==================== coefficient_loader
Figure 1. Routed metal, one color a layer (coefficient_loader).
Bar = 20 um. Two of the layers only.
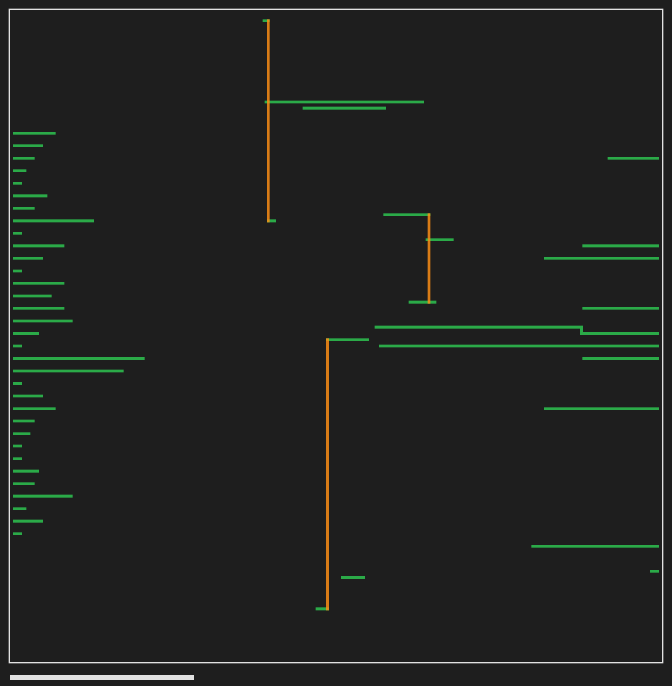

==> src/rtl/coefficient_loader.sv <==
// coefficient_loader: walks a coefficient bank into fir_filter with the modwait handshake.
// Optional per-wait timeout with load_err is built when COEFF_LOADER_TIMEOUT_EN is defined.
module coefficient_loader #(
   parameter  int NUM_COEFFS     = 4,
   parameter  int COEFF_W        = 16,
   parameter  int TIMEOUT_CYCLES = 256,
   localparam int IW             = (NUM_COEFFS > 1) ? $clog2(NUM_COEFFS) : 1
) (
   input  logic                          clk,
   input  logic                          n_rst,
   input  logic                          new_coefficient_set,
   input  logic [NUM_COEFFS*COEFF_W-1:0] coeff_bank,
   input  logic                          modwait,
   output logic                          load_coeff,
   output logic [COEFF_W-1:0]            fir_coefficient,
   output logic [IW-1:0]                 coeff_idx,
   output logic                          clear_new_coeff,
   output logic                          busy,
   output logic                          load_err
);

   typedef enum logic [2:0] {
      S_IDLE,
      S_LOAD,
      S_WAIT_ACK,
      S_WAIT_DONE,
      S_NEXT,
      S_DONE
   } state_t;

   state_t               state_q;
   logic [IW-1:0]        idx_q;
   logic [IW-1:0]        idx_d;
   logic [COEFF_W-1:0]   coeff_q;
   logic                 load_q;
   logic                 clear_q;
   logic                 busy_q;
   logic                 err_q;
   logic                 wait_to;
   logic                 last_idx;

   assign idx_d    = idx_q + IW'(1);
   assign last_idx = (idx_q == IW'(NUM_COEFFS - 1));

`ifdef COEFF_LOADER_TIMEOUT_EN
   localparam int CW = $clog2(TIMEOUT_CYCLES + 1);

   logic [CW-1:0] cnt_q;
   logic          in_wait;
   logic          wait_entry;

   assign in_wait    = (state_q == S_WAIT_ACK) || (state_q == S_WAIT_DONE);
   assign wait_entry = (state_q == S_LOAD) ||
                       ((state_q == S_WAIT_ACK) && modwait);
   // Decision one cycle early so load_err lands TIMEOUT_CYCLES after LOAD
   assign wait_to    = in_wait && (cnt_q == CW'(TIMEOUT_CYCLES - 2));

   always_ff @(posedge clk or negedge n_rst) begin
      if (!n_rst) begin
         cnt_q <= '0;
      end else if (wait_entry) begin
         cnt_q <= '0;
      end else if (in_wait && !wait_to) begin
         cnt_q <= cnt_q + CW'(1);
      end
   end
`else
   logic unused_timeout;

   assign wait_to        = 1'b0;
   assign unused_timeout = (TIMEOUT_CYCLES == 0);
`endif

   always_ff @(posedge clk or negedge n_rst) begin
      if (!n_rst) begin
         state_q <= S_IDLE;
         idx_q   <= '0;
         coeff_q <= '0;
         load_q  <= 1'b0;
         clear_q <= 1'b0;
         busy_q  <= 1'b0;
         err_q   <= 1'b0;
      end else begin
         load_q  <= 1'b0;
         clear_q <= 1'b0;
         err_q   <= 1'b0;
         unique case (state_q)
            S_IDLE: begin
               idx_q <= '0;
               if (new_coefficient_set && !modwait) begin
                  state_q <= S_LOAD;
                  load_q  <= 1'b1;
                  busy_q  <= 1'b1;
                  coeff_q <= coeff_bank[0 +: COEFF_W];
               end
            end
            S_LOAD: begin
               state_q <= S_WAIT_ACK;
            end
            S_WAIT_ACK: begin
               if (modwait) begin
                  state_q <= S_WAIT_DONE;
               end else if (wait_to) begin
                  state_q <= S_IDLE;
                  idx_q   <= '0;
                  busy_q  <= 1'b0;
                  err_q   <= 1'b1;
               end
            end
            S_WAIT_DONE: begin
               if (!modwait) begin
                  state_q <= S_NEXT;
               end else if (wait_to) begin
                  state_q <= S_IDLE;
                  idx_q   <= '0;
                  busy_q  <= 1'b0;
                  err_q   <= 1'b1;
               end
            end
            S_NEXT: begin
               if (last_idx) begin
                  state_q <= S_DONE;
                  clear_q <= 1'b1;
               end else begin
                  state_q <= S_LOAD;
                  idx_q   <= idx_d;
                  load_q  <= 1'b1;
                  coeff_q <= coeff_bank[idx_d*COEFF_W +: COEFF_W];
               end
            end
            S_DONE: begin
               state_q <= S_IDLE;
               idx_q   <= '0;
               busy_q  <= 1'b0;
            end
            default: begin
               state_q <= S_IDLE;
               idx_q   <= '0;
               busy_q  <= 1'b0;
            end
         endcase
      end
   end

   assign load_coeff      = load_q;
   assign fir_coefficient = coeff_q;
   assign coeff_idx       = idx_q;
   assign clear_new_coeff = clear_q;
   assign busy            = busy_q;
   assign load_err        = err_q;

endmodule

==> config.mk <==
export PLATFORM = sky130hd
export DESIGN_NAME = coefficient_loader
export DESIGN_NICKNAME = d
export VERILOG_FILES = /design/src/rtl/coefficient_loader.sv
export SDC_FILE = /design/constraint.sdc
export NUM_CORES = 1
export LEC_CHECK = 0
export CELL_PAD_IN_SITES_DETAIL_PLACEMENT = 0
export CELL_PAD_IN_SITES_GLOBAL_PLACEMENT = 2
export CORE_MARGIN = 2
export CORE_UTILIZATION = 32
export CTS_CLUSTER_DIAMETER = 150
export DETAILED_ROUTE_END_ITERATION = 16
export DONT_BUFFER_PORTS = 1
export GPL_TIMING_DRIVEN = 0
export PLACE_DENSITY = 0.75
export SYNTH_ARGS = -nofsm -noshare
export SYNTH_HDL_FRONTEND = slang
export SYNTH_SLANG_ARGS = --single-unit
==> constraint.sdc <==
create_clock -name clk -period 2.4 [get_ports clk]
set_clock_uncertainty 0.1 [all_clocks]
set_input_delay 0.36 -clock clk [delete_from_list [all_inputs] [get_ports clk]]
set_output_delay 0.36 -clock clk [all_outputs]
set_load 0.02 [all_outputs]
==================== dualport_sram_clr
## src/rtl/dualport_sram_pkg.sv

```systemverilog
// Shared definitions for the clearable dual-port SRAM: FSM encoding,
// byte-lane helpers and parameter legality checks.
package dualport_sram_pkg;

  localparam int BYTE_W = 8;

  typedef enum logic [1:0] {
    CLEAR_INIT = 2'd0,
    IDLE       = 2'd1,
    CLEAR      = 2'd2
  } state_e;

  function automatic int lane_count(input int data_width);
    return data_width / BYTE_W;
  endfunction

  function automatic bit rd_lat_legal(input int rd_lat);
    return (rd_lat == 1) || (rd_lat == 2);
  endfunction

endpackage

```

## src/rtl/sram_be_merge.sv

```systemverilog
// Byte-lane merge: lanes with their enable set take the new data, the rest keep the old word.
module sram_be_merge
  import dualport_sram_pkg::*;
#(
  parameter int DATA_WIDTH = 16,
  parameter int NB         = lane_count(DATA_WIDTH)
) (
  input  logic [DATA_WIDTH-1:0] old_i,
  input  logic [DATA_WIDTH-1:0] new_i,
  input  logic [NB-1:0]         be_i,
  output logic [DATA_WIDTH-1:0] merged_o
);

  for (genvar gi = 0; gi < NB; gi++) begin : g_lane
    assign merged_o[gi*BYTE_W +: BYTE_W] = be_i[gi] ? new_i[gi*BYTE_W +: BYTE_W]
                                                    : old_i[gi*BYTE_W +: BYTE_W];
  end

endmodule

```

## src/rtl/dualport_sram_clr.sv

```systemverilog
// One-write/one-read SRAM with byte enables, 1- or 2-cycle read latency,
// optional write-to-read bypass, and a one-word-per-cycle clear sweep.
module dualport_sram_clr
  import dualport_sram_pkg::*;
#(
  parameter int ADDR_WIDTH = 4,
  parameter int DATA_WIDTH = 16,
  parameter int RAM_DEPTH  = 16,
  parameter int RD_LAT     = 1,
  parameter int WR_BYPASS  = 1
) (
  input  logic                             clk,
  input  logic                             rsr,
  input  logic                             i_cs,
  input  logic                             i_clr,
  input  logic                             i_wr_en,
  input  logic [ADDR_WIDTH-1:0]            i_address_w,
  input  logic [DATA_WIDTH-1:0]            i_write_data,
  input  logic [lane_count(DATA_WIDTH)-1:0] i_wr_be,
  input  logic                             i_rd_en,
  input  logic [ADDR_WIDTH-1:0]            i_address_r,
  output logic [DATA_WIDTH-1:0]            o_read_data,
  output logic                             o_rd_valid,
  output logic                             o_busy,
  output logic                             o_err
);

  localparam int                    NB        = lane_count(DATA_WIDTH);
  localparam logic [ADDR_WIDTH:0]   DEPTH_W   = (ADDR_WIDTH+1)'(RAM_DEPTH);
  localparam logic [ADDR_WIDTH-1:0] LAST_ADDR = ADDR_WIDTH'(RAM_DEPTH - 1);

  if (!rd_lat_legal(RD_LAT)) begin : g_bad_rd_lat
    $error("dualport_sram_clr: RD_LAT must be 1 or 2");
  end
  if ((DATA_WIDTH % BYTE_W) != 0 || RAM_DEPTH > (1 << ADDR_WIDTH)) begin : g_bad_geometry
    $error("dualport_sram_clr: DATA_WIDTH must be a byte multiple and RAM_DEPTH <= 2**ADDR_WIDTH");
  end

  state_e                 state_q, state_d;
  logic [ADDR_WIDTH-1:0]  clr_cnt_q, clr_cnt_d;
  logic                   clr_we;
  logic                   busy;
  logic                   wr_in_range, rd_in_range;
  logic                   wr_ok, rd_ok;
  logic                   err_d, err_q;

  logic [DATA_WIDTH-1:0]  mem_q [RAM_DEPTH];
  logic                   mem_we;
  logic [ADDR_WIDTH-1:0]  mem_addr;
  logic [DATA_WIDTH-1:0]  mem_wdata;
  logic [DATA_WIDTH-1:0]  old_word, merged_word, rd_word;

  logic                   rd_vld1_q;
  logic [DATA_WIDTH-1:0]  rd_data1_q;

  assign busy        = (state_q != IDLE);
  assign wr_in_range = ({1'b0, i_address_w} < DEPTH_W);
  assign rd_in_range = ({1'b0, i_address_r} < DEPTH_W);
  assign wr_ok       = i_cs & i_wr_en & wr_in_range & ~busy;
  assign rd_ok       = i_cs & i_rd_en & rd_in_range & ~busy;
  assign err_d       = i_cs & ~busy & ((i_wr_en & ~wr_in_range) | (i_rd_en & ~rd_in_range));

  always_comb begin
    state_d   = state_q;
    clr_cnt_d = clr_cnt_q;
    clr_we    = 1'b0;
    case (state_q)
      CLEAR_INIT, CLEAR: begin
        clr_we = 1'b1;
        if (clr_cnt_q == LAST_ADDR) begin
          state_d   = IDLE;
          clr_cnt_d = '0;
        end else begin
          clr_cnt_d = clr_cnt_q + ADDR_WIDTH'(1);
        end
      end
      IDLE: begin
        if (i_clr) state_d = CLEAR;
      end
      default: state_d = CLEAR_INIT;
    endcase
  end

  always_ff @(posedge clk or posedge rsr) begin
    if (rsr) begin
      state_q   <= CLEAR_INIT;
      clr_cnt_q <= '0;
      err_q     <= 1'b0;
    end else begin
      state_q   <= state_d;
      clr_cnt_q <= clr_cnt_d;
      err_q     <= err_d;
    end
  end

  // One merge instance serves both the write path and the bypass path:
  // on a same-address collision the merged write word is exactly the bypass value.
  assign old_word = mem_q[i_address_w];

  sram_be_merge #(
    .DATA_WIDTH (DATA_WIDTH),
    .NB         (NB)
  ) u_be_merge (
    .old_i    (old_word),
    .new_i    (i_write_data),
    .be_i     (i_wr_be),
    .merged_o (merged_word)
  );

  always_comb begin
    mem_we    = wr_ok;
    mem_addr  = i_address_w;
    mem_wdata = merged_word;
    if (clr_we) begin
      mem_we    = ~rsr;
      mem_addr  = clr_cnt_q;
      mem_wdata = '0;
    end
  end

  // The array has no reset; only the clear sweep zeroes it.
  always_ff @(posedge clk) begin
    if (mem_we) mem_q[mem_addr] <= mem_wdata;
  end

  if (WR_BYPASS != 0) begin : g_bypass
    assign rd_word = (wr_ok && (i_address_w == i_address_r)) ? merged_word : mem_q[i_address_r];
  end else begin : g_no_bypass
    assign rd_word = mem_q[i_address_r];
  end

  always_ff @(posedge clk or posedge rsr) begin
    if (rsr) begin
      rd_vld1_q  <= 1'b0;
      rd_data1_q <= '0;
    end else begin
      rd_vld1_q <= rd_ok;
      if (rd_ok) rd_data1_q <= rd_word;
    end
  end

  if (RD_LAT == 2) begin : g_lat2
    logic                  rd_vld2_q;
    logic [DATA_WIDTH-1:0] rd_data2_q;

    always_ff @(posedge clk or posedge rsr) begin
      if (rsr) begin
        rd_vld2_q  <= 1'b0;
        rd_data2_q <= '0;
      end else begin
        rd_vld2_q <= rd_vld1_q;
        if (rd_vld1_q) rd_data2_q <= rd_data1_q;
      end
    end

    assign o_read_data = rd_data2_q;
    assign o_rd_valid  = rd_vld2_q;
  end else begin : g_lat1
    assign o_read_data = rd_data1_q;
    assign o_rd_valid  = rd_vld1_q;
  end

  assign o_busy = busy;
  assign o_err  = err_q;

endmodule
```

## config.mk

```make
export PLATFORM = sky130hd
export DESIGN_NAME = dualport_sram_clr
export DESIGN_NICKNAME = d
export VERILOG_FILES = /design/src/rtl/dualport_sram_pkg.sv /design/src/rtl/sram_be_merge.sv /design/src/rtl/dualport_sram_clr.sv
export SDC_FILE = /design/constraint.sdc
export NUM_CORES = 1
export LEC_CHECK = 0
export ABC_CLOCK_PERIOD_IN_PS = 2600
export CORE_ASPECT_RATIO = 1.1
export CORE_MARGIN = 4
export CORE_UTILIZATION = 33
export CTS_CLUSTER_SIZE = 14
export DETAILED_ROUTE_END_ITERATION = 6
export PLACE_DENSITY = 0.52
export REMOVE_ABC_BUFFERS = 1
export SYNTH_ARGS = -nofsm -noshare
export SYNTH_HDL_FRONTEND = slang
export SYNTH_SLANG_ARGS = --single-unit
```

## constraint.sdc

```tcl
create_clock -name clk -period 2.6 [get_ports clk]
set_input_delay 0.26 -clock clk [delete_from_list [all_inputs] [get_ports clk]]
set_output_delay 0.26 -clock clk [all_outputs]
set_load 0.01 [all_outputs]
```

==================== instr_prefetch_queue
### src/rtl/instr_prefetch_queue.sv
// Fetch front end: request/response instruction fetcher feeding a small {PC, instruction}
// FIFO whose head drives the IF/ID stage; supports decode stall and branch redirect/flush.
module instr_prefetch_queue #(
  parameter int unsigned PC_W  = 9,
  parameter int unsigned INS_W = 32,
  parameter int unsigned DEPTH = 4
) (
  input  logic                     clk,
  input  logic                     reset,
  input  logic                     stall,
  input  logic                     redirect,
  input  logic [PC_W-1:0]          redirect_pc,
  output logic                     imem_req,
  output logic [PC_W-1:0]          imem_addr,
  input  logic                     imem_rvalid,
  input  logic [INS_W-1:0]         imem_rdata,
  output logic                     if_valid,
  output logic [PC_W-1:0]          if_pc,
  output logic [INS_W-1:0]         if_instr,
  output logic [$clog2(DEPTH):0]   q_count
);

  localparam int unsigned PTR_W = $clog2(DEPTH);
  localparam int unsigned CNT_W = PTR_W + 1;

  typedef enum logic [1:0] {
    S_FETCH = 2'd0,
    S_WAIT  = 2'd1,
    S_DRAIN = 2'd2
  } state_t;

  state_t             r_state;
  logic [PC_W-1:0]    r_fetch_pc;
  logic [PC_W-1:0]    r_pc_mem  [DEPTH];
  logic [INS_W-1:0]   r_ins_mem [DEPTH];
  logic [PTR_W-1:0]   r_wr_ptr;
  logic [PTR_W-1:0]   r_rd_ptr;
  logic [CNT_W-1:0]   r_count;

  logic               w_not_empty;
  logic               w_not_full;
  logic               w_req;
  logic               w_push;
  logic               w_pop;

  assign w_not_empty = (r_count != '0);
  assign w_not_full  = (r_count < CNT_W'(DEPTH));

  // Request is held low while reset is asserted so nothing leaks out during reset.
  assign w_req  = !reset && (r_state == S_FETCH) && w_not_full && !redirect;
  assign w_push = (r_state == S_WAIT) && imem_rvalid && !redirect;
  assign w_pop  = w_not_empty && !stall && !redirect;

  assign imem_req  = w_req;
  assign imem_addr = r_fetch_pc;

  // Empty head reads as PC 0 / instruction 0, which downstream treats as a bubble.
  assign if_valid = w_not_empty;
  assign if_pc    = w_not_empty ? r_pc_mem[r_rd_ptr]  : '0;
  assign if_instr = w_not_empty ? r_ins_mem[r_rd_ptr] : '0;
  assign q_count  = r_count;

  // Fetch sequencer; a redirect with a response still in flight parks in DRAIN to eat it.
  always_ff @(posedge clk or posedge reset) begin
    if (reset) begin
      r_state    <= S_FETCH;
      r_fetch_pc <= '0;
    end else if (redirect) begin
      r_fetch_pc <= redirect_pc;
      case (r_state)
        S_WAIT:  r_state <= imem_rvalid ? S_FETCH : S_DRAIN;
        S_DRAIN: r_state <= imem_rvalid ? S_FETCH : S_DRAIN;
        default: r_state <= S_FETCH;
      endcase
    end else begin
      case (r_state)
        S_FETCH: begin
          if (w_req) begin
            r_state <= S_WAIT;
          end
        end
        S_WAIT: begin
          if (imem_rvalid) begin
            r_fetch_pc <= r_fetch_pc + PC_W'(4);
            r_state    <= S_FETCH;
          end
        end
        S_DRAIN: begin
          if (imem_rvalid) begin
            r_state <= S_FETCH;
          end
        end
        default: r_state <= S_FETCH;
      endcase
    end
  end

  // FIFO pointers and occupancy; a redirect flushes everything.
  always_ff @(posedge clk or posedge reset) begin
    if (reset) begin
      r_wr_ptr <= '0;
      r_rd_ptr <= '0;
      r_count  <= '0;
    end else if (redirect) begin
      r_wr_ptr <= '0;
      r_rd_ptr <= '0;
      r_count  <= '0;
    end else begin
      if (w_push) begin
        r_wr_ptr <= r_wr_ptr + PTR_W'(1);
      end
      if (w_pop) begin
        r_rd_ptr <= r_rd_ptr + PTR_W'(1);
      end
      case ({w_push, w_pop})
        2'b10:   r_count <= r_count + CNT_W'(1);
        2'b01:   r_count <= r_count - CNT_W'(1);
        default: r_count <= r_count;
      endcase
    end
  end

  // Entry storage; the PC recorded is the address the data was fetched from.
  always_ff @(posedge clk) begin
    if (w_push) begin
      r_pc_mem[r_wr_ptr]  <= r_fetch_pc;
      r_ins_mem[r_wr_ptr] <= imem_rdata;
    end
  end

endmodule
### config.mk
export PLATFORM = sky130hd
export DESIGN_NAME = instr_prefetch_queue
export DESIGN_NICKNAME = d
export VERILOG_FILES = /design/src/rtl/instr_prefetch_queue.sv
export SDC_FILE = /design/constraint.sdc
export NUM_CORES = 1
export LEC_CHECK = 0
export CELL_PAD_IN_SITES_DETAIL_PLACEMENT = 0
export CELL_PAD_IN_SITES_GLOBAL_PLACEMENT = 1
export CORE_ASPECT_RATIO = 0.6
export CORE_MARGIN = 5
export CORE_UTILIZATION = 42
export DETAILED_ROUTE_END_ITERATION = 8
export GPL_TIMING_DRIVEN = 0
export PLACE_DENSITY = 0.75
export SKIP_CTS_REPAIR_TIMING = 1
export SLEW_MARGIN = 0
export SYNTH_ARGS = -nofsm -noshare
export SYNTH_HDL_FRONTEND = slang
export SYNTH_SLANG_ARGS = --single-unit
### constraint.sdc
create_clock -name clk -period 4.4 [get_ports clk]
set_clock_uncertainty 0.05 [all_clocks]
set_input_delay 0.44 -clock clk [delete_from_list [all_inputs] [get_ports clk]]
set_output_delay 0.44 -clock clk [all_outputs]
set_load 0.05 [all_outputs]
Figure 2. Wire density map (instr_prefetch_queue).
The die is cut into 36 by 23 equal tiles; white is low, dark blue is high, scaled to the fullest tile. Values are wire area over tile area, all layers added.
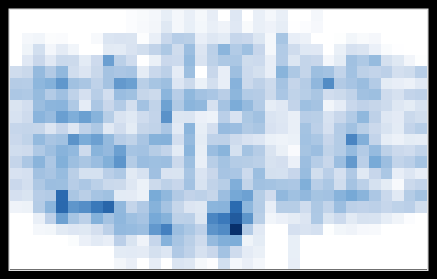
The mean over all tiles is 0.12. The densest ninth of the die: left middle. 18% of the tiles are nearly empty. The fullest tile reaches 0.54. 4.5% of the tiles are over half the peak.

==> flow_metrics.py, instr_prefetch_queue <==
# Flow results
metrics = {
    "outcome": {
        "status": "finished, final reports clean",
    },
    "global_route": {
        "busiest_layer": "met2",
        "grt_overflow": 0,
    },
    "yosys": {
        "synthTopLogicFamily": "multiplexers",
        "ys_area_sq_mm": 0.00740,
        "ys_ff": 182,
        "yosys.area.top_type": "edfxtp_1",
        "synth.avg_cell_area_sq_um": 19.2,
        "yosys.area.top_type_share": 0.666,
        "ys_sh_adder": 0.0145,
        "area_leaders": "edfxtp_1 67%, mux4_2 11%, dfrtp_1 6.1%",
        "synthTopCellsByCount": "164 x edfxtp_1, 43 x and2_1, 37 x mux4_2",
    },
    "layout": {
        "fin_area_sq_mm": 0.00948,
        "dominant_cells": "sequential cells",
        "final_nets": 575,
        "utilization": 0.550,
        "final_cell_mix": "164 x edfxtp_1, 98 x clkdlybuf4s50_1, 43 x and2_1",
        "nNonClkInverters": 8,
    },
    "floorplanning": {
        "die_w_um": 181,
        "tap_cells": 234,
    },
    "clocking": {
        "cts_tree": "done",
    },
    "timing": {
        "final-setup-viol-count": 0,
        "tightest_slew_ns": 0.777,
    },
    "power_and_ir_drop": {
        "power_clock_mw": 1.48,
        "ir_drop_mv": 0.290,
        "leakagePower_nw": 3.15,
        "power_frac_comb": 0.315,
    },
    "routing": {
        "drtIter0Drc": 299,
        "ant_nets": 0,
        "vias": 4047,
    },
    "setup_path": {
        "cp.required_ns": 3.91,
    },
}
## instr_prefetch_queue: final timing paths
kind                       slack, ns  cells after the start       start               to
setup / recovery                1.07                      6  q_count[2]         if_pc[4]
setup reg to reg                1.61                      8  r_state[1]  r_ins_mem[3][4]
hold / removal                  0.43                      1  r_state[1]       r_state[1]
max in group asynchronous       3.37                      2       reset      r_wr_ptr[0]
hold reg to reg                 0.43                      1  r_state[1]       r_state[1]
min in group asynchronous       0.46                      2       reset     imem_addr[6]
Figure 3. Track usage over the die (dualport_sram_clr).
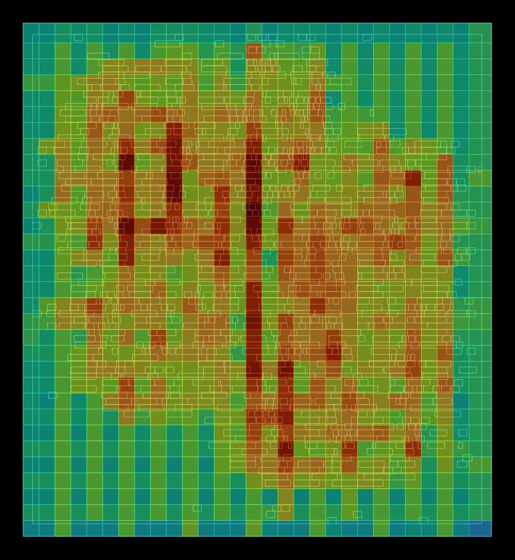
Final Util: 0.403
GRT Total Usage: 0.193
GR Util met3: 0.0304
post-DR wirelength/cell: 27.4 um

==> flow_metrics.py, dualport_sram_clr <==
# Flow results
metrics = {
    "layout": {
        "fin_area_sq_mm": 0.0166,
        "antennaDiodeCount": 1,
        "final_cells": 1616,
        "n_all_buffers": 153,
        "clkbuf_count": 46,
        "largest_register": "mem_q",
        "dominant_cells": "sequential cells",
        "drive_gt1_frac": 0.274,
        "clk_share": 0.0620,
    },
    "routing": {
        "ant_nets": 0,
        "vias": 9065,
        "wl_met2_um": 21000,
        "top_layer": "met4",
    },
    "power_and_ir_drop": {
        "p_seq_mw": 6.04,
        "p_clk_frac": 0.327,
        "comb_cell_power_mw": 3.07,
    },
    "yosys": {
        "synth_cell_type_count": 57,
        "ys_cells": 918,
        "synth.avg_cell_area_sq_um": 15.0,
        "synth_top_cell_by_count": "edfxtp_1",
        "aoi_share": 0.110,
        "mux_share": 0.199,
        "yosys.area.top_type_share": 0.557,
        "ys_sh_adder": 0.000907,
        "syn_area_sq_mm": 0.0138,
        "yosys.area.top_type": "edfxtp_1",
        "synthTopCellsByCount": "256 x edfxtp_1, 135 x mux2i_1, 60 x mux2_2",
    },
    "global_route": {
        "grt_pass1_vias": 9196,
        "grt_first_pass_wirelength_um": 63900,
        "grt_overflow": 0,
    },
    "floorplanning": {
        "die_y_um": 222,
        "boundaryPins": 51,
        "row_count": 78,
        "tap_cells": 560,
    },
    "outcome": {
        "status": "finished, final reports clean",
    },
    "timing": {
        "rsz0062_at_grt": "no",
        "drv_slew": 0,
        "fin_crit_ns": 2.39,
    },
    "clocking": {
        "post_cts_buffers": 0,
        "cts_tree": "done",
        "clockRootBuffer": "clkbuf_16",
    },
    "setup_path": {
        "cp.required_ns": 2.93,
        "r2r-end": "mem_q[3][4]",
    },
}
-- dualport_sram_clr: critical path: stages, from the launching register on --
cell and delay, ns:
dfrtp_1 0.42, buf_12 0.20, and3b_1 0.61, o21ai_0 0.19, a211oi_1 0.23, a221oi_1 0.11
inv_1 0.38
-- dualport_sram_clr: layout by cell type, fill, tap and decap left out, drive strengths merged, types with 32 or more instances in the layout --
cell,instances
nand2,43
clkdlybuf4s50,46
edfxtp,256
a22oi,34
clkbuf,46
mux2i,135
mux2,60
buf,107
a221oi,34
mux4,32
nor2,35
Figure 4. Layout detail (coefficient_loader).
Bar = 5 um. Window x 43 to 63, y 43 to 63 um. Cells in gray, sequential cells in the stronger gray; small squares are vias.
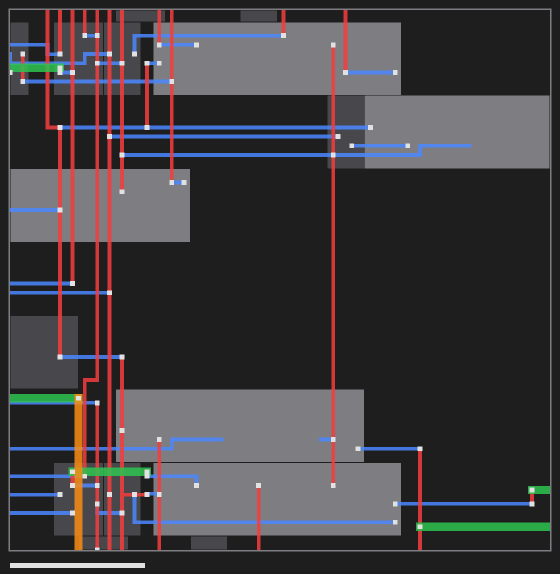
M2: in red. M4: in orange. M1: in blue. M3: in green.
12 logic cells have their middle in the window. Sequential cells in the window: 5. Netlist names of flops here include fir_coefficient (4), load_coeff (1). Most frequent: dfrtp_1 (5), nand2_1 (3), o21ai_1 (2).

Figure 5. Metal 1 (coefficient_loader).
Bar = 20 um. Cells faint in the background.
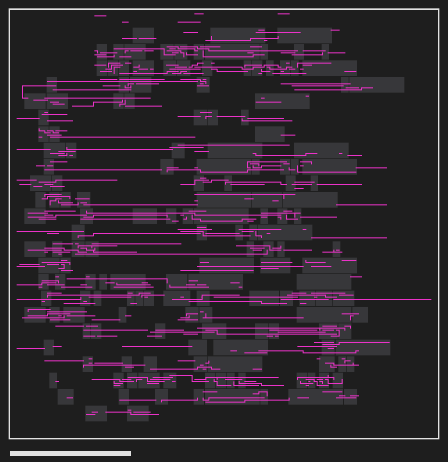
The longest straight run is 31.7 um. The wires run mostly horizontal.

## Picture notes: Figure 1
M3: in green, wire length 287 um. M4: in orange, wire length 60.5 um.

==> flow_metrics.py, coefficient_loader <==
# Flow results
metrics = {
    "min_path": {
        "hold_path_class": "primary input to register",
        "hold_depth": 2,
        "whs_endpoint": "state_q[0]",
    },
    "global_route": {
        "met2_usage": 0.262,
        "grt_first_pass_wirelength_um": 6500,
        "busiest_layer": "met2",
        "grt_util_all_layers": 0.163,
    },
    "setup_path": {
        "cp-endpoint": "fir_coefficient[3]",
        "path_cells": "ha_1 > clkbuf_1 > clkbuf_1 > nor3_1 > a21oi_1 > o22ai_1 > o21ai_0",
        "r2r-end": "fir_coefficient[3]",
        "r2r_slack_ns": 0.25,
        "arrival_ns": 2.24,
        "cp_max_fo": 10,
    },
    "yosys": {
        "ys_area_sq_mm": 0.00143,
        "netlist_instances": 164,
        "flop_cell": "dfrtp_1",
        "yosys.area.top_type_share": 0.420,
        "synth.avg_cell_area_sq_um": 8.72,
    },
    "floorplanning": {
        "boundaryPins": 90,
        "die_area_sq_mm": 0.00502,
    },
    "power_and_ir_drop": {
        "power_leader": "registers",
        "switching_share": 0.467,
    },
    "placed_design": {
        "port_buffers": 0,
        "dp_worst_setup_slack_ns": 0.251,
    },
    "layout": {
        "antennaDiodeCount": 0,
        "dominant_cells": "logic gates",
        "comb_area_sq_um": 731,
        "final_nets": 239,
        "lay_top_count": "dfrtp_1",
    },
    "timing": {
        "drv_slew": 0,
        "relSlewSlack": 0.297,
        "fin_setup_tns_ns": 0,
        "max_freq_ghz": 0.464,
        "layout_setup_ws_ns": 0.246,
    },
    "outcome": {
        "status": "finished, final reports clean",
    },
    "clocking": {
        "post_cts_buffers": 0,
        "htree_levels": 1,
    },
}
## coefficient_loader: logic make-up after synthesis
| family | count (synthesis) | synth area share |
|---|---|---|
| mux | 17 | 0.119 |
| xor+xnor | 1 | 0.00613 |
| fa+ha+maj | 1 | 0.00875 |
| compound gates | 57 | 0.227 |
| flops | 24 | 0.420 |
| other cells | 1 | 0.00262 |
| buf+inv | 19 | 0.0691 |
| simple gates | 44 | 0.148 |
## coefficient_loader: sequential cells by signal, summed over array words and instances, names as in the netlist
register and cells:
busy 1, clear_new_coeff 1, state_q 3, fir_coefficient 16, load_coeff 1, coeff_idx 2

==================== pll_rst_seq
Figure 6. Metal 1 (pll_rst_seq).
Bar = 20 um. Cells faint in the background.
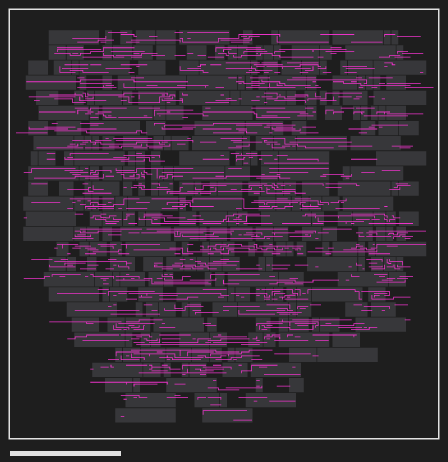

### config.mk
export PLATFORM = sky130hd
export DESIGN_NAME = pll_rst_seq
export DESIGN_NICKNAME = d
export VERILOG_FILES = /design/src/rtl/pll_seq_pkg.sv /design/src/rtl/pll_lock_sync.sv /design/src/rtl/pll_rst_seq.sv
export SDC_FILE = /design/constraint.sdc
export NUM_CORES = 1
export LEC_CHECK = 0
export CAP_MARGIN = 20
export CORE_MARGIN = 2
export CORE_UTILIZATION = 59
export DETAILED_ROUTE_END_ITERATION = 12
export PLACE_DENSITY = 0.89
export SLEW_MARGIN = 0
export SYNTH_ARGS = -nofsm -noshare
export SYNTH_HDL_FRONTEND = slang
export SYNTH_SLANG_ARGS = --single-unit
### constraint.sdc
create_clock -name clki_i -period 2.8 [get_ports clki_i]
set_clock_uncertainty 0.05 [all_clocks]
set_input_delay 0.56 -clock clki_i [delete_from_list [all_inputs] [get_ports clki_i]]
set_output_delay 0.56 -clock clki_i [all_outputs]
set_load 0.05 [all_outputs]
### src/rtl/pll_seq_pkg.sv
// Shared types and constants for the PLL reset sequencer.
package pll_seq_pkg;

    localparam int unsigned RELOCK_W = 8;

    typedef enum logic [2:0] {
        ST_RESET_PLL = 3'd0,
        ST_WAIT_LOCK = 3'd1,
        ST_RELEASE   = 3'd2,
        ST_RUN       = 3'd3,
        ST_FAIL      = 3'd4
    } pll_state_t;

endpackage

### src/rtl/pll_lock_sync.sv
// Two-flop synchronizer bringing the asynchronous PLL lock into the reference clock domain.
module pll_lock_sync (
    input  logic clk,
    input  logic rst,
    input  logic d,
    output logic q
);

    logic meta;

    always_ff @(posedge clk or posedge rst) begin
        if (rst) begin
            meta <= 1'b0;
            q    <= 1'b0;
        end else begin
            meta <= d;
            q    <= meta;
        end
    end

endmodule

### src/rtl/pll_rst_seq.sv
// PLL reset sequencer: pulses PLLRESET, waits for a stable lock, then releases
// the downstream domain resets one by one; retries on timeout and re-sequences on lock loss.
module pll_rst_seq
    import pll_seq_pkg::*;
#(
    parameter int unsigned N_CH           = 3,
    parameter int unsigned PLL_RST_CYCLES = 16,
    parameter int unsigned LOCK_STABLE    = 1024,
    parameter int unsigned LOCK_TIMEOUT   = 65536,
    parameter int unsigned STAGE_GAP      = 8,
    parameter int unsigned MAX_RETRY      = 3
) (
    input  logic                clki_i,
    input  logic                rst_i,
    input  logic                lock_i,
    output logic                pll_rst_o,
    output logic [N_CH-1:0]     rst_o,
    output logic                ready_o,
    output logic                fail_o,
    output logic [RELOCK_W-1:0] relock_cnt_o
);

    localparam int unsigned PLL_W = $clog2(PLL_RST_CYCLES + 1);
    localparam int unsigned STB_W = $clog2(LOCK_STABLE + 1);
    localparam int unsigned TO_W  = $clog2(LOCK_TIMEOUT + 1);
    localparam int unsigned GAP_W = $clog2(STAGE_GAP + 1);
    localparam int unsigned STG_W = $clog2(N_CH + 1);
    localparam int unsigned RTY_W = (MAX_RETRY > 0) ? $clog2(MAX_RETRY + 1) : 1;

    pll_state_t        state, state_nxt;
    logic [PLL_W-1:0]  pll_cnt, pll_cnt_nxt;
    logic [STB_W-1:0]  stb_cnt, stb_cnt_nxt;
    logic [TO_W-1:0]   to_cnt, to_cnt_nxt;
    logic [GAP_W-1:0]  gap_cnt, gap_cnt_nxt;
    logic [STG_W-1:0]  stage, stage_nxt;
    logic [RTY_W-1:0]  retry, retry_nxt;

    logic                pll_rst_nxt;
    logic [N_CH-1:0]     rst_nxt;
    logic                ready_nxt;
    logic                fail_nxt;
    logic [RELOCK_W-1:0] relock_nxt;

    logic             lock_s;
    logic             stable_c;
    logic             timeout_c;
    logic             release_c;
    logic             last_stage_c;
    logic             lock_loss_c;
    logic [RTY_W-1:0] retry_inc_c;
    logic             retry_hit_c;

    pll_lock_sync u_lock_sync (
        .clk (clki_i),
        .rst (rst_i),
        .d   (lock_i),
        .q   (lock_s)
    );

    assign stable_c     = lock_s && (stb_cnt == STB_W'(LOCK_STABLE - 1));
    assign timeout_c    = (to_cnt == TO_W'(LOCK_TIMEOUT - 1));
    assign release_c    = (state == ST_RELEASE) && lock_s && (gap_cnt == GAP_W'(STAGE_GAP));
    assign last_stage_c = (stage == STG_W'(N_CH - 1));
    assign lock_loss_c  = ((state == ST_RELEASE) || (state == ST_RUN)) && !lock_s;
    assign retry_inc_c  = retry + RTY_W'(1);
    assign retry_hit_c  = (MAX_RETRY > 0) && (retry_inc_c == RTY_W'(MAX_RETRY));

    // State and sequencing counters
    always_ff @(posedge clki_i or posedge rst_i) begin
        if (rst_i) begin
            state   <= ST_RESET_PLL;
            pll_cnt <= '0;
            stb_cnt <= '0;
            to_cnt  <= '0;
            gap_cnt <= '0;
            stage   <= '0;
            retry   <= '0;
        end else begin
            state   <= state_nxt;
            pll_cnt <= pll_cnt_nxt;
            stb_cnt <= stb_cnt_nxt;
            to_cnt  <= to_cnt_nxt;
            gap_cnt <= gap_cnt_nxt;
            stage   <= stage_nxt;
            retry   <= retry_nxt;
        end
    end

    // Next state; entering RESET_PLL from elsewhere counts the entry cycle as pulse cycle 1
    always_comb begin
        state_nxt   = state;
        pll_cnt_nxt = pll_cnt;
        stb_cnt_nxt = stb_cnt;
        to_cnt_nxt  = to_cnt;
        gap_cnt_nxt = gap_cnt;
        stage_nxt   = stage;
        retry_nxt   = retry;
        unique case (state)
            ST_RESET_PLL: begin
                if (pll_cnt == PLL_W'(PLL_RST_CYCLES)) begin
                    state_nxt   = ST_WAIT_LOCK;
                    stb_cnt_nxt = '0;
                    to_cnt_nxt  = '0;
                end else begin
                    pll_cnt_nxt = pll_cnt + PLL_W'(1);
                end
            end
            ST_WAIT_LOCK: begin
                if (stable_c) begin
                    state_nxt   = ST_RELEASE;
                    retry_nxt   = '0;
                    gap_cnt_nxt = GAP_W'(STAGE_GAP);
                    stage_nxt   = '0;
                end else if (timeout_c) begin
                    if (MAX_RETRY > 0) begin
                        retry_nxt = retry_inc_c;
                    end
                    if (retry_hit_c) begin
                        state_nxt = ST_FAIL;
                    end else begin
                        state_nxt   = ST_RESET_PLL;
                        pll_cnt_nxt = PLL_W'(1);
                    end
                end else begin
                    stb_cnt_nxt = lock_s ? stb_cnt + STB_W'(1) : '0;
                    to_cnt_nxt  = to_cnt + TO_W'(1);
                end
            end
            ST_RELEASE: begin
                if (!lock_s) begin
                    state_nxt   = ST_RESET_PLL;
                    pll_cnt_nxt = PLL_W'(1);
                end else if (release_c) begin
                    gap_cnt_nxt = GAP_W'(1);
                    if (last_stage_c) begin
                        state_nxt = ST_RUN;
                    end else begin
                        stage_nxt = stage + STG_W'(1);
                    end
                end else begin
                    gap_cnt_nxt = gap_cnt + GAP_W'(1);
                end
            end
            ST_RUN: begin
                if (!lock_s) begin
                    state_nxt   = ST_RESET_PLL;
                    pll_cnt_nxt = PLL_W'(1);
                end
            end
            ST_FAIL: begin
                state_nxt = ST_FAIL;
            end
            default: begin
                state_nxt   = ST_RESET_PLL;
                pll_cnt_nxt = PLL_W'(1);
            end
        endcase
    end

    // Output next values, registered below
    always_comb begin
        pll_rst_nxt = (state_nxt == ST_RESET_PLL) || (state_nxt == ST_FAIL);
        fail_nxt    = (state_nxt == ST_FAIL);
        rst_nxt     = rst_o;
        ready_nxt   = ready_o;
        relock_nxt  = relock_cnt_o;
        if (lock_loss_c) begin
            rst_nxt   = '1;
            ready_nxt = 1'b0;
            if (relock_cnt_o != '1) begin
                relock_nxt = relock_cnt_o + RELOCK_W'(1);
            end
        end else if (release_c) begin
            for (int k = 0; k < int'(N_CH); k++) begin
                if (stage == STG_W'(k)) begin
                    rst_nxt[k] = 1'b0;
                end
            end
            if (last_stage_c) begin
                ready_nxt = 1'b1;
            end
        end else if ((state_nxt != ST_RELEASE) && (state_nxt != ST_RUN)) begin
            rst_nxt   = '1;
            ready_nxt = 1'b0;
        end
    end

    always_ff @(posedge clki_i or posedge rst_i) begin
        if (rst_i) begin
            pll_rst_o    <= 1'b1;
            rst_o        <= '1;
            ready_o      <= 1'b0;
            fail_o       <= 1'b0;
            relock_cnt_o <= '0;
        end else begin
            pll_rst_o    <= pll_rst_nxt;
            rst_o        <= rst_nxt;
            ready_o      <= ready_nxt;
            fail_o       <= fail_nxt;
            relock_cnt_o <= relock_nxt;
        end
    end

endmodule

==================== acc_cpu
==> src/rtl/acc_cpu_pkg.sv <==
// rtl/acc_cpu_pkg.sv - opcode, state and width constants shared by the acc_cpu files
package acc_cpu_pkg;

   localparam int OP_W = 4;

   localparam logic [OP_W-1:0] OP_NOP  = 4'd0;
   localparam logic [OP_W-1:0] OP_LDI  = 4'd1;
   localparam logic [OP_W-1:0] OP_LDX  = 4'd2;
   localparam logic [OP_W-1:0] OP_ADD  = 4'd3;
   localparam logic [OP_W-1:0] OP_SUB  = 4'd4;
   localparam logic [OP_W-1:0] OP_AND  = 4'd5;
   localparam logic [OP_W-1:0] OP_OR   = 4'd6;
   localparam logic [OP_W-1:0] OP_XOR  = 4'd7;
   localparam logic [OP_W-1:0] OP_ADDI = 4'd8;
   localparam logic [OP_W-1:0] OP_JMP  = 4'd9;
   localparam logic [OP_W-1:0] OP_JC   = 4'd10;
   localparam logic [OP_W-1:0] OP_JZ   = 4'd11;
   localparam logic [OP_W-1:0] OP_HLT  = 4'd12;

   localparam logic [1:0] ST_IDLE = 2'd0;
   localparam logic [1:0] ST_RUN  = 2'd1;
   localparam logic [1:0] ST_HALT = 2'd2;

endpackage

==> src/rtl/acc_cpu_alu.sv <==
// rtl/acc_cpu_alu.sv - combinational ALU: accumulator result plus carry/zero update strobes
module acc_cpu_alu
   import acc_cpu_pkg::*;
#(
   parameter int DATA_W = 4
)(
   input  logic [OP_W-1:0]   i_op,
   input  logic [DATA_W-1:0] i_a,
   input  logic [DATA_W-1:0] i_b,
   input  logic [DATA_W-1:0] i_imm,
   output logic [DATA_W-1:0] o_result,
   output logic              o_carry,
   output logic              o_carry_upd,
   output logic              o_zero_upd
);

   logic [DATA_W:0] w_sum;

   // Opcode decode; ops that do not write the accumulator pass i_a through.
   // LDX only raises the zero strobe here, its operand is selected in the top.
   always_comb begin
      w_sum       = '0;
      o_result    = i_a;
      o_carry     = 1'b0;
      o_carry_upd = 1'b0;
      o_zero_upd  = 1'b0;
      case (i_op)
         OP_NOP: ;
         OP_LDI: begin
            o_result   = i_imm;
            o_zero_upd = 1'b1;
         end
         OP_LDX: o_zero_upd = 1'b1;
         OP_ADD: begin
            w_sum       = {1'b0, i_a} + {1'b0, i_b};
            o_result    = w_sum[DATA_W-1:0];
            o_carry     = w_sum[DATA_W];
            o_carry_upd = 1'b1;
            o_zero_upd  = 1'b1;
         end
         OP_SUB: begin
            // the extra top bit of a widened subtraction is the borrow
            w_sum       = {1'b0, i_a} - {1'b0, i_b};
            o_result    = w_sum[DATA_W-1:0];
            o_carry     = w_sum[DATA_W];
            o_carry_upd = 1'b1;
            o_zero_upd  = 1'b1;
         end
         OP_AND: begin
            o_result   = i_a & i_b;
            o_zero_upd = 1'b1;
         end
         OP_OR: begin
            o_result   = i_a | i_b;
            o_zero_upd = 1'b1;
         end
         OP_XOR: begin
            o_result   = i_a ^ i_b;
            o_zero_upd = 1'b1;
         end
         OP_ADDI: begin
            w_sum       = {1'b0, i_a} + {1'b0, i_imm};
            o_result    = w_sum[DATA_W-1:0];
            o_carry     = w_sum[DATA_W];
            o_carry_upd = 1'b1;
            o_zero_upd  = 1'b1;
         end
         default: ;
      endcase
   end

endmodule

==> src/rtl/acc_cpu.sv <==
// rtl/acc_cpu.sv - accumulator CPU top (FSM, pc, program memory, acc, flags); optional ACC_CPU_STEP_EN
module acc_cpu
   import acc_cpu_pkg::*;
#(
   parameter  int DATA_W  = 4,
   parameter  int PC_W    = 3,
   localparam int INSTR_W = OP_W + DATA_W
)(
   input  logic               clk,
   input  logic               rstn,
   input  logic               start,
`ifdef ACC_CPU_STEP_EN
   input  logic               step_mode,
   input  logic               step,
`endif
   input  logic               prog_we,
   input  logic [PC_W-1:0]    prog_addr,
   input  logic [INSTR_W-1:0] prog_data,
   input  logic [DATA_W-1:0]  ext_in,
   input  logic [DATA_W-1:0]  alu_in,
   output logic [DATA_W-1:0]  acc_out,
   output logic [PC_W-1:0]    pc_out,
   output logic [INSTR_W-1:0] instr_out,
   output logic               carry_out,
   output logic               zero_out,
   output logic               running,
   output logic               halted
);

   localparam int DEPTH = 2**PC_W;

   logic [1:0]         r_state;
   logic [PC_W-1:0]    r_pc;
   logic [DATA_W-1:0]  r_acc;
   logic               r_carry;
   logic               r_zero;
   logic [INSTR_W-1:0] r_mem [DEPTH];

   logic [OP_W-1:0]    w_op;
   logic [DATA_W-1:0]  w_imm;
   logic [DATA_W-1:0]  w_alu_res;
   logic [DATA_W-1:0]  w_acc_nxt;
   logic               w_alu_c;
   logic               w_c_upd;
   logic               w_z_upd;
   logic               w_exec;
   logic               w_take;
   logic [PC_W-1:0]    w_pc_nxt;

   assign instr_out = r_mem[r_pc];
   assign w_op      = instr_out[INSTR_W-1 -: OP_W];
   assign w_imm     = instr_out[DATA_W-1:0];

`ifdef ACC_CPU_STEP_EN
   assign w_exec = (r_state == ST_RUN) && (!step_mode || step);
`else
   assign w_exec = (r_state == ST_RUN);
`endif

   acc_cpu_alu #(.DATA_W(DATA_W)) u_alu (
      .i_op        (w_op),
      .i_a         (r_acc),
      .i_b         (alu_in),
      .i_imm       (w_imm),
      .o_result    (w_alu_res),
      .o_carry     (w_alu_c),
      .o_carry_upd (w_c_upd),
      .o_zero_upd  (w_z_upd)
   );

   assign w_acc_nxt = (w_op == OP_LDX) ? ext_in : w_alu_res;

   // Branch condition for the instruction at pc
   always_comb begin
      w_take = 1'b0;
      case (w_op)
         OP_JMP:  w_take = 1'b1;
         OP_JC:   w_take = r_carry;
         OP_JZ:   w_take = r_zero;
         default: w_take = 1'b0;
      endcase
   end

   // Next pc: HLT parks on its own address, taken jumps load the immediate
   always_comb begin
      w_pc_nxt = r_pc + 1'b1;
      if (w_op == OP_HLT)
         w_pc_nxt = r_pc;
      else if (w_take)
         w_pc_nxt = w_imm[PC_W-1:0];
   end

   // Control FSM with pc, accumulator and flag updates
   always_ff @(posedge clk or negedge rstn) begin
      if (!rstn) begin
         r_state <= ST_IDLE;
         r_pc    <= '0;
         r_acc   <= '0;
         r_carry <= 1'b0;
         r_zero  <= 1'b0;
      end else begin
         case (r_state)
            ST_IDLE: begin
               r_pc <= '0;
               if (start)
                  r_state <= ST_RUN;
            end
            ST_RUN: begin
               if (w_exec) begin
                  r_pc  <= w_pc_nxt;
                  r_acc <= w_acc_nxt;
                  if (w_c_upd)
                     r_carry <= w_alu_c;
                  if (w_z_upd)
                     r_zero <= (w_acc_nxt == '0);
                  if (w_op == OP_HLT)
                     r_state <= ST_HALT;
               end
            end
            ST_HALT: begin
               if (start) begin
                  r_state <= ST_IDLE;
                  r_pc    <= '0;
               end
            end
            default: r_state <= ST_IDLE;
         endcase
      end
   end

   // Program store: not reset, and locked while the core executes
   always_ff @(posedge clk) begin
      if (prog_we && (r_state != ST_RUN))
         r_mem[prog_addr] <= prog_data;
   end

   assign acc_out   = r_acc;
   assign pc_out    = r_pc;
   assign carry_out = r_carry;
   assign zero_out  = r_zero;
   assign running   = (r_state == ST_RUN);
   assign halted    = (r_state == ST_HALT);

endmodule

==> config.mk <==
export PLATFORM = sky130hd
export DESIGN_NAME = acc_cpu
export DESIGN_NICKNAME = d
export VERILOG_FILES = /design/src/rtl/acc_cpu_pkg.sv /design/src/rtl/acc_cpu_alu.sv /design/src/rtl/acc_cpu.sv
export SDC_FILE = /design/constraint.sdc
export NUM_CORES = 1
export LEC_CHECK = 0
export CORE_ASPECT_RATIO = 0.9
export CORE_UTILIZATION = 57
export CTS_CLUSTER_SIZE = 30
export DETAILED_ROUTE_END_ITERATION = 6
export PLACE_DENSITY = 0.91
export SYNTH_ARGS = -nofsm -noshare
export SYNTH_HDL_FRONTEND = slang
export SYNTH_SLANG_ARGS = --single-unit
==> constraint.sdc <==
create_clock -name clk -period 3.93 [get_ports clk]
set_input_delay 0.786 -clock clk [delete_from_list [all_inputs] [get_ports clk]]
set_output_delay 0.786 -clock clk [all_outputs]
set_load 0.01 [all_outputs]
==================== uart_buffer_path_flat
File: config.mk
export PLATFORM = sky130hd
export DESIGN_NAME = uart_buffer_path_flat
export DESIGN_NICKNAME = d
export VERILOG_FILES = /design/src/rtl/uart_buffer_path_if.sv /design/src/rtl/uart_buffer_path.sv /design/src/flat_wrapper.sv
export SDC_FILE = /design/constraint.sdc
export NUM_CORES = 1
export LEC_CHECK = 0
export ABC_AREA = 1
export CAP_MARGIN = 20
export CORE_MARGIN = 2
export CORE_UTILIZATION = 59
export DETAILED_ROUTE_END_ITERATION = 16
export PLACE_DENSITY_LB_ADDON = 0.15
export SLEW_MARGIN = 40
export SYNTH_ARGS = -nofsm -noshare
export SYNTH_HDL_FRONTEND = slang
export SYNTH_SLANG_ARGS = --single-unit
File: constraint.sdc
create_clock -name clock -period 2.85 [get_ports clock]
set_input_delay 0.7125 -clock clock [delete_from_list [all_inputs] [get_ports clock]]
set_output_delay 0.7125 -clock clock [all_outputs]
set_load 0.01 [all_outputs]
File: src/rtl/uart_buffer_path_if.sv
// Bus bundle for the UART buffer datapath: host/demux select and data,
// receiver byte, RAM address and strobes, and every datapath output.
interface uart_buffer_path_if #(
    parameter int DATA_WIDTH = 8,
    parameter int WORDS      = 5
);
    logic [1:0]            demux_sel_i;
    logic [DATA_WIDTH-1:0] host_data_i;
    logic [DATA_WIDTH-1:0] demux0_o;
    logic [DATA_WIDTH-1:0] demux1_o;
    logic [DATA_WIDTH-1:0] demux2_o;
    logic [DATA_WIDTH-1:0] demux3_o;
    logic                  buff_sel_i;
    logic [DATA_WIDTH-1:0] rx_byte_i;
    logic [DATA_WIDTH-1:0] buff_in_o;
    logic [WORDS-1:0]      addr_i;
    logic                  wr_n_i;
    logic                  rd_n_i;
    logic [DATA_WIDTH-1:0] data_o;

    // Controller side: drives selects, data, address and strobes.
    modport master (
        output demux_sel_i, host_data_i, buff_sel_i, rx_byte_i,
               addr_i, wr_n_i, rd_n_i,
        input  demux0_o, demux1_o, demux2_o, demux3_o, buff_in_o, data_o
    );

    // Datapath side.
    modport slave (
        input  demux_sel_i, host_data_i, buff_sel_i, rx_byte_i,
               addr_i, wr_n_i, rd_n_i,
        output demux0_o, demux1_o, demux2_o, demux3_o, buff_in_o, data_o
    );
endinterface

File: src/rtl/uart_buffer_path.sv
// UART buffer datapath: 1:4 host-data demux, rx/host source mux and a
// 2^WORDS x DATA_WIDTH buffer RAM with active-low strobes and a registered
// read port. All sequencing (selects, address, strobes) is owned by the
// controller above; this block only moves bytes.
module uart_buffer_path #(
    parameter int DATA_WIDTH = 8,
    parameter int WORDS      = 5
) (
    input  logic                clock,
    input  logic                reset,
    uart_buffer_path_if.slave   bus
);
    localparam int DEPTH = 1 << WORDS;

    logic [DATA_WIDTH-1:0] demux_out [4];
    logic [DATA_WIDTH-1:0] buff_in;
    logic                  wr_en;
    logic                  rd_en;
    logic [DATA_WIDTH-1:0] mem_q [DEPTH];
    logic [DATA_WIDTH-1:0] data_q;

    // Demux: the selected lane carries host data, the other lanes are zero.
    genvar gi;
    generate
        for (gi = 0; gi < 4; gi++) begin : g_demux
            assign demux_out[gi] = (bus.demux_sel_i == 2'(gi)) ? bus.host_data_i : '0;
        end
    endgenerate

    assign bus.demux0_o = demux_out[0];
    assign bus.demux1_o = demux_out[1];
    assign bus.demux2_o = demux_out[2];
    assign bus.demux3_o = demux_out[3];

    // Source mux: host path goes through demux lane 3, so a host write with
    // any other demux select stores zero.
    assign buff_in      = bus.buff_sel_i ? demux_out[3] : bus.rx_byte_i;
    assign bus.buff_in_o = buff_in;

    // Strobe qualification: an edge with reset asserted (low) does nothing
    // to the array and performs no read.
    always_comb begin
        wr_en = 1'b0;
        rd_en = 1'b0;
        if (reset) begin
            wr_en = ~bus.wr_n_i;
            rd_en = ~bus.rd_n_i;
        end
    end

    // Write port; contents survive reset (no clear sweep).
    always_ff @(posedge clock) begin
        if (wr_en) begin
            mem_q[bus.addr_i] <= buff_in;
        end
    end

    // Registered read port; reading the old word on a same-edge write gives
    // read-before-write. Only the output register is cleared by reset.
    always_ff @(posedge clock) begin
        if (!reset) begin
            data_q <= '0;
        end else if (rd_en) begin
            data_q <= mem_q[bus.addr_i];
        end
    end

    assign bus.data_o = data_q;
endmodule

File: src/flat_wrapper.sv
// flat-port wrapper written by rule: the top's interface ports become plain ports
module uart_buffer_path_flat 
#(
    parameter int DATA_WIDTH = 8,
    parameter int WORDS      = 5
)
  (clock, reset, bus_demux_sel_i, bus_host_data_i, bus_buff_sel_i, bus_rx_byte_i, bus_addr_i, bus_wr_n_i, bus_rd_n_i, bus_demux0_o, bus_demux1_o, bus_demux2_o, bus_demux3_o, bus_buff_in_o, bus_data_o);
  uart_buffer_path_if #(.DATA_WIDTH(DATA_WIDTH), .WORDS(WORDS)) bus_i ();
  input  logic clock;
  input  logic reset;
  input wire logic [$bits(bus_i.demux_sel_i)-1:0] bus_demux_sel_i;
  input wire logic [$bits(bus_i.host_data_i)-1:0] bus_host_data_i;
  input wire logic [$bits(bus_i.buff_sel_i)-1:0] bus_buff_sel_i;
  input wire logic [$bits(bus_i.rx_byte_i)-1:0] bus_rx_byte_i;
  input wire logic [$bits(bus_i.addr_i)-1:0] bus_addr_i;
  input wire logic [$bits(bus_i.wr_n_i)-1:0] bus_wr_n_i;
  input wire logic [$bits(bus_i.rd_n_i)-1:0] bus_rd_n_i;
  output wire logic [$bits(bus_i.demux0_o)-1:0] bus_demux0_o;
  output wire logic [$bits(bus_i.demux1_o)-1:0] bus_demux1_o;
  output wire logic [$bits(bus_i.demux2_o)-1:0] bus_demux2_o;
  output wire logic [$bits(bus_i.demux3_o)-1:0] bus_demux3_o;
  output wire logic [$bits(bus_i.buff_in_o)-1:0] bus_buff_in_o;
  output wire logic [$bits(bus_i.data_o)-1:0] bus_data_o;
  assign bus_i.demux_sel_i = bus_demux_sel_i;
  assign bus_i.host_data_i = bus_host_data_i;
  assign bus_i.buff_sel_i = bus_buff_sel_i;
  assign bus_i.rx_byte_i = bus_rx_byte_i;
  assign bus_i.addr_i = bus_addr_i;
  assign bus_i.wr_n_i = bus_wr_n_i;
  assign bus_i.rd_n_i = bus_rd_n_i;
  assign bus_demux0_o = bus_i.demux0_o;
  assign bus_demux1_o = bus_i.demux1_o;
  assign bus_demux2_o = bus_i.demux2_o;
  assign bus_demux3_o = bus_i.demux3_o;
  assign bus_buff_in_o = bus_i.buff_in_o;
  assign bus_data_o = bus_i.data_o;
  uart_buffer_path #(.DATA_WIDTH(DATA_WIDTH), .WORDS(WORDS)) u_core (.clock(clock), .reset(reset), .bus(bus_i));
endmodule
Figure 7. Layout detail (acc_cpu).
Bar = 5 um. Window x 58 to 78, y 51 to 71 um. Cells in gray, sequential cells in the stronger gray; small squares are vias.
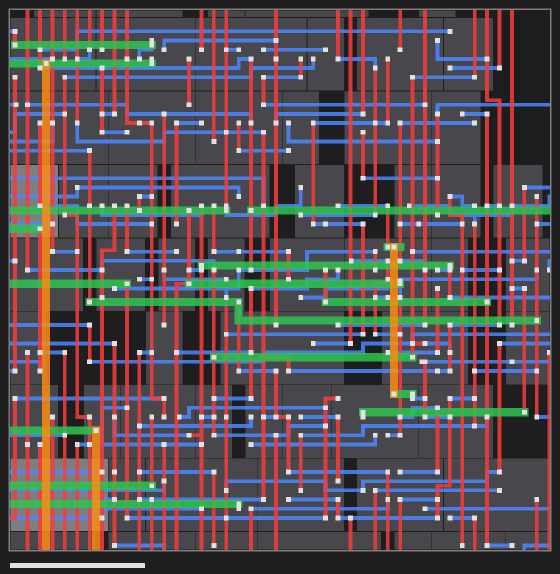
M4: in orange. M2: in red. M1: in blue. M3: in green.
Most frequent: nor2_1 (8), a21oi_1 (7), xnor2_1 (4). Sequential cells in the window: 0. 45 logic cells have their middle in the window.

==> flow_metrics.py, acc_cpu <==
# Flow results
metrics = {
    "timing": {
        "relSlewSlack": 0.397,
        "max_freq_ghz": 0.306,
        "whs_ns": 0.548,
    },
    "setup_path": {
        "reg2reg_from": "pc_out[0]",
        "cp_max_fo": 19,
        "cp-start-kind": "register",
        "path_buffers": 3,
        "cp-endpoint": "instr_out[4]",
    },
    "yosys": {
        "synthSimpleGateAreaFrac": 0.0730,
        "ys_warn_count": 0,
        "syn_area_sq_mm": 0.00398,
        "ys_sh_adder": 0.0686,
        "yosysSeqAreaShare": 0.553,
    },
    "floorplanning": {
        "boundaryPins": 42,
        "die_w_um": 90.0,
    },
    "clocking": {
        "htree_levels": 3,
    },
    "power_and_ir_drop": {
        "cellPowerDensity_mw_per_mm2": 816,
        "p_clk_frac": 0.164,
        "power_frac_comb": 0.559,
        "switching_share": 0.401,
    },
    "placed_design": {
        "place_inst": 409,
    },
    "outcome": {
        "status": "finished, final reports clean",
    },
    "layout": {
        "ff_count": 75,
    },
    "routing": {
        "drtIter0Drc": 224,
        "vias": 2616,
    },
    "global_route": {
        "grt_overflow": 0,
        "grt_first_pass_wirelength_um": 13700,
    },
}
## acc_cpu: per-stage QoR
step,utilization,cell area (sq um),worst slack [ns],power [mW]
final,0.700,4660,0.665,3.80
after global routing,0.700,4660,0.470,4.06
after CTS,0.700,4660,0.643,3.80
after detailed placement,0.669,4450,0.720,3.16
after global placement,0.669,4450,0.777,3.10
after floorplan,-,3980,0.793,2.60
## acc_cpu: registers in the layout, indices dropped and copies added, names as in the netlist
signal,count
acc_out,4
carry_out,1
pc_out,3
zero_out,1
r_mem,64
r_state,2
Figure 8. Wire density map (pll_rst_seq).
The die is cut into 15 by 15 equal tiles; white is low, dark blue is high, scaled to the fullest tile. Values are wire area over tile area, all layers added.
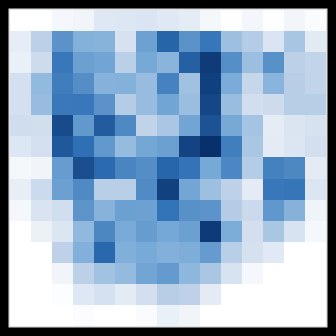
The densest ninth of the die: middle. The emptiest ninth of the die: bottom right. The fullest tile reaches 0.51. The mean over all tiles is 0.18. 32% of the tiles are over half the peak.

Figure 9. Routed metal, one color a layer (pll_rst_seq).
Bar = 20 um. Two of the layers only.
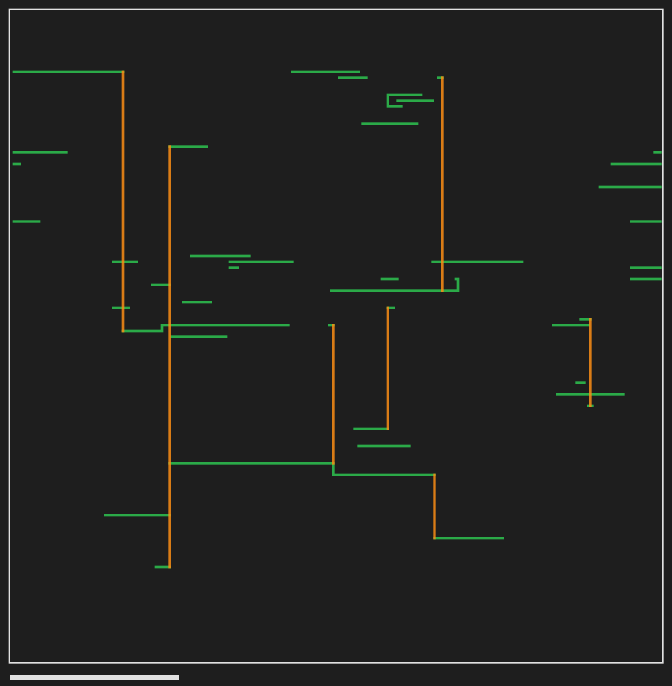
M3: in green, wire length 235 um. M4: in orange, wire length 154 um.

## Picture notes: Figure 6
316 nets have wire on it. The layer holds 45% of the routed length. The wires run mostly horizontal. The layer carries 2990 um of wire. The longest straight run is 25.3 um.

==> flow_metrics.py, pll_rst_seq <==
# Flow results
metrics = {
    "yosys": {
        "synth_top_cell_by_count": "dfrtp_1",
        "netlist_instances": 311,
        "async_flop_share": 1.00,
        "synth_cell_type_count": 57,
        "yosys.area.top_type": "dfrtp_1",
        "yosysSeqAreaShare": 0.479,
    },
    "timing": {
        "fin_setup_tns_ns": 0,
    },
    "clocking": {
        "cts.sinks": 60,
        "ctsLongestPathBuffers": 2,
        "clockRootBuffer": "clkbuf_8",
    },
    "setup_path": {
        "endpoint_kind": "register",
        "slowest_delay_ns": 0.44,
        "cp-start-kind": "register",
        "cp.required_ns": 3.02,
        "worst-path-stages": 9,
        "path_cells": "ha_1 > nand3_1 > nor3_1 > and3_1 > ha_1 > nand2b_2 > nor4_2 > nand3b_1 > a21oi_1",
        "crit_start": "to_cnt[0]",
    },
    "layout": {
        "flop_area_sq_mm": 0.00151,
        "n_all_buffers": 21,
        "comb_area_sq_mm": 0.00153,
        "largest_reg_flops": 17,
        "lay_top_count": "dfrtp_1",
        "top_regs": "to_cnt x17, stb_cnt x11, relock_cnt_o x8",
        "fill_cells": 389,
        "clk_share": 0.0620,
    },
    "placed_design": {
        "dp_worst_setup_slack_ns": 0.301,
        "place_area_sq_mm": 0.00339,
    },
    "min_path": {
        "hold_path_class": "register to register",
        "whs_endpoint": "u_lock_sync.q",
        "hold_depth": 0,
    },
    "global_route": {
        "grt_pass1_vias": 2412,
        "antenna_found_initial": 0,
    },
    "outcome": {
        "status": "finished, final reports clean",
    },
    "floorplanning": {
        "die_area_sq_mm": 0.00593,
        "die_w_um": 77,
    },
    "routing": {
        "drc": 0,
        "vias": 2483,
    },
    "power_and_ir_drop": {
        "power_leader": "clock",
        "comb_cell_power_mw": 0.0354,
        "power_frac_comb": 0.020,
        "p_switching_mw": 0.376,
    },
    "flow_run": {
        "cap_violations": 0,
    },
}
[pll_rst_seq: cell families after synthesis]
logic type / Yosys count / synth area share
buf+inv: 24 / 0.0358
compound gates: 54 / 0.114
simple gates: 137 / 0.253
flops: 60 / 0.479
mux: 4 / 0.0135
xor+xnor: 19 / 0.0529
fa+ha+maj: 13 / 0.0517
[pll_rst_seq: layer usage]
metal	wire length, um	share of wire	global-route usage
met1	2990	0.45	0.340
met2	3230	0.49	0.396
met3	235	0.036	0.0435
met4	153	0.023	0.116
met5	0	0	0
Figure 10. Layout detail (uart_buffer_path_flat).
Bar = 5 um. Window x 97 to 117, y 97 to 117 um. Cells in gray, sequential cells in the stronger gray; small squares are vias.
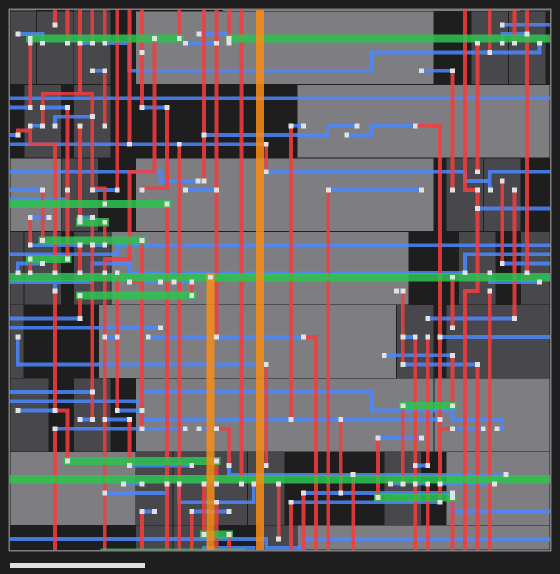
M2: in red. M4: in orange. M1: in blue. M3: in green.
Netlist names of flops here include u_core.mem_q (6). Most frequent: nand2_1 (21), edfxtp_1 (6), buf_4 (1). Sequential cells in the window: 6. 28 logic cells have their middle in the window.

Figure 11. Metal 1 (uart_buffer_path_flat).
Bar = 50 um. Cells faint in the background.
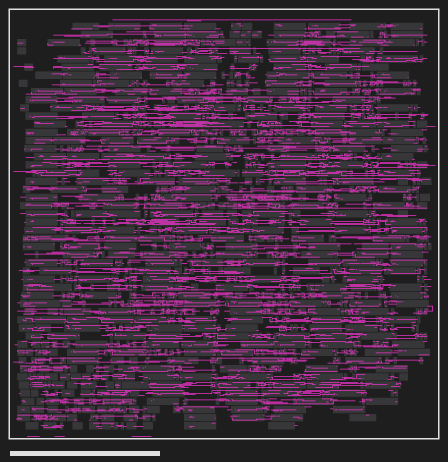
The layer holds 40% of the routed length. 1169 nets have wire on it. The longest straight run is 79.6 um. The wires run mostly horizontal. The layer carries 10800 um of wire.

==> flow_metrics.py, uart_buffer_path_flat <==
# Flow results
metrics = {
    "outcome": {
        "status": "finished, final reports clean",
    },
    "min_path": {
        "hold_path_class": "register to register",
    },
    "setup_path": {
        "cp-endpoint": "bus_buff_in_o[3]",
        "cp_max_fo": 7,
        "cp-start-kind": "primary input",
        "cpMaxStageDelayCell": "clkdlybuf4s50_1",
    },
    "power_and_ir_drop": {
        "power_leader": "registers",
        "power_clock_mw": 3.33,
        "p_int_mw": 6.49,
    },
    "floorplanning": {
        "die_w_um": 143,
        "fp_util": 0.604,
    },
    "flow_run": {
        "cap_violations": 0,
    },
    "routing": {
        "firstDrtPassIters": 5,
        "ant_nets": 0,
    },
    "global_route": {
        "grt_util_all_layers": 0.271,
        "grt_overflow": 0,
    },
    "timing": {
        "fin_worst_skew_ns": 0.00742,
        "fin_setup_tns_ns": 0,
        "hold_viol": 0,
    },
    "yosys": {
        "ys_warn_count": 0,
        "yosysSeqAreaShare": 0.690,
        "synth_cell_type_count": 17,
    },
    "clocking": {
        "clockRootBuffer": "clkbuf_16",
    },
    "layout": {
        "nNonClkInverters": 39,
        "final_cell_mix": "600 x nand2_1, 256 x edfxtp_1, 75 x buf_4",
        "dominant_cells": "sequential cells",
        "lay_top_count": "nand2_1",
        "utilization": 0.727,
    },
    "placed_design": {
        "gp_congestion": 0.847,
        "dp_worst_setup_slack_ns": -0.274,
    },
}
-- uart_buffer_path_flat: state kept, by name, summed over array words and instances (netlist names) --
name / cells
u_core.mem_q: 256
u_core.bus.data_o: 8
-- uart_buffer_path_flat: worst max-delay path: cells and delay by family --
family / cells / cell delay, ns
buffers and inverters: 3 / 0.91
and+or+nand+nor: 2 / 0.18
muxes: 1 / 0.29
-- uart_buffer_path_flat: metal layers --
layer  GRT usage  vias up  part of all wire
met5           0        -                 0
met3      0.0376       58             0.071
li1            -     3908                 -
met4      0.0860        0             0.028
met1       0.363     3897              0.40
met2       0.464      323              0.50

==================== simple_source_load
Figure 12. Wire density map (simple_source_load).
The die is cut into 34 by 35 equal tiles; white is low, dark blue is high, scaled to the fullest tile. Values are wire area over tile area, all layers added.
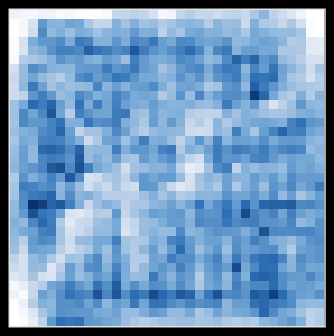

**src/rtl/simple_load_pkg.sv**
```systemverilog
// Shared types and constants for the host-to-local source load path.
package simple_load_pkg;

   localparam int MAX_WORDS_NUM_DEFAULT = 512;
   localparam int LANES  = 8;
   localparam int WORD_W = 64;
   localparam int BEAT_W = 512;
   localparam int LANE_W = $clog2(LANES);

   typedef enum logic [1:0] {
      IDLE      = 2'd0,
      START     = 2'd1,
      STREAM    = 2'd2,
      WAIT_DONE = 2'd3
   } state_t;

   // Word count rounded up to a whole number of beats; 33 bits so 2^32-1 words still fits.
   function automatic logic [32:0] round_up8(input logic [31:0] w);
      return ({1'b0, w} + 33'd7) & ~33'd7;
   endfunction

endpackage

```
**src/rtl/beat_unpacker.sv**
```systemverilog
// Serialises one 512-bit beat into eight 64-bit words, lane 0 (bits 63:0) first.
// in_load may be asserted only while empty or while the last lane is being emitted.
module beat_unpacker
   import simple_load_pkg::*;
(
   input  logic              clk,
   input  logic              reset,
   input  logic              in_load,
   input  logic [BEAT_W-1:0] in_data,
   output logic              out_valid,
   output logic [WORD_W-1:0] out_data,
   output logic              last_lane,
   output logic              empty
);

   logic [BEAT_W-1:0] hold_q, hold_d;
   logic [LANE_W-1:0] lane_q, lane_d;
   logic              full_q, full_d;

   always_comb begin
      hold_d    = hold_q;
      lane_d    = lane_q;
      full_d    = full_q;
      out_valid = full_q;
      empty     = !full_q;
      last_lane = full_q && (lane_q == LANE_W'(LANES - 1));
      out_data  = hold_q[lane_q*WORD_W +: WORD_W];

      if (full_q) begin
         lane_d = lane_q + 1'b1;
      end
      // Reloading on the last lane keeps back-to-back beats bubble-free.
      if (in_load) begin
         hold_d = in_data;
         full_d = 1'b1;
         lane_d = '0;
      end else if (last_lane) begin
         full_d = 1'b0;
      end
   end

   always_ff @(posedge clk or posedge reset) begin
      if (reset) begin
         hold_q <= '0;
         lane_q <= '0;
         full_q <= 1'b0;
      end else begin
         hold_q <= hold_d;
         lane_q <= lane_d;
         full_q <= full_d;
      end
   end

endmodule

```
**src/rtl/simple_source_load.sv**
```systemverilog
// Loads a block of 64-bit words from host memory into local word memory, in host requests
// of at most MAX_WORDS_NUM words. Optional stall counter: define SOURCE_LOAD_PERF_CNT_EN.
// Stream handshake: a beat transfers in a cycle where s_axis_tvalid and s_axis_tready are both high.
module simple_source_load
   import simple_load_pkg::*;
#(
   parameter int MAX_WORDS_NUM = MAX_WORDS_NUM_DEFAULT
) (
   input  logic              clk,
   input  logic              reset,
   input  logic              kick,
   output logic              busy,
   input  logic [31:0]       offset,
   input  logic [31:0]       words,
   input  logic [63:0]       memory_addr,
   output logic [31:0]       addr,
   output logic [63:0]       d,
   output logic              we,
   output logic              ctrl_start,
   input  logic              ctrl_done,
   output logic [63:0]       ctrl_addr_offset,
   output logic [63:0]       ctrl_xfer_size_in_bytes,
   input  logic              s_axis_tvalid,
   output logic              s_axis_tready,
   input  logic [BEAT_W-1:0] s_axis_tdata,
`ifdef SOURCE_LOAD_PERF_CNT_EN
   output logic [31:0]       stall_cycles,
`endif
   output logic [1:0]        dbg_state
);

   localparam logic [32:0] MAX_W = 33'(MAX_WORDS_NUM);

   state_t      state_q, state_d;
   logic        busy_q, busy_d;
   logic [31:0] words_left_q, words_left_d;
   logic [32:0] padded_left_q, padded_left_d;
   logic [31:0] addr_q, addr_d;
   logic [63:0] host_addr_q, host_addr_d;
   logic [32:0] chunk_q, chunk_d;
   logic [29:0] beats_left_q, beats_left_d;
   logic        done_seen_q, done_seen_d;
   logic        ctrl_start_q, ctrl_start_d;
   logic [63:0] ctrl_addr_q, ctrl_addr_d;
   logic [63:0] ctrl_size_q, ctrl_size_d;

   logic        tready_c, accept_c, we_c;
   logic [32:0] chunk_sel;
   logic        up_valid, up_last, up_empty;
   logic [63:0] up_data;

   beat_unpacker u_unpacker (
      .clk       (clk),
      .reset     (reset),
      .in_load   (accept_c),
      .in_data   (s_axis_tdata),
      .out_valid (up_valid),
      .out_data  (up_data),
      .last_lane (up_last),
      .empty     (up_empty)
   );

   always_comb begin
      state_d       = state_q;
      words_left_d  = words_left_q;
      padded_left_d = padded_left_q;
      addr_d        = addr_q;
      host_addr_d   = host_addr_q;
      chunk_d       = chunk_q;
      beats_left_d  = beats_left_q;
      done_seen_d   = done_seen_q;
      ctrl_start_d  = 1'b0;
      ctrl_addr_d   = ctrl_addr_q;
      ctrl_size_d   = ctrl_size_q;
      busy_d        = 1'b0;
      chunk_sel     = (padded_left_q > MAX_W) ? MAX_W : padded_left_q;

      tready_c = (state_q == STREAM) && (beats_left_q != '0) && (up_empty || up_last);
      accept_c = s_axis_tvalid && tready_c;
      // Padding lanes past the requested word count are dropped here.
      we_c     = up_valid && (words_left_q != '0);

      if (we_c) begin
         addr_d       = addr_q + 32'd1;
         words_left_d = words_left_q - 32'd1;
      end
      if (accept_c) begin
         beats_left_d = beats_left_q - 30'd1;
      end

      case (state_q)
         IDLE: begin
            if (kick) begin
               words_left_d  = words;
               padded_left_d = round_up8(words);
               addr_d        = offset;
               host_addr_d   = memory_addr;
               busy_d        = 1'b1;
               state_d       = (words == '0) ? IDLE : START;
            end
         end
         START: begin
            chunk_d      = chunk_sel;
            ctrl_size_d  = 64'(chunk_sel) << 3;
            ctrl_addr_d  = host_addr_q;
            ctrl_start_d = 1'b1;
            beats_left_d = chunk_sel[32:3];
            done_seen_d  = 1'b0;
            state_d      = STREAM;
         end
         STREAM: begin
            if (ctrl_done) begin
               done_seen_d = 1'b1;
            end
            if ((beats_left_q == '0) && (up_last || up_empty)) begin
               state_d = WAIT_DONE;
            end
         end
         WAIT_DONE: begin
            if (done_seen_q || ctrl_done) begin
               padded_left_d = padded_left_q - chunk_q;
               host_addr_d   = host_addr_q + (64'(chunk_q) << 3);
               state_d       = (padded_left_q == chunk_q) ? IDLE : START;
            end
         end
         default: state_d = IDLE;
      endcase

      if (state_d != IDLE) begin
         busy_d = 1'b1;
      end
   end

   always_ff @(posedge clk or posedge reset) begin
      if (reset) begin
         state_q       <= IDLE;
         busy_q        <= 1'b1;
         words_left_q  <= '0;
         padded_left_q <= '0;
         addr_q        <= '0;
         host_addr_q   <= '0;
         chunk_q       <= '0;
         beats_left_q  <= '0;
         done_seen_q   <= 1'b0;
         ctrl_start_q  <= 1'b0;
         ctrl_addr_q   <= '0;
         ctrl_size_q   <= '0;
      end else begin
         state_q       <= state_d;
         busy_q        <= busy_d;
         words_left_q  <= words_left_d;
         padded_left_q <= padded_left_d;
         addr_q        <= addr_d;
         host_addr_q   <= host_addr_d;
         chunk_q       <= chunk_d;
         beats_left_q  <= beats_left_d;
         done_seen_q   <= done_seen_d;
         ctrl_start_q  <= ctrl_start_d;
         ctrl_addr_q   <= ctrl_addr_d;
         ctrl_size_q   <= ctrl_size_d;
      end
   end

`ifdef SOURCE_LOAD_PERF_CNT_EN
   logic [31:0] stall_q, stall_d;

   always_comb begin
      stall_d = stall_q;
      if ((state_q == IDLE) && kick) begin
         stall_d = '0;
      end else if ((state_q == STREAM) && tready_c && !s_axis_tvalid) begin
         stall_d = stall_q + 32'd1;
      end
   end

   always_ff @(posedge clk or posedge reset) begin
      if (reset) begin
         stall_q <= '0;
      end else begin
         stall_q <= stall_d;
      end
   end

   assign stall_cycles = stall_q;
`endif

   assign busy                    = busy_q;
   assign addr                    = addr_q;
   assign d                       = up_data;
   assign we                      = we_c;
   assign ctrl_start              = ctrl_start_q;
   assign ctrl_addr_offset        = ctrl_addr_q;
   assign ctrl_xfer_size_in_bytes = ctrl_size_q;
   assign s_axis_tready           = tready_c;
   assign dbg_state               = state_q;

endmodule

```
**config.mk**
```make
export PLATFORM = sky130hd
export DESIGN_NAME = simple_source_load
export DESIGN_NICKNAME = d
export VERILOG_FILES = /design/src/rtl/simple_load_pkg.sv /design/src/rtl/beat_unpacker.sv /design/src/rtl/simple_source_load.sv
export SDC_FILE = /design/constraint.sdc
export NUM_CORES = 2
export LEC_CHECK = 0
export ABC_AREA = 1
export CORE_AREA = 2 2 343 345
export DETAILED_ROUTE_END_ITERATION = 7
export DIE_AREA = 0 0 345 347
export GPL_TIMING_DRIVEN = 0
export SLEW_MARGIN = 20
export SYNTH_ARGS = -nofsm -noshare
export SYNTH_HDL_FRONTEND = slang
export SYNTH_HIERARCHICAL = 1
export SYNTH_SLANG_ARGS = --single-unit
```
**constraint.sdc**
```tcl
create_clock -name clk -period 42.1 [get_ports clk]
set_clock_uncertainty 0.15 [all_clocks]
set_input_delay 4.21 -clock clk [delete_from_list [all_inputs] [get_ports clk]]
set_output_delay 4.21 -clock clk [all_outputs]
set_load 0.02 [all_outputs]
```
==================== ex_muldiv_unit
**src/rtl/ex_muldiv_unit_pkg.sv**
```systemverilog
// Shared encodings for the EX-stage multiply/divide unit.
// The forwarding selects match the ones the ALU forwarding path uses.
package ex_muldiv_unit_pkg;

  localparam int MD_NONE  = 0;
  localparam int MD_MULT  = 1;
  localparam int MD_MULTU = 2;
  localparam int MD_DIV   = 3;
  localparam int MD_DIVU  = 4;
  localparam int MD_MFHI  = 5;
  localparam int MD_MFLO  = 6;
  localparam int MD_MTHI  = 7;
  localparam int MD_MTLO  = 8;

  localparam logic [1:0] FWD_REG  = 2'b00;
  localparam logic [1:0] FWD_WB   = 2'b01;
  localparam logic [1:0] FWD_MEM  = 2'b10;
  localparam logic [1:0] FWD_ZERO = 2'b11;

  typedef enum logic [1:0] {
    ST_IDLE = 2'd0,
    ST_BUSY = 2'd1,
    ST_FIX  = 2'd2
  } md_state_e;

endpackage

```
**src/rtl/ex_muldiv_unit_md_iter_core.sv**
```systemverilog
// Iterative magnitude datapath: one shift-add multiply step or one restoring
// divide step per cycle. The accumulator holds {remainder/high, quotient/low}.
module ex_muldiv_unit_md_iter_core #(
  parameter int NB_REG = 32,
  parameter int NB_CNT = $clog2(NB_REG)
) (
  input  logic              i_clk,
  input  logic              i_rst_n,
  input  logic              i_start,
  input  logic              i_step,
  input  logic              i_div_mode,
  input  logic [NB_REG-1:0] i_a_mag,
  input  logic [NB_REG-1:0] i_b_mag,
  output logic [NB_REG-1:0] o_hi_raw,
  output logic [NB_REG-1:0] o_lo_raw,
  output logic              o_done
);

  logic [2*NB_REG-1:0] acc_q, acc_d;
  logic [NB_REG-1:0]   opb_q, opb_d;
  logic                div_q, div_d;
  logic [NB_CNT-1:0]   cnt_q, cnt_d;

  logic [NB_REG:0]     add_sum;
  logic [NB_REG:0]     rem_shift;
  logic [NB_REG:0]     rem_diff;
  logic                rem_ge;
  logic [NB_REG-1:0]   rem_next;

  // The shifted partial remainder is always below 2*divisor, so after the
  // trial subtraction (or without it) it fits back into NB_REG bits.
  assign add_sum   = {1'b0, acc_q[2*NB_REG-1:NB_REG]} + (acc_q[0] ? {1'b0, opb_q} : '0);
  assign rem_shift = acc_q[2*NB_REG-1:NB_REG-1];
  assign rem_diff  = rem_shift - {1'b0, opb_q};
  assign rem_ge    = (rem_shift >= {1'b0, opb_q});
  assign rem_next  = rem_ge ? rem_diff[NB_REG-1:0] : rem_shift[NB_REG-1:0];

  always_comb begin
    acc_d = acc_q;
    opb_d = opb_q;
    div_d = div_q;
    cnt_d = cnt_q;
    if (i_start) begin
      acc_d = {{NB_REG{1'b0}}, i_a_mag};
      opb_d = i_b_mag;
      div_d = i_div_mode;
      cnt_d = NB_CNT'(NB_REG - 1);
    end else if (i_step) begin
      if (div_q) begin
        acc_d = {rem_next, acc_q[NB_REG-2:0], rem_ge};
      end else begin
        acc_d = {add_sum, acc_q[NB_REG-1:1]};
      end
      if (cnt_q != '0) begin
        cnt_d = cnt_q - 1'b1;
      end
    end
  end

  always_ff @(posedge i_clk or negedge i_rst_n) begin
    if (!i_rst_n) begin
      acc_q <= '0;
      opb_q <= '0;
      div_q <= 1'b0;
      cnt_q <= '0;
    end else begin
      acc_q <= acc_d;
      opb_q <= opb_d;
      div_q <= div_d;
      cnt_q <= cnt_d;
    end
  end

  assign o_hi_raw = acc_q[2*NB_REG-1:NB_REG];
  assign o_lo_raw = acc_q[NB_REG-1:0];
  assign o_done   = i_step && (cnt_q == '0);

endmodule

```
**src/rtl/ex_muldiv_unit.sv**
```systemverilog
// EX-stage multiply/divide unit: forwarding muxes, IDLE/BUSY/FIX control,
// sign correction, architectural HI/LO and the hazard stall.
module ex_muldiv_unit
  import ex_muldiv_unit_pkg::*;
#(
  parameter int NB_REG  = 32,
  parameter int NB_MDOP = 4,
  parameter int NB_CNT  = $clog2(NB_REG)
) (
  input  logic               i_clk,
  input  logic               i_rst_n,
  input  logic               i_valid,
  input  logic               i_flush,
  input  logic [NB_MDOP-1:0] i_md_op,
  input  logic [NB_REG-1:0]  i_rs_data,
  input  logic [NB_REG-1:0]  i_rt_data,
  input  logic [NB_REG-1:0]  i_result_MEM,
  input  logic [NB_REG-1:0]  i_result_WB,
  input  logic [1:0]         i_forwardA,
  input  logic [1:0]         i_forwardB,
  output logic [NB_REG-1:0]  o_md_result,
  output logic               o_stall,
  output logic               o_busy
);

  md_state_e         state_q, state_d;
  logic [NB_REG-1:0] hi_q, hi_d, lo_q, lo_d;
  logic [NB_REG-1:0] araw_q, araw_d;
  logic              neg_res_q, neg_res_d;
  logic              neg_rem_q, neg_rem_d;
  logic              div_q, div_d;
  logic              dz_q, dz_d;
  logic              busy_q, busy_d;

  logic [NB_REG-1:0] opa, opb, a_mag, b_mag;
  logic              op_mult, op_multu, op_div, op_divu, op_mthi, op_mtlo, op_mfhi, op_mflo;
  logic              op_arith, op_signed, op_is_div, op_md;
  logic              accept, mt_ok, core_start, core_step, core_done;
  logic [NB_REG-1:0] hi_raw, lo_raw;
  logic [2*NB_REG-1:0] prod_raw, prod_fix;

  always_comb begin
    case (i_forwardA)
      FWD_REG: opa = i_rs_data;
      FWD_WB:  opa = i_result_WB;
      FWD_MEM: opa = i_result_MEM;
      default: opa = '0;
    endcase
    case (i_forwardB)
      FWD_REG: opb = i_rt_data;
      FWD_WB:  opb = i_result_WB;
      FWD_MEM: opb = i_result_MEM;
      default: opb = '0;
    endcase
  end

  assign op_mult   = (i_md_op == NB_MDOP'(MD_MULT));
  assign op_multu  = (i_md_op == NB_MDOP'(MD_MULTU));
  assign op_div    = (i_md_op == NB_MDOP'(MD_DIV));
  assign op_divu   = (i_md_op == NB_MDOP'(MD_DIVU));
  assign op_mfhi   = (i_md_op == NB_MDOP'(MD_MFHI));
  assign op_mflo   = (i_md_op == NB_MDOP'(MD_MFLO));
  assign op_mthi   = (i_md_op == NB_MDOP'(MD_MTHI));
  assign op_mtlo   = (i_md_op == NB_MDOP'(MD_MTLO));
  assign op_arith  = op_mult | op_multu | op_div | op_divu;
  assign op_signed = op_mult | op_div;
  assign op_is_div = op_div | op_divu;
  assign op_md     = op_arith | op_mfhi | op_mflo | op_mthi | op_mtlo;

  assign a_mag  = (op_signed && opa[NB_REG-1]) ? -opa : opa;
  assign b_mag  = (op_signed && opb[NB_REG-1]) ? -opb : opb;
  assign accept = (state_q == ST_IDLE) && i_valid && !i_flush && op_arith;
  assign mt_ok  = (state_q == ST_IDLE) && i_valid && !i_flush;

  assign prod_raw = {hi_raw, lo_raw};
  assign prod_fix = neg_res_q ? -prod_raw : prod_raw;

  // Divide by zero skips the iterations; FIX then writes the fixed pattern.
  always_comb begin
    state_d    = state_q;
    hi_d       = hi_q;
    lo_d       = lo_q;
    araw_d     = araw_q;
    neg_res_d  = neg_res_q;
    neg_rem_d  = neg_rem_q;
    div_d      = div_q;
    dz_d       = dz_q;
    core_start = 1'b0;
    case (state_q)
      ST_IDLE: begin
        if (accept) begin
          core_start = 1'b1;
          araw_d     = opa;
          neg_res_d  = op_signed & (opa[NB_REG-1] ^ opb[NB_REG-1]);
          neg_rem_d  = op_signed & opa[NB_REG-1];
          div_d      = op_is_div;
          dz_d       = op_is_div && (opb == '0);
          state_d    = (op_is_div && (opb == '0)) ? ST_FIX : ST_BUSY;
        end else if (mt_ok && op_mthi) begin
          hi_d = opa;
        end else if (mt_ok && op_mtlo) begin
          lo_d = opa;
        end
      end
      ST_BUSY: begin
        if (core_done) begin
          state_d = ST_FIX;
        end
      end
      ST_FIX: begin
        state_d = ST_IDLE;
        if (dz_q) begin
          hi_d = araw_q;
          lo_d = '1;
        end else if (div_q) begin
          lo_d = neg_res_q ? -lo_raw : lo_raw;
          hi_d = neg_rem_q ? -hi_raw : hi_raw;
        end else begin
          hi_d = prod_fix[2*NB_REG-1:NB_REG];
          lo_d = prod_fix[NB_REG-1:0];
        end
      end
      default: state_d = ST_IDLE;
    endcase
    busy_d = (state_d != ST_IDLE);
  end

  always_ff @(posedge i_clk or negedge i_rst_n) begin
    if (!i_rst_n) begin
      state_q   <= ST_IDLE;
      hi_q      <= '0;
      lo_q      <= '0;
      araw_q    <= '0;
      neg_res_q <= 1'b0;
      neg_rem_q <= 1'b0;
      div_q     <= 1'b0;
      dz_q      <= 1'b0;
      busy_q    <= 1'b0;
    end else begin
      state_q   <= state_d;
      hi_q      <= hi_d;
      lo_q      <= lo_d;
      araw_q    <= araw_d;
      neg_res_q <= neg_res_d;
      neg_rem_q <= neg_rem_d;
      div_q     <= div_d;
      dz_q      <= dz_d;
      busy_q    <= busy_d;
    end
  end

  assign core_step = (state_q == ST_BUSY);

  ex_muldiv_unit_md_iter_core #(
    .NB_REG (NB_REG),
    .NB_CNT (NB_CNT)
  ) u_md_iter_core (
    .i_clk      (i_clk),
    .i_rst_n    (i_rst_n),
    .i_start    (core_start),
    .i_step     (core_step),
    .i_div_mode (op_is_div),
    .i_a_mag    (a_mag),
    .i_b_mag    (b_mag),
    .o_hi_raw   (hi_raw),
    .o_lo_raw   (lo_raw),
    .o_done     (core_done)
  );

  assign o_stall     = i_valid && !i_flush && (state_q != ST_IDLE) && op_md;
  assign o_busy      = busy_q;
  assign o_md_result = op_mfhi ? hi_q : (op_mflo ? lo_q : '0);

endmodule

```
**config.mk**
```make
export PLATFORM = sky130hd
export DESIGN_NAME = ex_muldiv_unit
export DESIGN_NICKNAME = d
export VERILOG_FILES = /design/src/rtl/ex_muldiv_unit_pkg.sv /design/src/rtl/ex_muldiv_unit_md_iter_core.sv /design/src/rtl/ex_muldiv_unit.sv
export SDC_FILE = /design/constraint.sdc
export NUM_CORES = 1
export LEC_CHECK = 0
export CORE_MARGIN = 2
export CORE_UTILIZATION = 55
export DETAILED_ROUTE_END_ITERATION = 16
export GPL_TIMING_DRIVEN = 0
export HOLD_SLACK_MARGIN = 0.03
export PLACE_DENSITY = 0.8
export SYNTH_ARGS = -nofsm -noshare
export SYNTH_HDL_FRONTEND = slang
export SYNTH_SLANG_ARGS = --single-unit
export TNS_END_PERCENT = 30
```
**constraint.sdc**
```tcl
create_clock -name i_clk -period 4.38 [get_ports i_clk]
set_clock_uncertainty 0.15 [all_clocks]
set_input_delay 0.876 -clock i_clk [delete_from_list [all_inputs] [get_ports i_clk]]
set_output_delay 0.876 -clock i_clk [all_outputs]
set_load 0.005 [all_outputs]
```
==================== cla_32bits
$ cat src/rtl/cla_32bits.sv
// Two-level carry-lookahead adder: eight 4-bit lookahead groups, two 4-group
// halves with their own lookahead, and a top-level combine for the carry out.
module cla_32bits #(
  parameter int WIDTH = 32
) (
  input  logic             clk,
  input  logic             rst_n,
  input  logic [WIDTH-1:0] a,
  input  logic [WIDTH-1:0] b,
  input  logic             ci,
  output logic [WIDTH-1:0] s,
  output logic             co,
  output logic [WIDTH-1:0] s_r,
  output logic             co_r
);

  localparam int GROUPS = WIDTH / 4;

  logic [WIDTH-1:0]  g;
  logic [WIDTH-1:0]  p;
  logic [WIDTH-1:0]  c;
  logic [GROUPS-1:0] grp_g;
  logic [GROUPS-1:0] grp_p;
  logic [GROUPS-1:0] grp_c;
  logic              half_g0;
  logic              half_p0;
  logic              half_g1;
  logic              half_p1;

  assign g = a & b;
  assign p = a ^ b;
  assign s = p ^ c;

  // First level: in-group carries are flattened from the group carry-in.
  for (genvar gi = 0; gi < GROUPS; gi++) begin : g_group
    logic [3:0] gb;
    logic [3:0] pb;
    logic       cin;

    assign gb  = g[4*gi +: 4];
    assign pb  = p[4*gi +: 4];
    assign cin = grp_c[gi];

    assign c[4*gi]     = cin;
    assign c[4*gi + 1] = gb[0] | (pb[0] & cin);
    assign c[4*gi + 2] = gb[1] | (pb[1] & gb[0]) | (pb[1] & pb[0] & cin);
    assign c[4*gi + 3] = gb[2] | (pb[2] & gb[1]) | (pb[2] & pb[1] & gb[0])
                       | (pb[2] & pb[1] & pb[0] & cin);

    assign grp_g[gi] = gb[3] | (pb[3] & gb[2]) | (pb[3] & pb[2] & gb[1])
                     | (pb[3] & pb[2] & pb[1] & gb[0]);
    assign grp_p[gi] = &pb;
  end

  // Second level: each half looks ahead from its own carry-in, so the lower
  // half's carry-out is formed directly from ci rather than through C[1..3].
  assign half_g0 = grp_g[3] | (grp_p[3] & grp_g[2]) | (grp_p[3] & grp_p[2] & grp_g[1])
                 | (grp_p[3] & grp_p[2] & grp_p[1] & grp_g[0]);
  assign half_p0 = &grp_p[3:0];
  assign half_g1 = grp_g[7] | (grp_p[7] & grp_g[6]) | (grp_p[7] & grp_p[6] & grp_g[5])
                 | (grp_p[7] & grp_p[6] & grp_p[5] & grp_g[4]);
  assign half_p1 = &grp_p[7:4];

  assign grp_c[0] = ci;
  assign grp_c[1] = grp_g[0] | (grp_p[0] & ci);
  assign grp_c[2] = grp_g[1] | (grp_p[1] & grp_g[0]) | (grp_p[1] & grp_p[0] & ci);
  assign grp_c[3] = grp_g[2] | (grp_p[2] & grp_g[1]) | (grp_p[2] & grp_p[1] & grp_g[0])
                  | (grp_p[2] & grp_p[1] & grp_p[0] & ci);
  assign grp_c[4] = half_g0 | (half_p0 & ci);
  assign grp_c[5] = grp_g[4] | (grp_p[4] & grp_c[4]);
  assign grp_c[6] = grp_g[5] | (grp_p[5] & grp_g[4]) | (grp_p[5] & grp_p[4] & grp_c[4]);
  assign grp_c[7] = grp_g[6] | (grp_p[6] & grp_g[5]) | (grp_p[6] & grp_p[5] & grp_g[4])
                  | (grp_p[6] & grp_p[5] & grp_p[4] & grp_c[4]);

  assign co = half_g1 | (half_p1 & half_g0) | (half_p1 & half_p0 & ci);

  always_ff @(posedge clk) begin
    if (!rst_n) begin
      s_r  <= '0;
      co_r <= 1'b0;
    end else begin
      s_r  <= s;
      co_r <= co;
    end
  end

endmodule

$ cat config.mk
export PLATFORM = sky130hd
export DESIGN_NAME = cla_32bits
export DESIGN_NICKNAME = d
export VERILOG_FILES = /design/src/rtl/cla_32bits.sv
export SDC_FILE = /design/constraint.sdc
export NUM_CORES = 1
export LEC_CHECK = 0
export CORE_UTILIZATION = 41
export DETAILED_ROUTE_END_ITERATION = 8
export PLACE_DENSITY_LB_ADDON = 0.15
export SYNTH_ARGS = -nofsm -noshare
export SYNTH_HDL_FRONTEND = slang
export SYNTH_SLANG_ARGS = --single-unit
$ cat constraint.sdc
create_clock -name clk -period 8 [get_ports clk]
set_input_delay 2 -clock clk [delete_from_list [all_inputs] [get_ports clk]]
set_output_delay 2 -clock clk [all_outputs]
set_load 0.005 [all_outputs]
==================== timer_entry
===== config.mk =====
export PLATFORM = sky130hd
export DESIGN_NAME = timer_entry
export DESIGN_NICKNAME = d
export VERILOG_FILES = /design/src/rtl/timer_pkg.sv /design/src/rtl/bcd_time_normalize.sv /design/src/rtl/timer_entry.sv
export SDC_FILE = /design/constraint.sdc
export NUM_CORES = 1
export LEC_CHECK = 0
export CAP_MARGIN = 10
export CORE_MARGIN = 5
export CORE_UTILIZATION = 44
export CTS_CLUSTER_DIAMETER = 100
export DETAILED_ROUTE_END_ITERATION = 16
export PLACE_DENSITY = 0.75
export SYNTH_ARGS = -nofsm -noshare
export SYNTH_HDL_FRONTEND = slang
export SYNTH_HIERARCHICAL = 1
export SYNTH_SLANG_ARGS = --single-unit

===== constraint.sdc =====
create_clock -name clock -period 1.5 [get_ports clock]
set_input_delay 0.375 -clock clock [delete_from_list [all_inputs] [get_ports clock]]
set_output_delay 0.375 -clock clock [all_outputs]
set_load 0.005 [all_outputs]

===== src/rtl/timer_pkg.sv =====
// Shared types and constants for the keypad timer entry block.
package timer_pkg;

  localparam int DIGIT_W = 4;
  localparam logic [15:0] QUICK_START_DEF = 16'h0030;
  localparam logic [15:0] MAX_TIME = 16'h9959;

  typedef enum logic [1:0] {
    IDLE,
    ENTRY,
    NORM,
    LOAD
  } state_t;

endpackage


===== src/rtl/bcd_time_normalize.sv =====
// Folds seconds of 60..99 into the minutes field of a BCD mm:ss value,
// saturating at 99:59 when the minute carry would overflow.
module bcd_time_normalize
  import timer_pkg::*;
(
  input  logic [15:0] raw_i,
  output logic [15:0] norm_o
);

  logic [DIGIT_W-1:0] min_tens, min_ones, sec_tens, sec_ones;

  assign {min_tens, min_ones, sec_tens, sec_ones} = raw_i;

  // Digits are never above 9, so S >= 60 exactly when sec_tens >= 6, and
  // subtracting 60 only touches the tens digit.
  always_comb begin
    norm_o = raw_i;
    if (sec_tens >= 4'd6) begin
      if (min_ones == 4'd9) begin
        if (min_tens == 4'd9) begin
          norm_o = MAX_TIME;
        end else begin
          norm_o = {min_tens + 4'd1, 4'd0, sec_tens - 4'd6, sec_ones};
        end
      end else begin
        norm_o = {min_tens, min_ones + 4'd1, sec_tens - 4'd6, sec_ones};
      end
    end
  end

endmodule


===== src/rtl/timer_entry.sv =====
// Keypad-side writer for the down-counting timer digits: collects BCD keys,
// normalises mm:ss and issues a one-cycle active-low load to the counters.
module timer_entry
  import timer_pkg::*;
#(
  parameter logic [15:0] QUICK_START = QUICK_START_DEF
) (
  input  logic        clock,
  input  logic        clear,
  input  logic        key_valid,
  input  logic [3:0]  key_digit,
  input  logic        start_req,
  input  logic        cancel,
  input  logic        timer_running,
  output logic [15:0] entry,
  output logic [2:0]  entry_count,
  output logic [15:0] data,
  output logic        loadn,
  output logic        load_done
);

  state_t      state_q;
  logic [15:0] entry_q;
  logic [2:0]  count_q;
  logic [15:0] data_q;
  logic        loadn_q;
  logic        load_done_q;
  logic [15:0] norm_d;
  logic        key_ok;
  logic        accepting;

  bcd_time_normalize u_norm (
    .raw_i  (entry_q),
    .norm_o (norm_d)
  );

  assign accepting = (state_q == IDLE) || (state_q == ENTRY);
  assign key_ok    = key_valid && (key_digit <= 4'd9) && !timer_running
                     && (count_q < 3'd4) && accepting;

  always_ff @(posedge clock) begin
    if (clear) begin
      state_q     <= IDLE;
      entry_q     <= '0;
      count_q     <= '0;
      data_q      <= '0;
      loadn_q     <= 1'b1;
      load_done_q <= 1'b0;
    end else begin
      loadn_q     <= 1'b1;
      load_done_q <= 1'b0;
      case (state_q)
        IDLE, ENTRY: begin
          if (cancel) begin
            entry_q <= '0;
            count_q <= '0;
            state_q <= IDLE;
          end else if (start_req && !timer_running) begin
            // An empty entry commits the quick-start time instead.
            if (state_q == IDLE) begin
              entry_q <= QUICK_START;
            end
            state_q <= NORM;
          end else if (key_ok) begin
            entry_q <= {entry_q[11:0], key_digit};
            count_q <= count_q + 3'd1;
            state_q <= ENTRY;
          end
        end
        NORM: begin
          data_q  <= norm_d;
          state_q <= LOAD;
        end
        LOAD: begin
          loadn_q     <= 1'b0;
          load_done_q <= 1'b1;
          entry_q     <= '0;
          count_q     <= '0;
          state_q     <= IDLE;
        end
        default: state_q <= IDLE;
      endcase
    end
  end

  assign entry       = entry_q;
  assign entry_count = count_q;
  assign data        = data_q;
  assign loadn       = loadn_q;
  assign load_done   = load_done_q;

endmodule


Figure 13. Track usage over the die (cla_32bits).
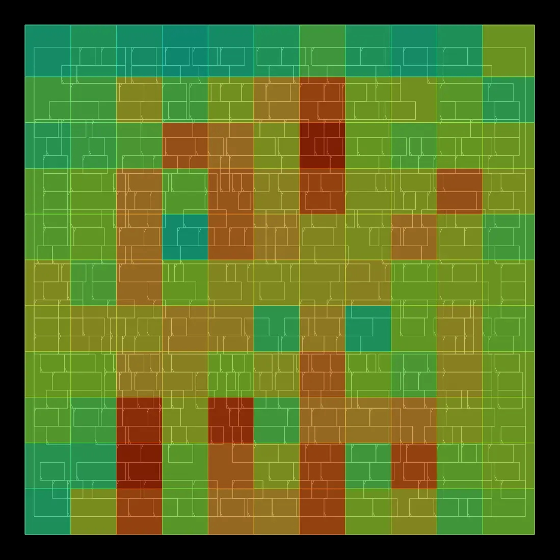
met1 global-route usage: 0.223
GRT Total Usage: 0.202
Final Util: 0.729
met2 Use GR: 0.381

==> flow_metrics.py, cla_32bits <==
# Flow results
metrics = {
    "floorplanning": {
        "fp_util": 0.438,
        "core_sq_mm": 0.00524,
        "die_w_um": 76.8,
    },
    "power_and_ir_drop": {
        "ir_drop_mv": 0.0935,
        "switching_share": 0.272,
        "power_frac_comb": 0.455,
        "p_int_mw": 0.473,
        "cellPowerDensity_mw_per_mm2": 170,
    },
    "yosys": {
        "flop_cell": "dfxtp_1",
        "ys_sh_adder": 0.244,
        "ys_area_sq_mm": 0.00229,
        "synthTopCellsByCount": "33 x dfxtp_1, 32 x ha_1, 28 x and2_1",
    },
    "min_path": {
        "whs_endpoint": "co_r",
        "hold_depth": 3,
    },
    "clocking": {
        "clockRootBuffer": "clkbuf_8",
        "cts.sinks": 33,
    },
    "flow_run": {
        "openroad.warnings": 26,
    },
    "global_route": {
        "grt_pass1_vias": 2229,
        "grt_first_pass_wirelength_um": 9620,
    },
    "timing": {
        "fin_setup_tns_ns": 0,
        "hold_viol": 0,
    },
    "layout": {
        "dominant_cells": "logic gates",
        "flop_area_sq_um": 661,
        "fill_cells": 407,
        "drive_gt1_frac": 0.0504,
        "logic_gate_count": 194,
        "nNonClkInverters": 9,
    },
    "routing": {
        "drtIter0Drc": 31,
    },
    "setup_path": {
        "path_cells": "clkdlybuf4s50_1 > ha_1 > and3_4 > and2_4 > a221oi_2 > or2_4 > nand3_4 > a31oi_4 > nand2b_1 > fa_1 > xor2_1 > clkdlybuf4s50_1",
    },
    "outcome": {
        "status": "finished, final reports clean",
    },
}
## cla_32bits: worst max-delay path by stage
stage,slack (ns),start,endpoint,cells past startpoint
CTS,0.77,a[12],s[29],12
finish,0.77,a[12],s[29],12
detailed placement,0.79,a[12],s[29],12
floorplan,1.93,a[13],s[29],10
global route,0.60,a[12],s[29],12
global placement,0.85,a[12],s[29],12
## cla_32bits: flip-flops by register name, summed over array words and instances (netlist names)
register	flops
co_r	1
s_r	32
Figure 14. Layout detail (ex_muldiv_unit).
Bar = 5 um. Window x 126 to 146, y 126 to 146 um. Cells in gray, sequential cells in the stronger gray; small squares are vias.
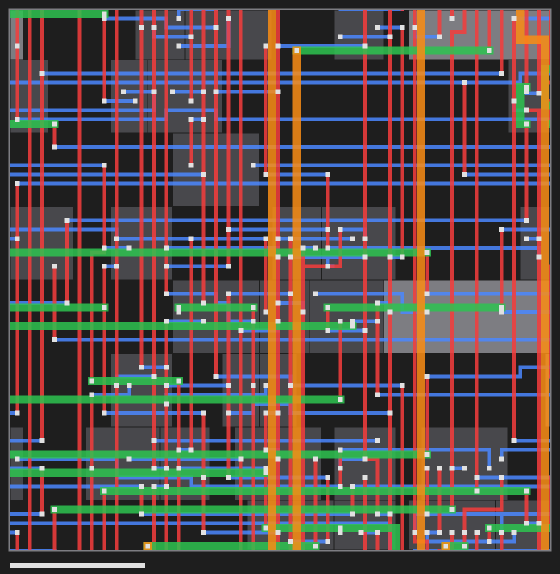
M4: in orange. M2: in red. M3: in green. M1: in blue.
Most frequent: xor2_1 (3), a221oi_1 (3). 29 logic cells have their middle in the window. Sequential cells in the window: 2. Netlist names of flops here include araw_q (1), hi_q (1).

Figure 15. Metal 1 (ex_muldiv_unit).
Bar = 50 um. Cells faint in the background.
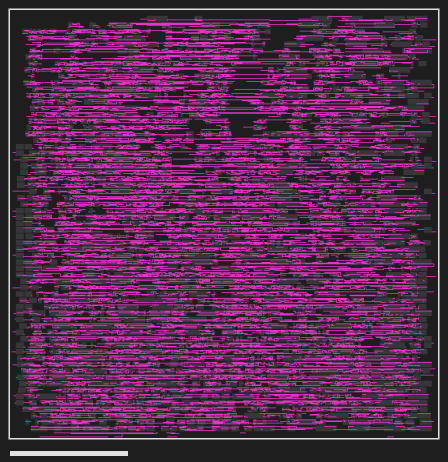
The layer carries 27.8 mm of wire. The wires run mostly horizontal.

==> flow_metrics.py, ex_muldiv_unit <==
# Flow results
metrics = {
    "setup_path": {
        "reg2reg_from": "u_md_iter_core.acc_q[0]",
        "cp_max_fo": 10,
        "r2r_slack_ns": 0.15,
    },
    "timing": {
        "max_freq_ghz": 0.235,
        "period_used_share": 0.973,
        "hold_viol": 0,
        "rsz0062_at_grt": "no",
        "final-setup-viol-count": 0,
    },
    "layout": {
        "clkbuf_count": 34,
        "seq_area_frac": 0.248,
        "flop_area_sq_mm": 0.00510,
        "comb_area_sq_mm": 0.0115,
        "logic_gate_count": 1724,
    },
    "floorplanning": {
        "core_sq_mm": 0.0313,
        "tap_cells": 402,
        "fp_util": 0.556,
    },
    "yosys": {
        "synthSimpleGateAreaFrac": 0.172,
        "synthTopCellsByCount": "239 x nand2_1, 204 x dfrtp_1, 194 x o21ai_0",
        "mux_share": 0.0698,
        "yosys.area.top_type_share": 0.293,
        "ys_cells": 2140,
    },
    "routing": {
        "met1_length_um": 27800,
        "vias": 19300,
    },
    "clocking": {
        "cts_resized": 14,
    },
    "global_route": {
        "grt_pass1_vias": 18600,
    },
    "outcome": {
        "status": "finished, final reports clean",
    },
}
==> ex_muldiv_unit: how the worst max path moves through the flow <==
stage / end / start / cells past startpoint
CTS: hi_q[10] / i_valid / 11
global placement: u_md_iter_core.acc_q[60] / i_rst_n / 1
finish: o_md_result[7] / i_md_op[2] / 8
detailed placement: u_md_iter_core.acc_q[29] / i_forwardA[0] / 11
floorplan: u_md_iter_core.acc_q[55] / u_md_iter_core.acc_q[0] / 13
global route: u_md_iter_core.acc_q[55] / u_md_iter_core.acc_q[0] / 13
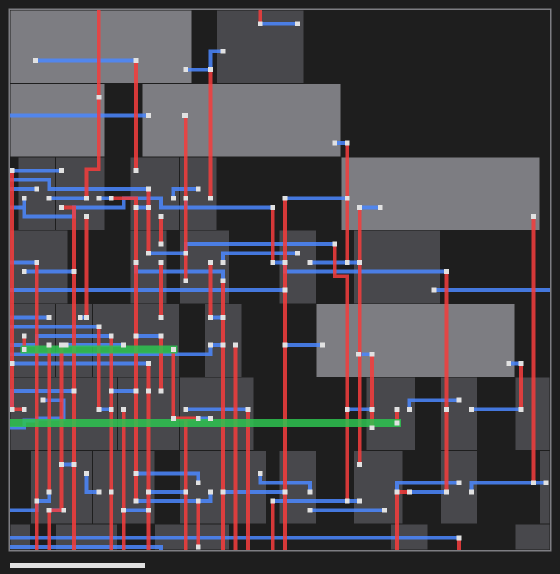
Figure 16: timer_entry, layout detail.
Bar = 5 um. Window x 48 to 68, y 48 to 68 um. Cells in gray, sequential cells in the stronger gray; small squares are vias.
M1: in blue. M3: in green. M2: in red.
29 logic cells have their middle in the window. Most frequent: nand2_1 (8), a21oi_1 (5), dfxtp_1 (4). Sequential cells in the window: 4. Netlist names of flops here include data (4).

==> flow_metrics.py, timer_entry <==
# Flow results
metrics = {
    "outcome": {
        "status": "finished with violations",
        "violations": "negative setup slack",
    },
    "timing": {
        "layout_setup_ws_ns": -0.00102,
        "final-setup-viol-count": 1,
        "drv_slew": 0,
        "rsz0062_at_grt": "yes",
        "fin_worst_skew_ns": 0.00188,
    },
    "power_and_ir_drop": {
        "power_leader": "registers",
        "p_clk_frac": 0.371,
        "comb_cell_power_mw": 0.278,
    },
    "yosys": {
        "edf_count": 0,
        "synth_cell_type_count": 41,
        "ys_warn_count": 6,
        "area_leaders": "dfxtp_1 40%, nand3b_1 9.9%, nand2_1 7.8%",
        "mux_share": 0.0837,
        "synth_top_cell_by_count": "nand2_1",
        "ys_ff": 39,
        "synthTopLogicFamily": "simple AND/OR/NAND/NOR gates",
    },
    "global_route": {
        "antenna_found_initial": 0,
        "met1_usage": 0.212,
        "grt_first_pass_wirelength_um": 8500,
        "met2_usage": 0.296,
    },
    "flow_run": {
        "cap_violations": 0,
    },
    "layout": {
        "ff_count": 39,
        "comb_share": 0.397,
    },
    "setup_path": {
        "path_delay_family": "simple AND/OR/NAND/NOR gates",
        "critical_path_class": "register to register",
        "path_buffers": 1,
        "r2r_cells": 5,
    },
    "routing": {
        "top_layer": "met4",
        "viasPerCell": 5.28,
    },
    "min_path": {
        "hold_depth": 2,
        "whs_endpoint": "data[10]",
    },
    "floorplanning": {
        "boundaryPins": 47,
        "row_count": 24,
        "die_area_sq_mm": 0.00593,
    },
    "clocking": {
        "clockRootBuffer": "clkbuf_8",
    },
}
==> timer_entry: through the flow <==
stage | worst slack (ns) | utilization | hold WS (ns)
6_report | -0.00102 | 0.668 | 0.452
2_1_floorplan | 0.000598 | - | 0.453
3_5_place_dp | -0.683 | 0.617 | 0.446
4_1_cts | -0.0199 | 0.664 | 0.454
3_3_place_gp | -0.558 | 0.617 | 0.442
5_1_grt | -0.0659 | 0.668 | 0.473
==> timer_entry: timing repair <==
action	CTS	global route
pin swaps	4	16
gates resized	72	13
setup buffers	12	2
hold buffers	0	0
setup endpoints to repair	53	29
Figure 17. Routed metal, one color a layer (simple_source_load).
Bar = 100 um. Two of the layers only.
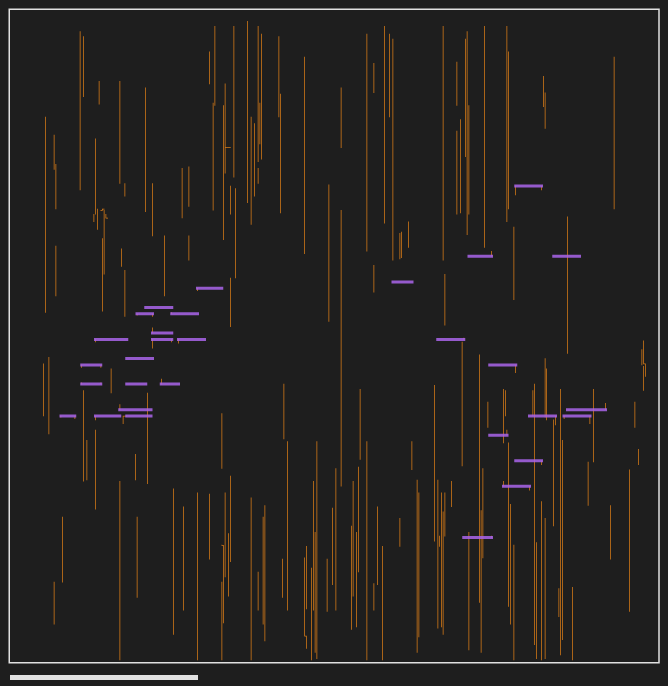
M4: in orange, wire length 8050 um. M5: in purple, wire length 379 um.

## Picture notes: Figure 12
The mean over all tiles is 0.31. 50% of the tiles are over half the peak. The fullest tile reaches 0.64. 1.0% of the tiles are nearly empty.

==> flow_metrics.py, simple_source_load <==
# Flow results
metrics = {
    "outcome": {
        "status": "finished, final reports clean",
    },
    "routing": {
        "vias": 49300,
        "postRouteWirelength_um": 223000,
        "wl_met3_um": 20600,
        "viasPerCell": 5.24,
    },
    "yosys": {
        "yosysSeqAreaShare": 0.432,
        "synth.avg_cell_area_sq_um": 6.89,
        "ys_cells": 6791,
        "synthTopCellsByCount": "2455 x nand2_1, 949 x inv_1, 808 x dfrtp_1",
        "ys_sh_adder": 0.0198,
    },
    "power_and_ir_drop": {
        "switching_share": 0.471,
        "power_frac_comb": 0.520,
        "p_total_mw": 4.65,
        "leakagePower_nw": 29.9,
    },
    "timing": {
        "drv_slew": 0,
        "final-setup-viol-count": 0,
        "fin_crit_ns": 7.99,
        "max_freq_ghz": 0.125,
        "relSlewSlack": 0.185,
        "rsz0062_at_grt": "no",
    },
    "clocking": {
        "cts.sinks": 809,
        "clockRootBuffer": "clkbuf_16",
        "cts_resized": 0,
        "clk-insertion-delay-late_ns": 0.69,
        "htree_levels": 3,
    },
    "flow_run": {
        "openroad.warnings": 30,
        "cap_violations": 0,
    },
    "global_route": {
        "use_met3": 0.0847,
        "met2_usage": 0.559,
        "met1_usage": 0.498,
        "grt_pass1_vias": 46600,
        "grt_util_all_layers": 0.363,
    },
    "setup_path": {
        "reg2reg_from": "beats_left_q[0]",
        "slowest_delay_ns": 0.86,
        "path_buffers": 4,
        "cp.required_ns": 37.74,
        "path_cells": "inv_1 > clkbuf_1 > clkbuf_1 > nand2_1 > nand2_1 > clkdlybuf4s50_1",
        "path_delay_family": "buffers and inverters",
    },
    "floorplanning": {
        "die_area_sq_mm": 0.120,
        "die_y_um": 347,
    },
    "layout": {
        "seq_area_frac": 0.332,
        "logic_gate_count": 4717,
        "largest_reg_flops": 512,
    },
    "min_path": {
        "hold_path_class": "register to register",
    },
}
-- simple_source_load: through the flow --
stage	instance area, sq um	instances	worst slack, ns
4_1_cts	60900	9374	34.12
6_report	61000	9418	34.11
2_1_floorplan	46900	6821	23.33
3_5_place_dp	57500	9196	34.87
5_1_grt	61000	9408	34.00
3_3_place_gp	57300	9187	15.93
-- simple_source_load: power groups by stage --
stage	clock network (mW)	logic [mW]	registers [mW]
2_1_floorplan	0	1.37	1.33
3_3_place_gp	0	2.35	1.34
3_5_place_dp	0	2.37	1.34
4_1_cts	0.907	2.38	1.33
5_1_grt	0.939	2.64	1.37
6_report	0.898	2.42	1.33

==> layout pictures side by side <==
Wire density map.
shot_01.png
The die is cut into 15 by 15 equal tiles; white is low, dark blue is high, scaled to the fullest tile. Values are wire area over tile area, all layers added.
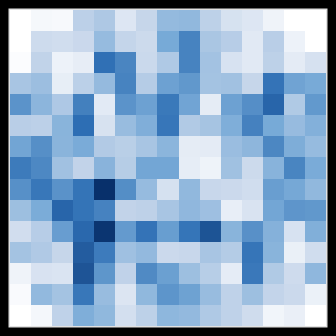
shot_02.png
The die is cut into 15 by 15 equal tiles; white is low, dark blue is high, scaled to the fullest tile. Values are wire area over tile area, all layers added.
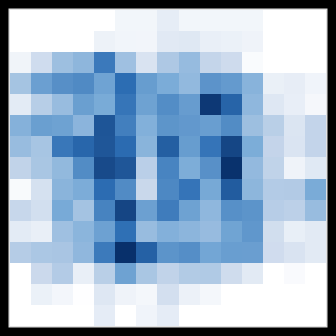
shot_03.png
The die is cut into 36 by 36 equal tiles; white is low, dark blue is high, scaled to the fullest tile. Values are wire area over tile area, all layers added.
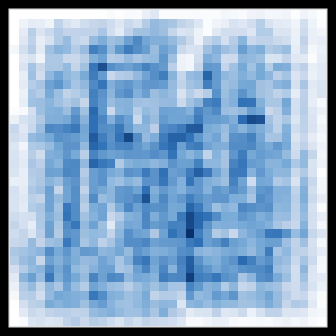
ex_muldiv_unit is shot_03.png.
cla_32bits is shot_01.png.
timer_entry is shot_02.png.


==================== shift_arbiter
Figure 18. Track usage over the die (shift_arbiter).
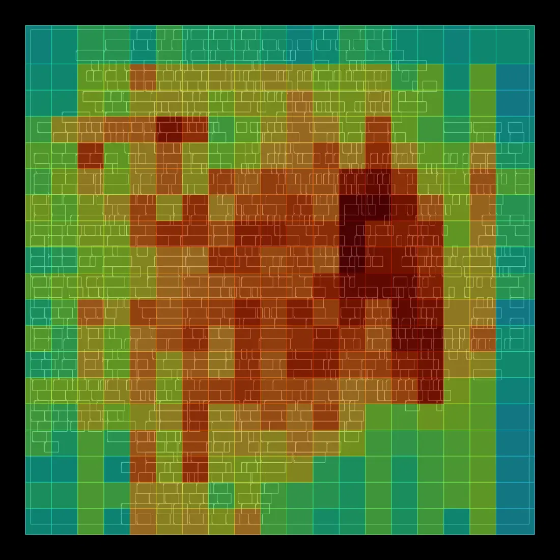
Figure 19. Wire density map (shift_arbiter).
The die is cut into 27 by 27 equal tiles; white is low, dark blue is high, scaled to the fullest tile. Values are wire area over tile area, all layers added.
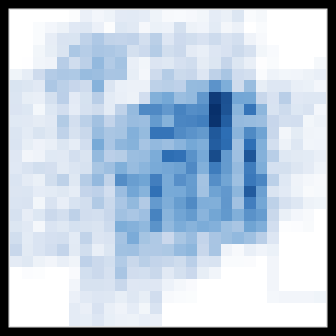
### config.mk
export PLATFORM = sky130hd
export DESIGN_NAME = shift_arbiter
export DESIGN_NICKNAME = d
export VERILOG_FILES = /design/src/rtl/shift_arbiter_pkg.sv /design/src/rtl/shift_arbiter_core.sv /design/src/rtl/shift_arbiter.sv
export SDC_FILE = /design/constraint.sdc
export NUM_CORES = 1
export LEC_CHECK = 0
export CAP_MARGIN = 25
export CORE_UTILIZATION = 44
export CTS_BUF_LIST = sky130_fd_sc_hd__clkbuf_4 sky130_fd_sc_hd__clkbuf_8
export CTS_CLUSTER_DIAMETER = 150
export CTS_CLUSTER_SIZE = 28
export DETAILED_ROUTE_END_ITERATION = 8
export PLACE_DENSITY = 0.77
export SKIP_CTS_REPAIR_TIMING = 1
export SLEW_MARGIN = 20
export SYNTH_ARGS = -nofsm -noshare
export SYNTH_HDL_FRONTEND = slang
export SYNTH_HIERARCHICAL = 1
export SYNTH_SLANG_ARGS = --single-unit
### constraint.sdc
create_clock -name clock -period 3.62 [get_ports clock]
set_clock_uncertainty 0.15 [all_clocks]
set_input_delay 0.362 -clock clock [delete_from_list [all_inputs] [get_ports clock]]
set_output_delay 0.362 -clock clock [all_outputs]
set_load 0.005 [all_outputs]
### src/rtl/shift_arbiter_pkg.sv
// -----------------------------------------------------------------------------
// shift_arbiter_pkg
//   Shared definitions for the shared barrel-shifter arbiter:
//   - shift opcode encodings used by ALU decode, multdiv and the shifter
//   - the request record carried through the operand stage (S1)
//   - the mapping from the ALU shift function field to a shift opcode
// -----------------------------------------------------------------------------
package shift_arbiter_pkg;

    // Shift opcode encodings
    localparam logic SHIFT_OP_SLL = 1'b0;
    localparam logic SHIFT_OP_SRA = 1'b1;

    // ALU shift function field values as decoded in the execute stage
    localparam logic [1:0] ALU_FN_SLL = 2'b00;
    localparam logic [1:0] ALU_FN_SRA = 2'b11;

    // One request as captured in the operand register
    typedef struct packed {
        logic [31:0] a;
        logic [4:0]  shamt;
        logic        op;
        logic        id;
    } shift_req_t;

    // Map an ALU shift function field to the shifter opcode; anything that is
    // not an arithmetic right shift falls back to a logical left shift.
    function automatic logic alu_fn_to_shift_op(input logic [1:0] alu_fn);
        logic op;
        case (alu_fn)
            ALU_FN_SLL: op = SHIFT_OP_SLL;
            ALU_FN_SRA: op = SHIFT_OP_SRA;
            default:    op = SHIFT_OP_SLL;
        endcase
        return op;
    endfunction

endpackage

### src/rtl/shift_arbiter_core.sv
// -----------------------------------------------------------------------------
// shift_arbiter_core
//   Combinational 32-bit shifter: a logical-left stage and an arithmetic-right
//   stage, with the result selected on the opcode.
// Ports
//   a_i       in  32  operand
//   shamt_i   in  5   shift amount (0 passes the operand unchanged)
//   op_i      in  1   SHIFT_OP_SLL / SHIFT_OP_SRA
//   result_o  out 32  shifted operand
// -----------------------------------------------------------------------------
module shift_arbiter_core
    import shift_arbiter_pkg::*;
(
    input  logic [31:0] a_i,
    input  logic [4:0]  shamt_i,
    input  logic        op_i,
    output logic [31:0] result_o
);

    logic [31:0] sll_s;
    logic [31:0] sra_s;

    // Left shift fills with zeros; right shift replicates bit 31.
    assign sll_s = a_i << shamt_i;
    assign sra_s = $unsigned($signed(a_i) >>> shamt_i);

    // Result select on opcode
    always_comb begin
        result_o = sll_s;
        case (op_i)
            SHIFT_OP_SRA: result_o = sra_s;
            SHIFT_OP_SLL: result_o = sll_s;
            default:      result_o = sll_s;
        endcase
    end

endmodule

### src/rtl/shift_arbiter.sv
// -----------------------------------------------------------------------------
// shift_arbiter
//   Shares one barrel shifter between the ALU execute stage (port 0) and the
//   multdiv unit (port 1). Round-robin arbitration on contention, a two-stage
//   pipeline (S1 operand register, S2 result register) with full throughput,
//   and a saturating count of accepted requests.
// Ports
//   clock, reset             clock; synchronous active-high reset
//   reqN_valid/ready         request handshake (ready = accepted this cycle)
//   reqN_a/shamt/op          operand, shift amount, opcode (0 SLL, 1 SRA)
//   res_valid/ready          result handshake
//   res_data/res_id          shifted value and the port that issued it
//   busy                     S1 or S2 holds a valid entry
//   op_count                 accepted requests since reset, saturating
// -----------------------------------------------------------------------------
module shift_arbiter
    import shift_arbiter_pkg::*;
#(
    parameter logic RR_INIT = 1'b1,
    parameter int   CNT_W   = 16
) (
    input  logic             clock,
    input  logic             reset,
    input  logic             req0_valid,
    output logic             req0_ready,
    input  logic [31:0]      req0_a,
    input  logic [4:0]       req0_shamt,
    input  logic             req0_op,
    input  logic             req1_valid,
    output logic             req1_ready,
    input  logic [31:0]      req1_a,
    input  logic [4:0]       req1_shamt,
    input  logic             req1_op,
    output logic             res_valid,
    input  logic             res_ready,
    output logic [31:0]      res_data,
    output logic             res_id,
    output logic             busy,
    output logic [CNT_W-1:0] op_count
);

    logic             s1_valid_q, s1_valid_d;
    shift_req_t       s1_q, s1_d;
    logic             s2_valid_q, s2_valid_d;
    logic [31:0]      res_data_q, res_data_d;
    logic             res_id_q, res_id_d;
    logic             last_grant_q, last_grant_d;
    logic [CNT_W-1:0] op_count_q, op_count_d;

    logic             s2_adv_s;
    logic             s1_adv_s;
    logic             grant_s;
    logic             accept_s;
    shift_req_t       req_s;
    logic [31:0]      shift_res_s;

    // S2 can take a new entry when empty or when its result leaves this cycle;
    // S1 can then take one when empty or moving into S2.
    assign s2_adv_s = ~s2_valid_q | res_ready;
    assign s1_adv_s = ~s1_valid_q | s2_adv_s;

    // Round-robin grant: a lone requester wins, contention goes to the port
    // that did not win the last accepted request.
    always_comb begin
        grant_s = 1'b0;
        if (req0_valid & req1_valid) begin
            grant_s = ~last_grant_q;
        end else if (req1_valid) begin
            grant_s = 1'b1;
        end else begin
            grant_s = 1'b0;
        end
    end

    // Readies are held low during reset so nothing is accepted into a pipe
    // that is being cleared.
    assign req0_ready = ~reset & s1_adv_s & ~grant_s & req0_valid;
    assign req1_ready = ~reset & s1_adv_s &  grant_s & req1_valid;
    assign accept_s   = req0_ready | req1_ready;

    // Request record of the granted port
    always_comb begin
        req_s = '{a: req0_a, shamt: req0_shamt, op: req0_op, id: 1'b0};
        if (grant_s) begin
            req_s = '{a: req1_a, shamt: req1_shamt, op: req1_op, id: 1'b1};
        end else begin
            req_s = '{a: req0_a, shamt: req0_shamt, op: req0_op, id: 1'b0};
        end
    end

    shift_arbiter_core u_core (
        .a_i      (s1_q.a),
        .shamt_i  (s1_q.shamt),
        .op_i     (s1_q.op),
        .result_o (shift_res_s)
    );

    // Next-state for pipeline stages, round-robin pointer and counter
    always_comb begin
        s1_valid_d   = s1_valid_q;
        s1_d         = s1_q;
        s2_valid_d   = s2_valid_q;
        res_data_d   = res_data_q;
        res_id_d     = res_id_q;
        last_grant_d = last_grant_q;
        op_count_d   = op_count_q;

        if (s1_adv_s) begin
            s1_valid_d = accept_s;
            if (accept_s) begin
                s1_d = req_s;
            end else begin
                s1_d = s1_q;
            end
        end else begin
            s1_valid_d = s1_valid_q;
        end

        // Result payload only loads with a real entry so a stalled output
        // never changes under the consumer.
        if (s2_adv_s) begin
            s2_valid_d = s1_valid_q;
            if (s1_valid_q) begin
                res_data_d = shift_res_s;
                res_id_d   = s1_q.id;
            end else begin
                res_data_d = res_data_q;
                res_id_d   = res_id_q;
            end
        end else begin
            s2_valid_d = s2_valid_q;
        end

        if (accept_s) begin
            last_grant_d = grant_s;
            if (op_count_q != {CNT_W{1'b1}}) begin
                op_count_d = op_count_q + {{(CNT_W-1){1'b0}}, 1'b1};
            end else begin
                op_count_d = op_count_q;
            end
        end else begin
            last_grant_d = last_grant_q;
        end
    end

    // State registers with synchronous reset; in-flight entries are dropped
    always_ff @(posedge clock) begin
        if (reset) begin
            s1_valid_q   <= 1'b0;
            s1_q         <= '0;
            s2_valid_q   <= 1'b0;
            res_data_q   <= 32'h0000_0000;
            res_id_q     <= 1'b0;
            last_grant_q <= RR_INIT;
            op_count_q   <= '0;
        end else begin
            s1_valid_q   <= s1_valid_d;
            s1_q         <= s1_d;
            s2_valid_q   <= s2_valid_d;
            res_data_q   <= res_data_d;
            res_id_q     <= res_id_d;
            last_grant_q <= last_grant_d;
            op_count_q   <= op_count_d;
        end
    end

    assign res_valid = s2_valid_q;
    assign res_data  = res_data_q;
    assign res_id    = res_id_q;
    assign busy      = s1_valid_q | s2_valid_q;
    assign op_count  = op_count_q;

endmodule

==> flow_metrics.py <==
# Flow results
metrics = {
    "yosys": {
        "ys_cells": 876,
        "synth_cell_type_count": 75,
        "netlist_instances": 876,
        "synth_top_cell_by_count": "nand2_1",
        "syn_area_sq_mm": 0.00771,
    },
    "setup_path": {
        "r2r_slack_ns": 0.76,
        "cpMaxStageDelayCell": "dfxtp_4",
        "cp.required_ns": 3.71,
        "r2r_cells": 8,
    },
    "power_and_ir_drop": {
        "ir_drop_mv": 0.211,
        "power_clock_mw": 0.706,
    },
    "routing": {
        "firstDrtPassIters": 6,
        "viasPerCell": 6.45,
        "drc": 0,
        "drtIter0Drc": 1034,
        "vias": 7619,
    },
    "outcome": {
        "status": "finished, final reports clean",
    },
    "layout": {
        "flop_area_sq_mm": 0.00183,
        "fill_cells": 1604,
        "antennaDiodeCount": 0,
    },
    "floorplanning": {
        "core_sq_mm": 0.0172,
    },
    "clocking": {
        "cts.sinks": 91,
        "cts_tree": "done",
    },
    "global_route": {
        "grt_first_pass_wirelength_um": 37100,
    },
    "timing": {
        "hold_viol": 0,
    },
}
About Figure 18:
met1 global-route usage: 0.361
post-DR wirelength/cell: 20.0 um
met2 Use GR: 0.407
GR Util met3: 0.0488
Final Util: 0.542

About Figure 19:
The fullest tile reaches 1.0. 18% of the tiles are nearly empty. The densest ninth of the die: middle. 11% of the tiles are over half the peak. The emptiest ninth of the die: bottom right. The mean over all tiles is 0.22.

per-layer routing:
metal | wire, um | up-vias
met5 | 0 | -
met4 | 1060 | 0
met3 | 2300 | 81
met2 | 10500 | 490
met1 | 9760 | 3545
li1 | - | 3503
worst min-delay path by stage:
stage          slack, ns         start      endpoint
2_1_floorplan       0.28       s1_q[0]        res_id
3_3_place_gp        0.29   res_data[3]   res_data[3]
3_5_place_dp        0.30   res_data[1]   res_data[1]
4_1_cts             0.31   res_data[1]   res_data[1]
5_1_grt             0.33  res_data[26]  res_data[26]
6_report            0.31   res_data[1]   res_data[1]


==> screenshots <==
Track usage over the die.
panel A
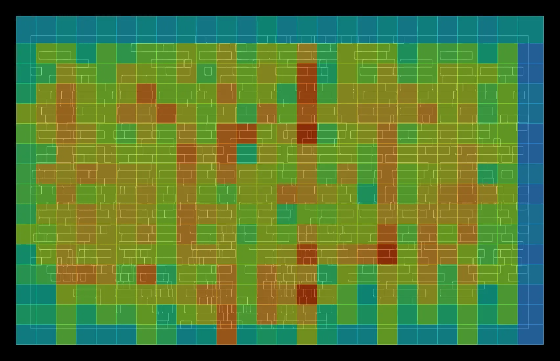
panel B
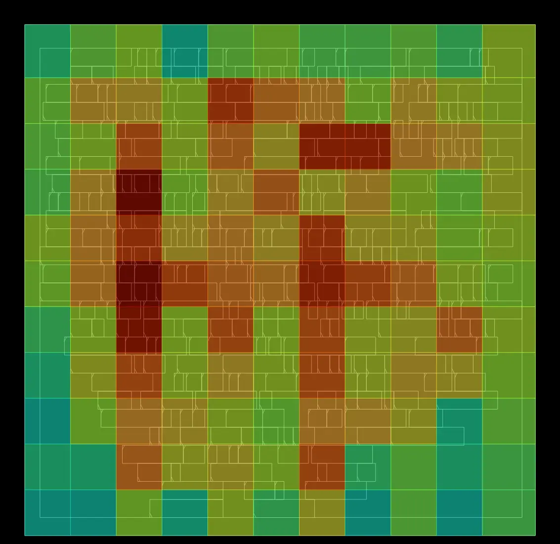
panel C
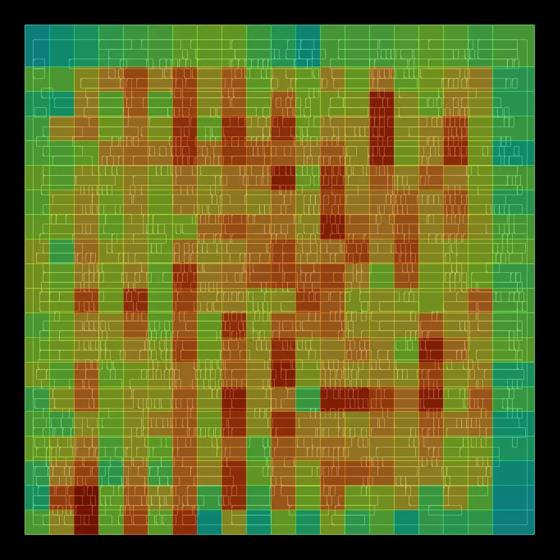
panel D
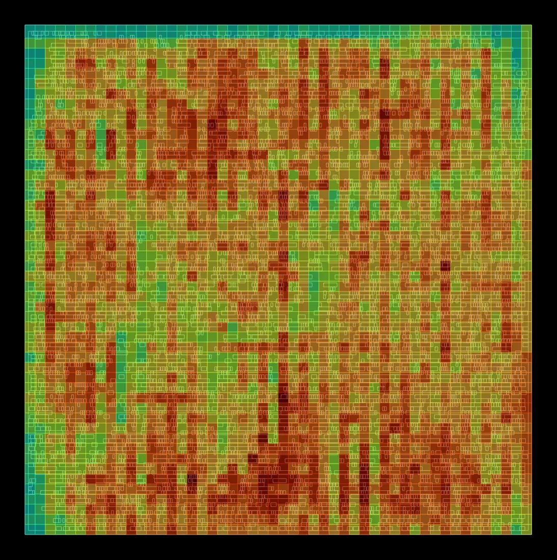
panel E
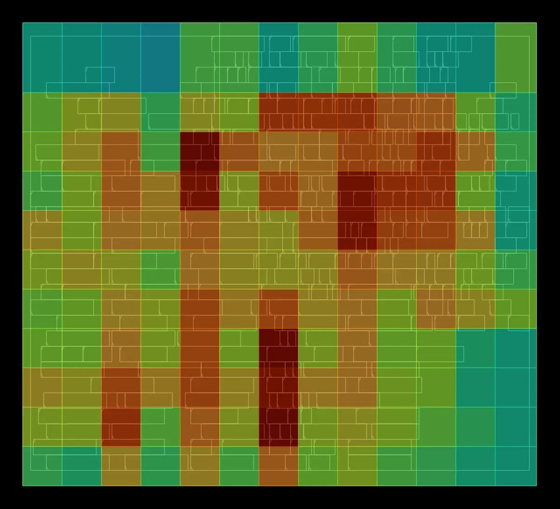
panel F
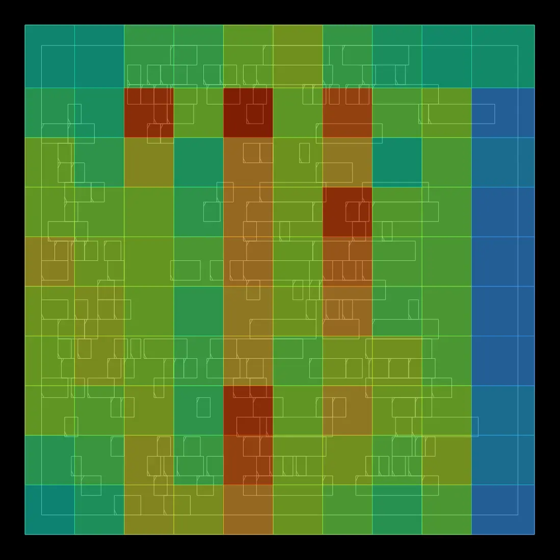
acc_cpu -> panel E
simple_source_load -> panel D
instr_prefetch_queue -> panel A
pll_rst_seq -> panel B
coefficient_loader -> panel F
uart_buffer_path_flat -> panel C


==> screenshots <==
Metal 1.
Plate I
Bar = 100 um. Cells faint in the background.
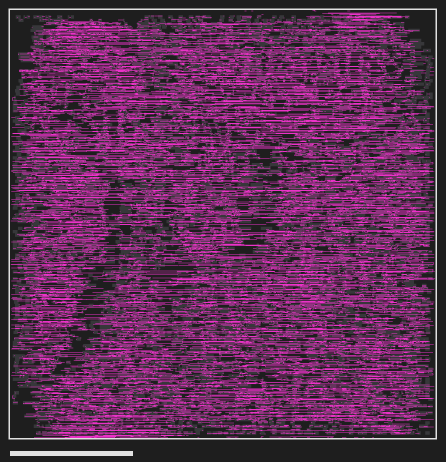
Plate II
Bar = 50 um. Cells faint in the background.
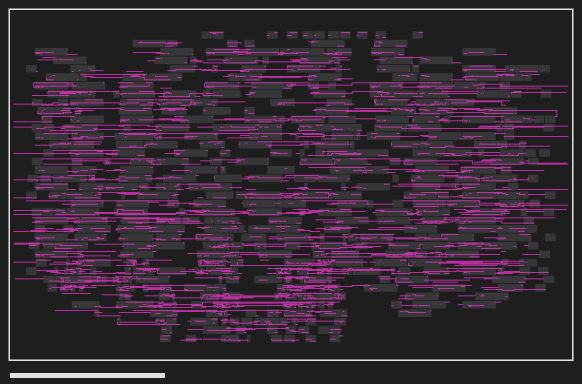
Plate III
Bar = 20 um. Cells faint in the background.
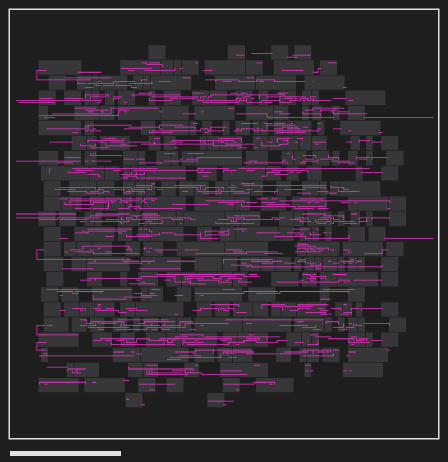
Plate IV
Bar = 50 um. Cells faint in the background.
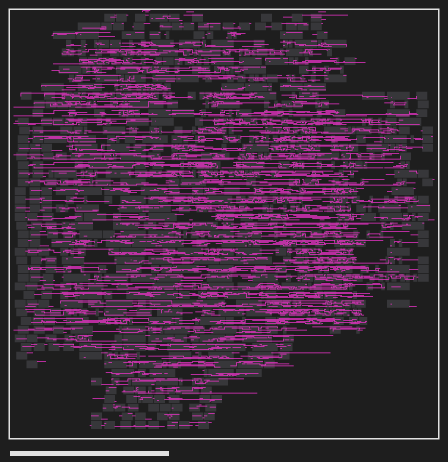
Plate V
Bar = 50 um. Cells faint in the background.
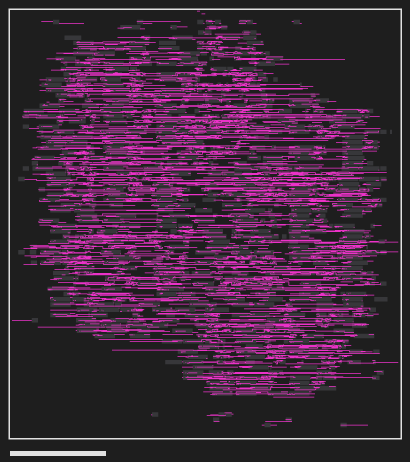
Plate VI
Bar = 20 um. Cells faint in the background.
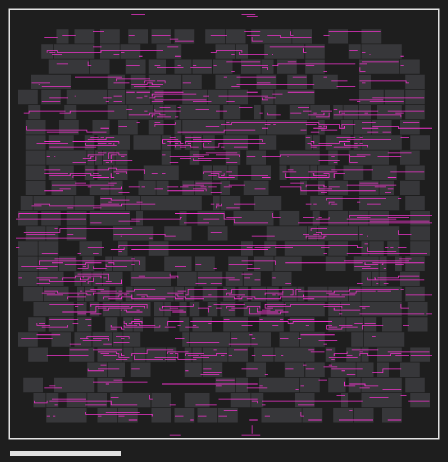
- largest die: Plate I
| picture | from |
|---|---|
| Plate III | timer_entry |
| Plate VI | cla_32bits |
| Plate I | simple_source_load |
| Plate IV | shift_arbiter |
| Plate V | dualport_sram_clr |
| Plate II | instr_prefetch_queue |

Key to Plate II:
The layer holds 46% of the routed length. The wires run mostly horizontal.

Power and IR drop assume default switching activity.
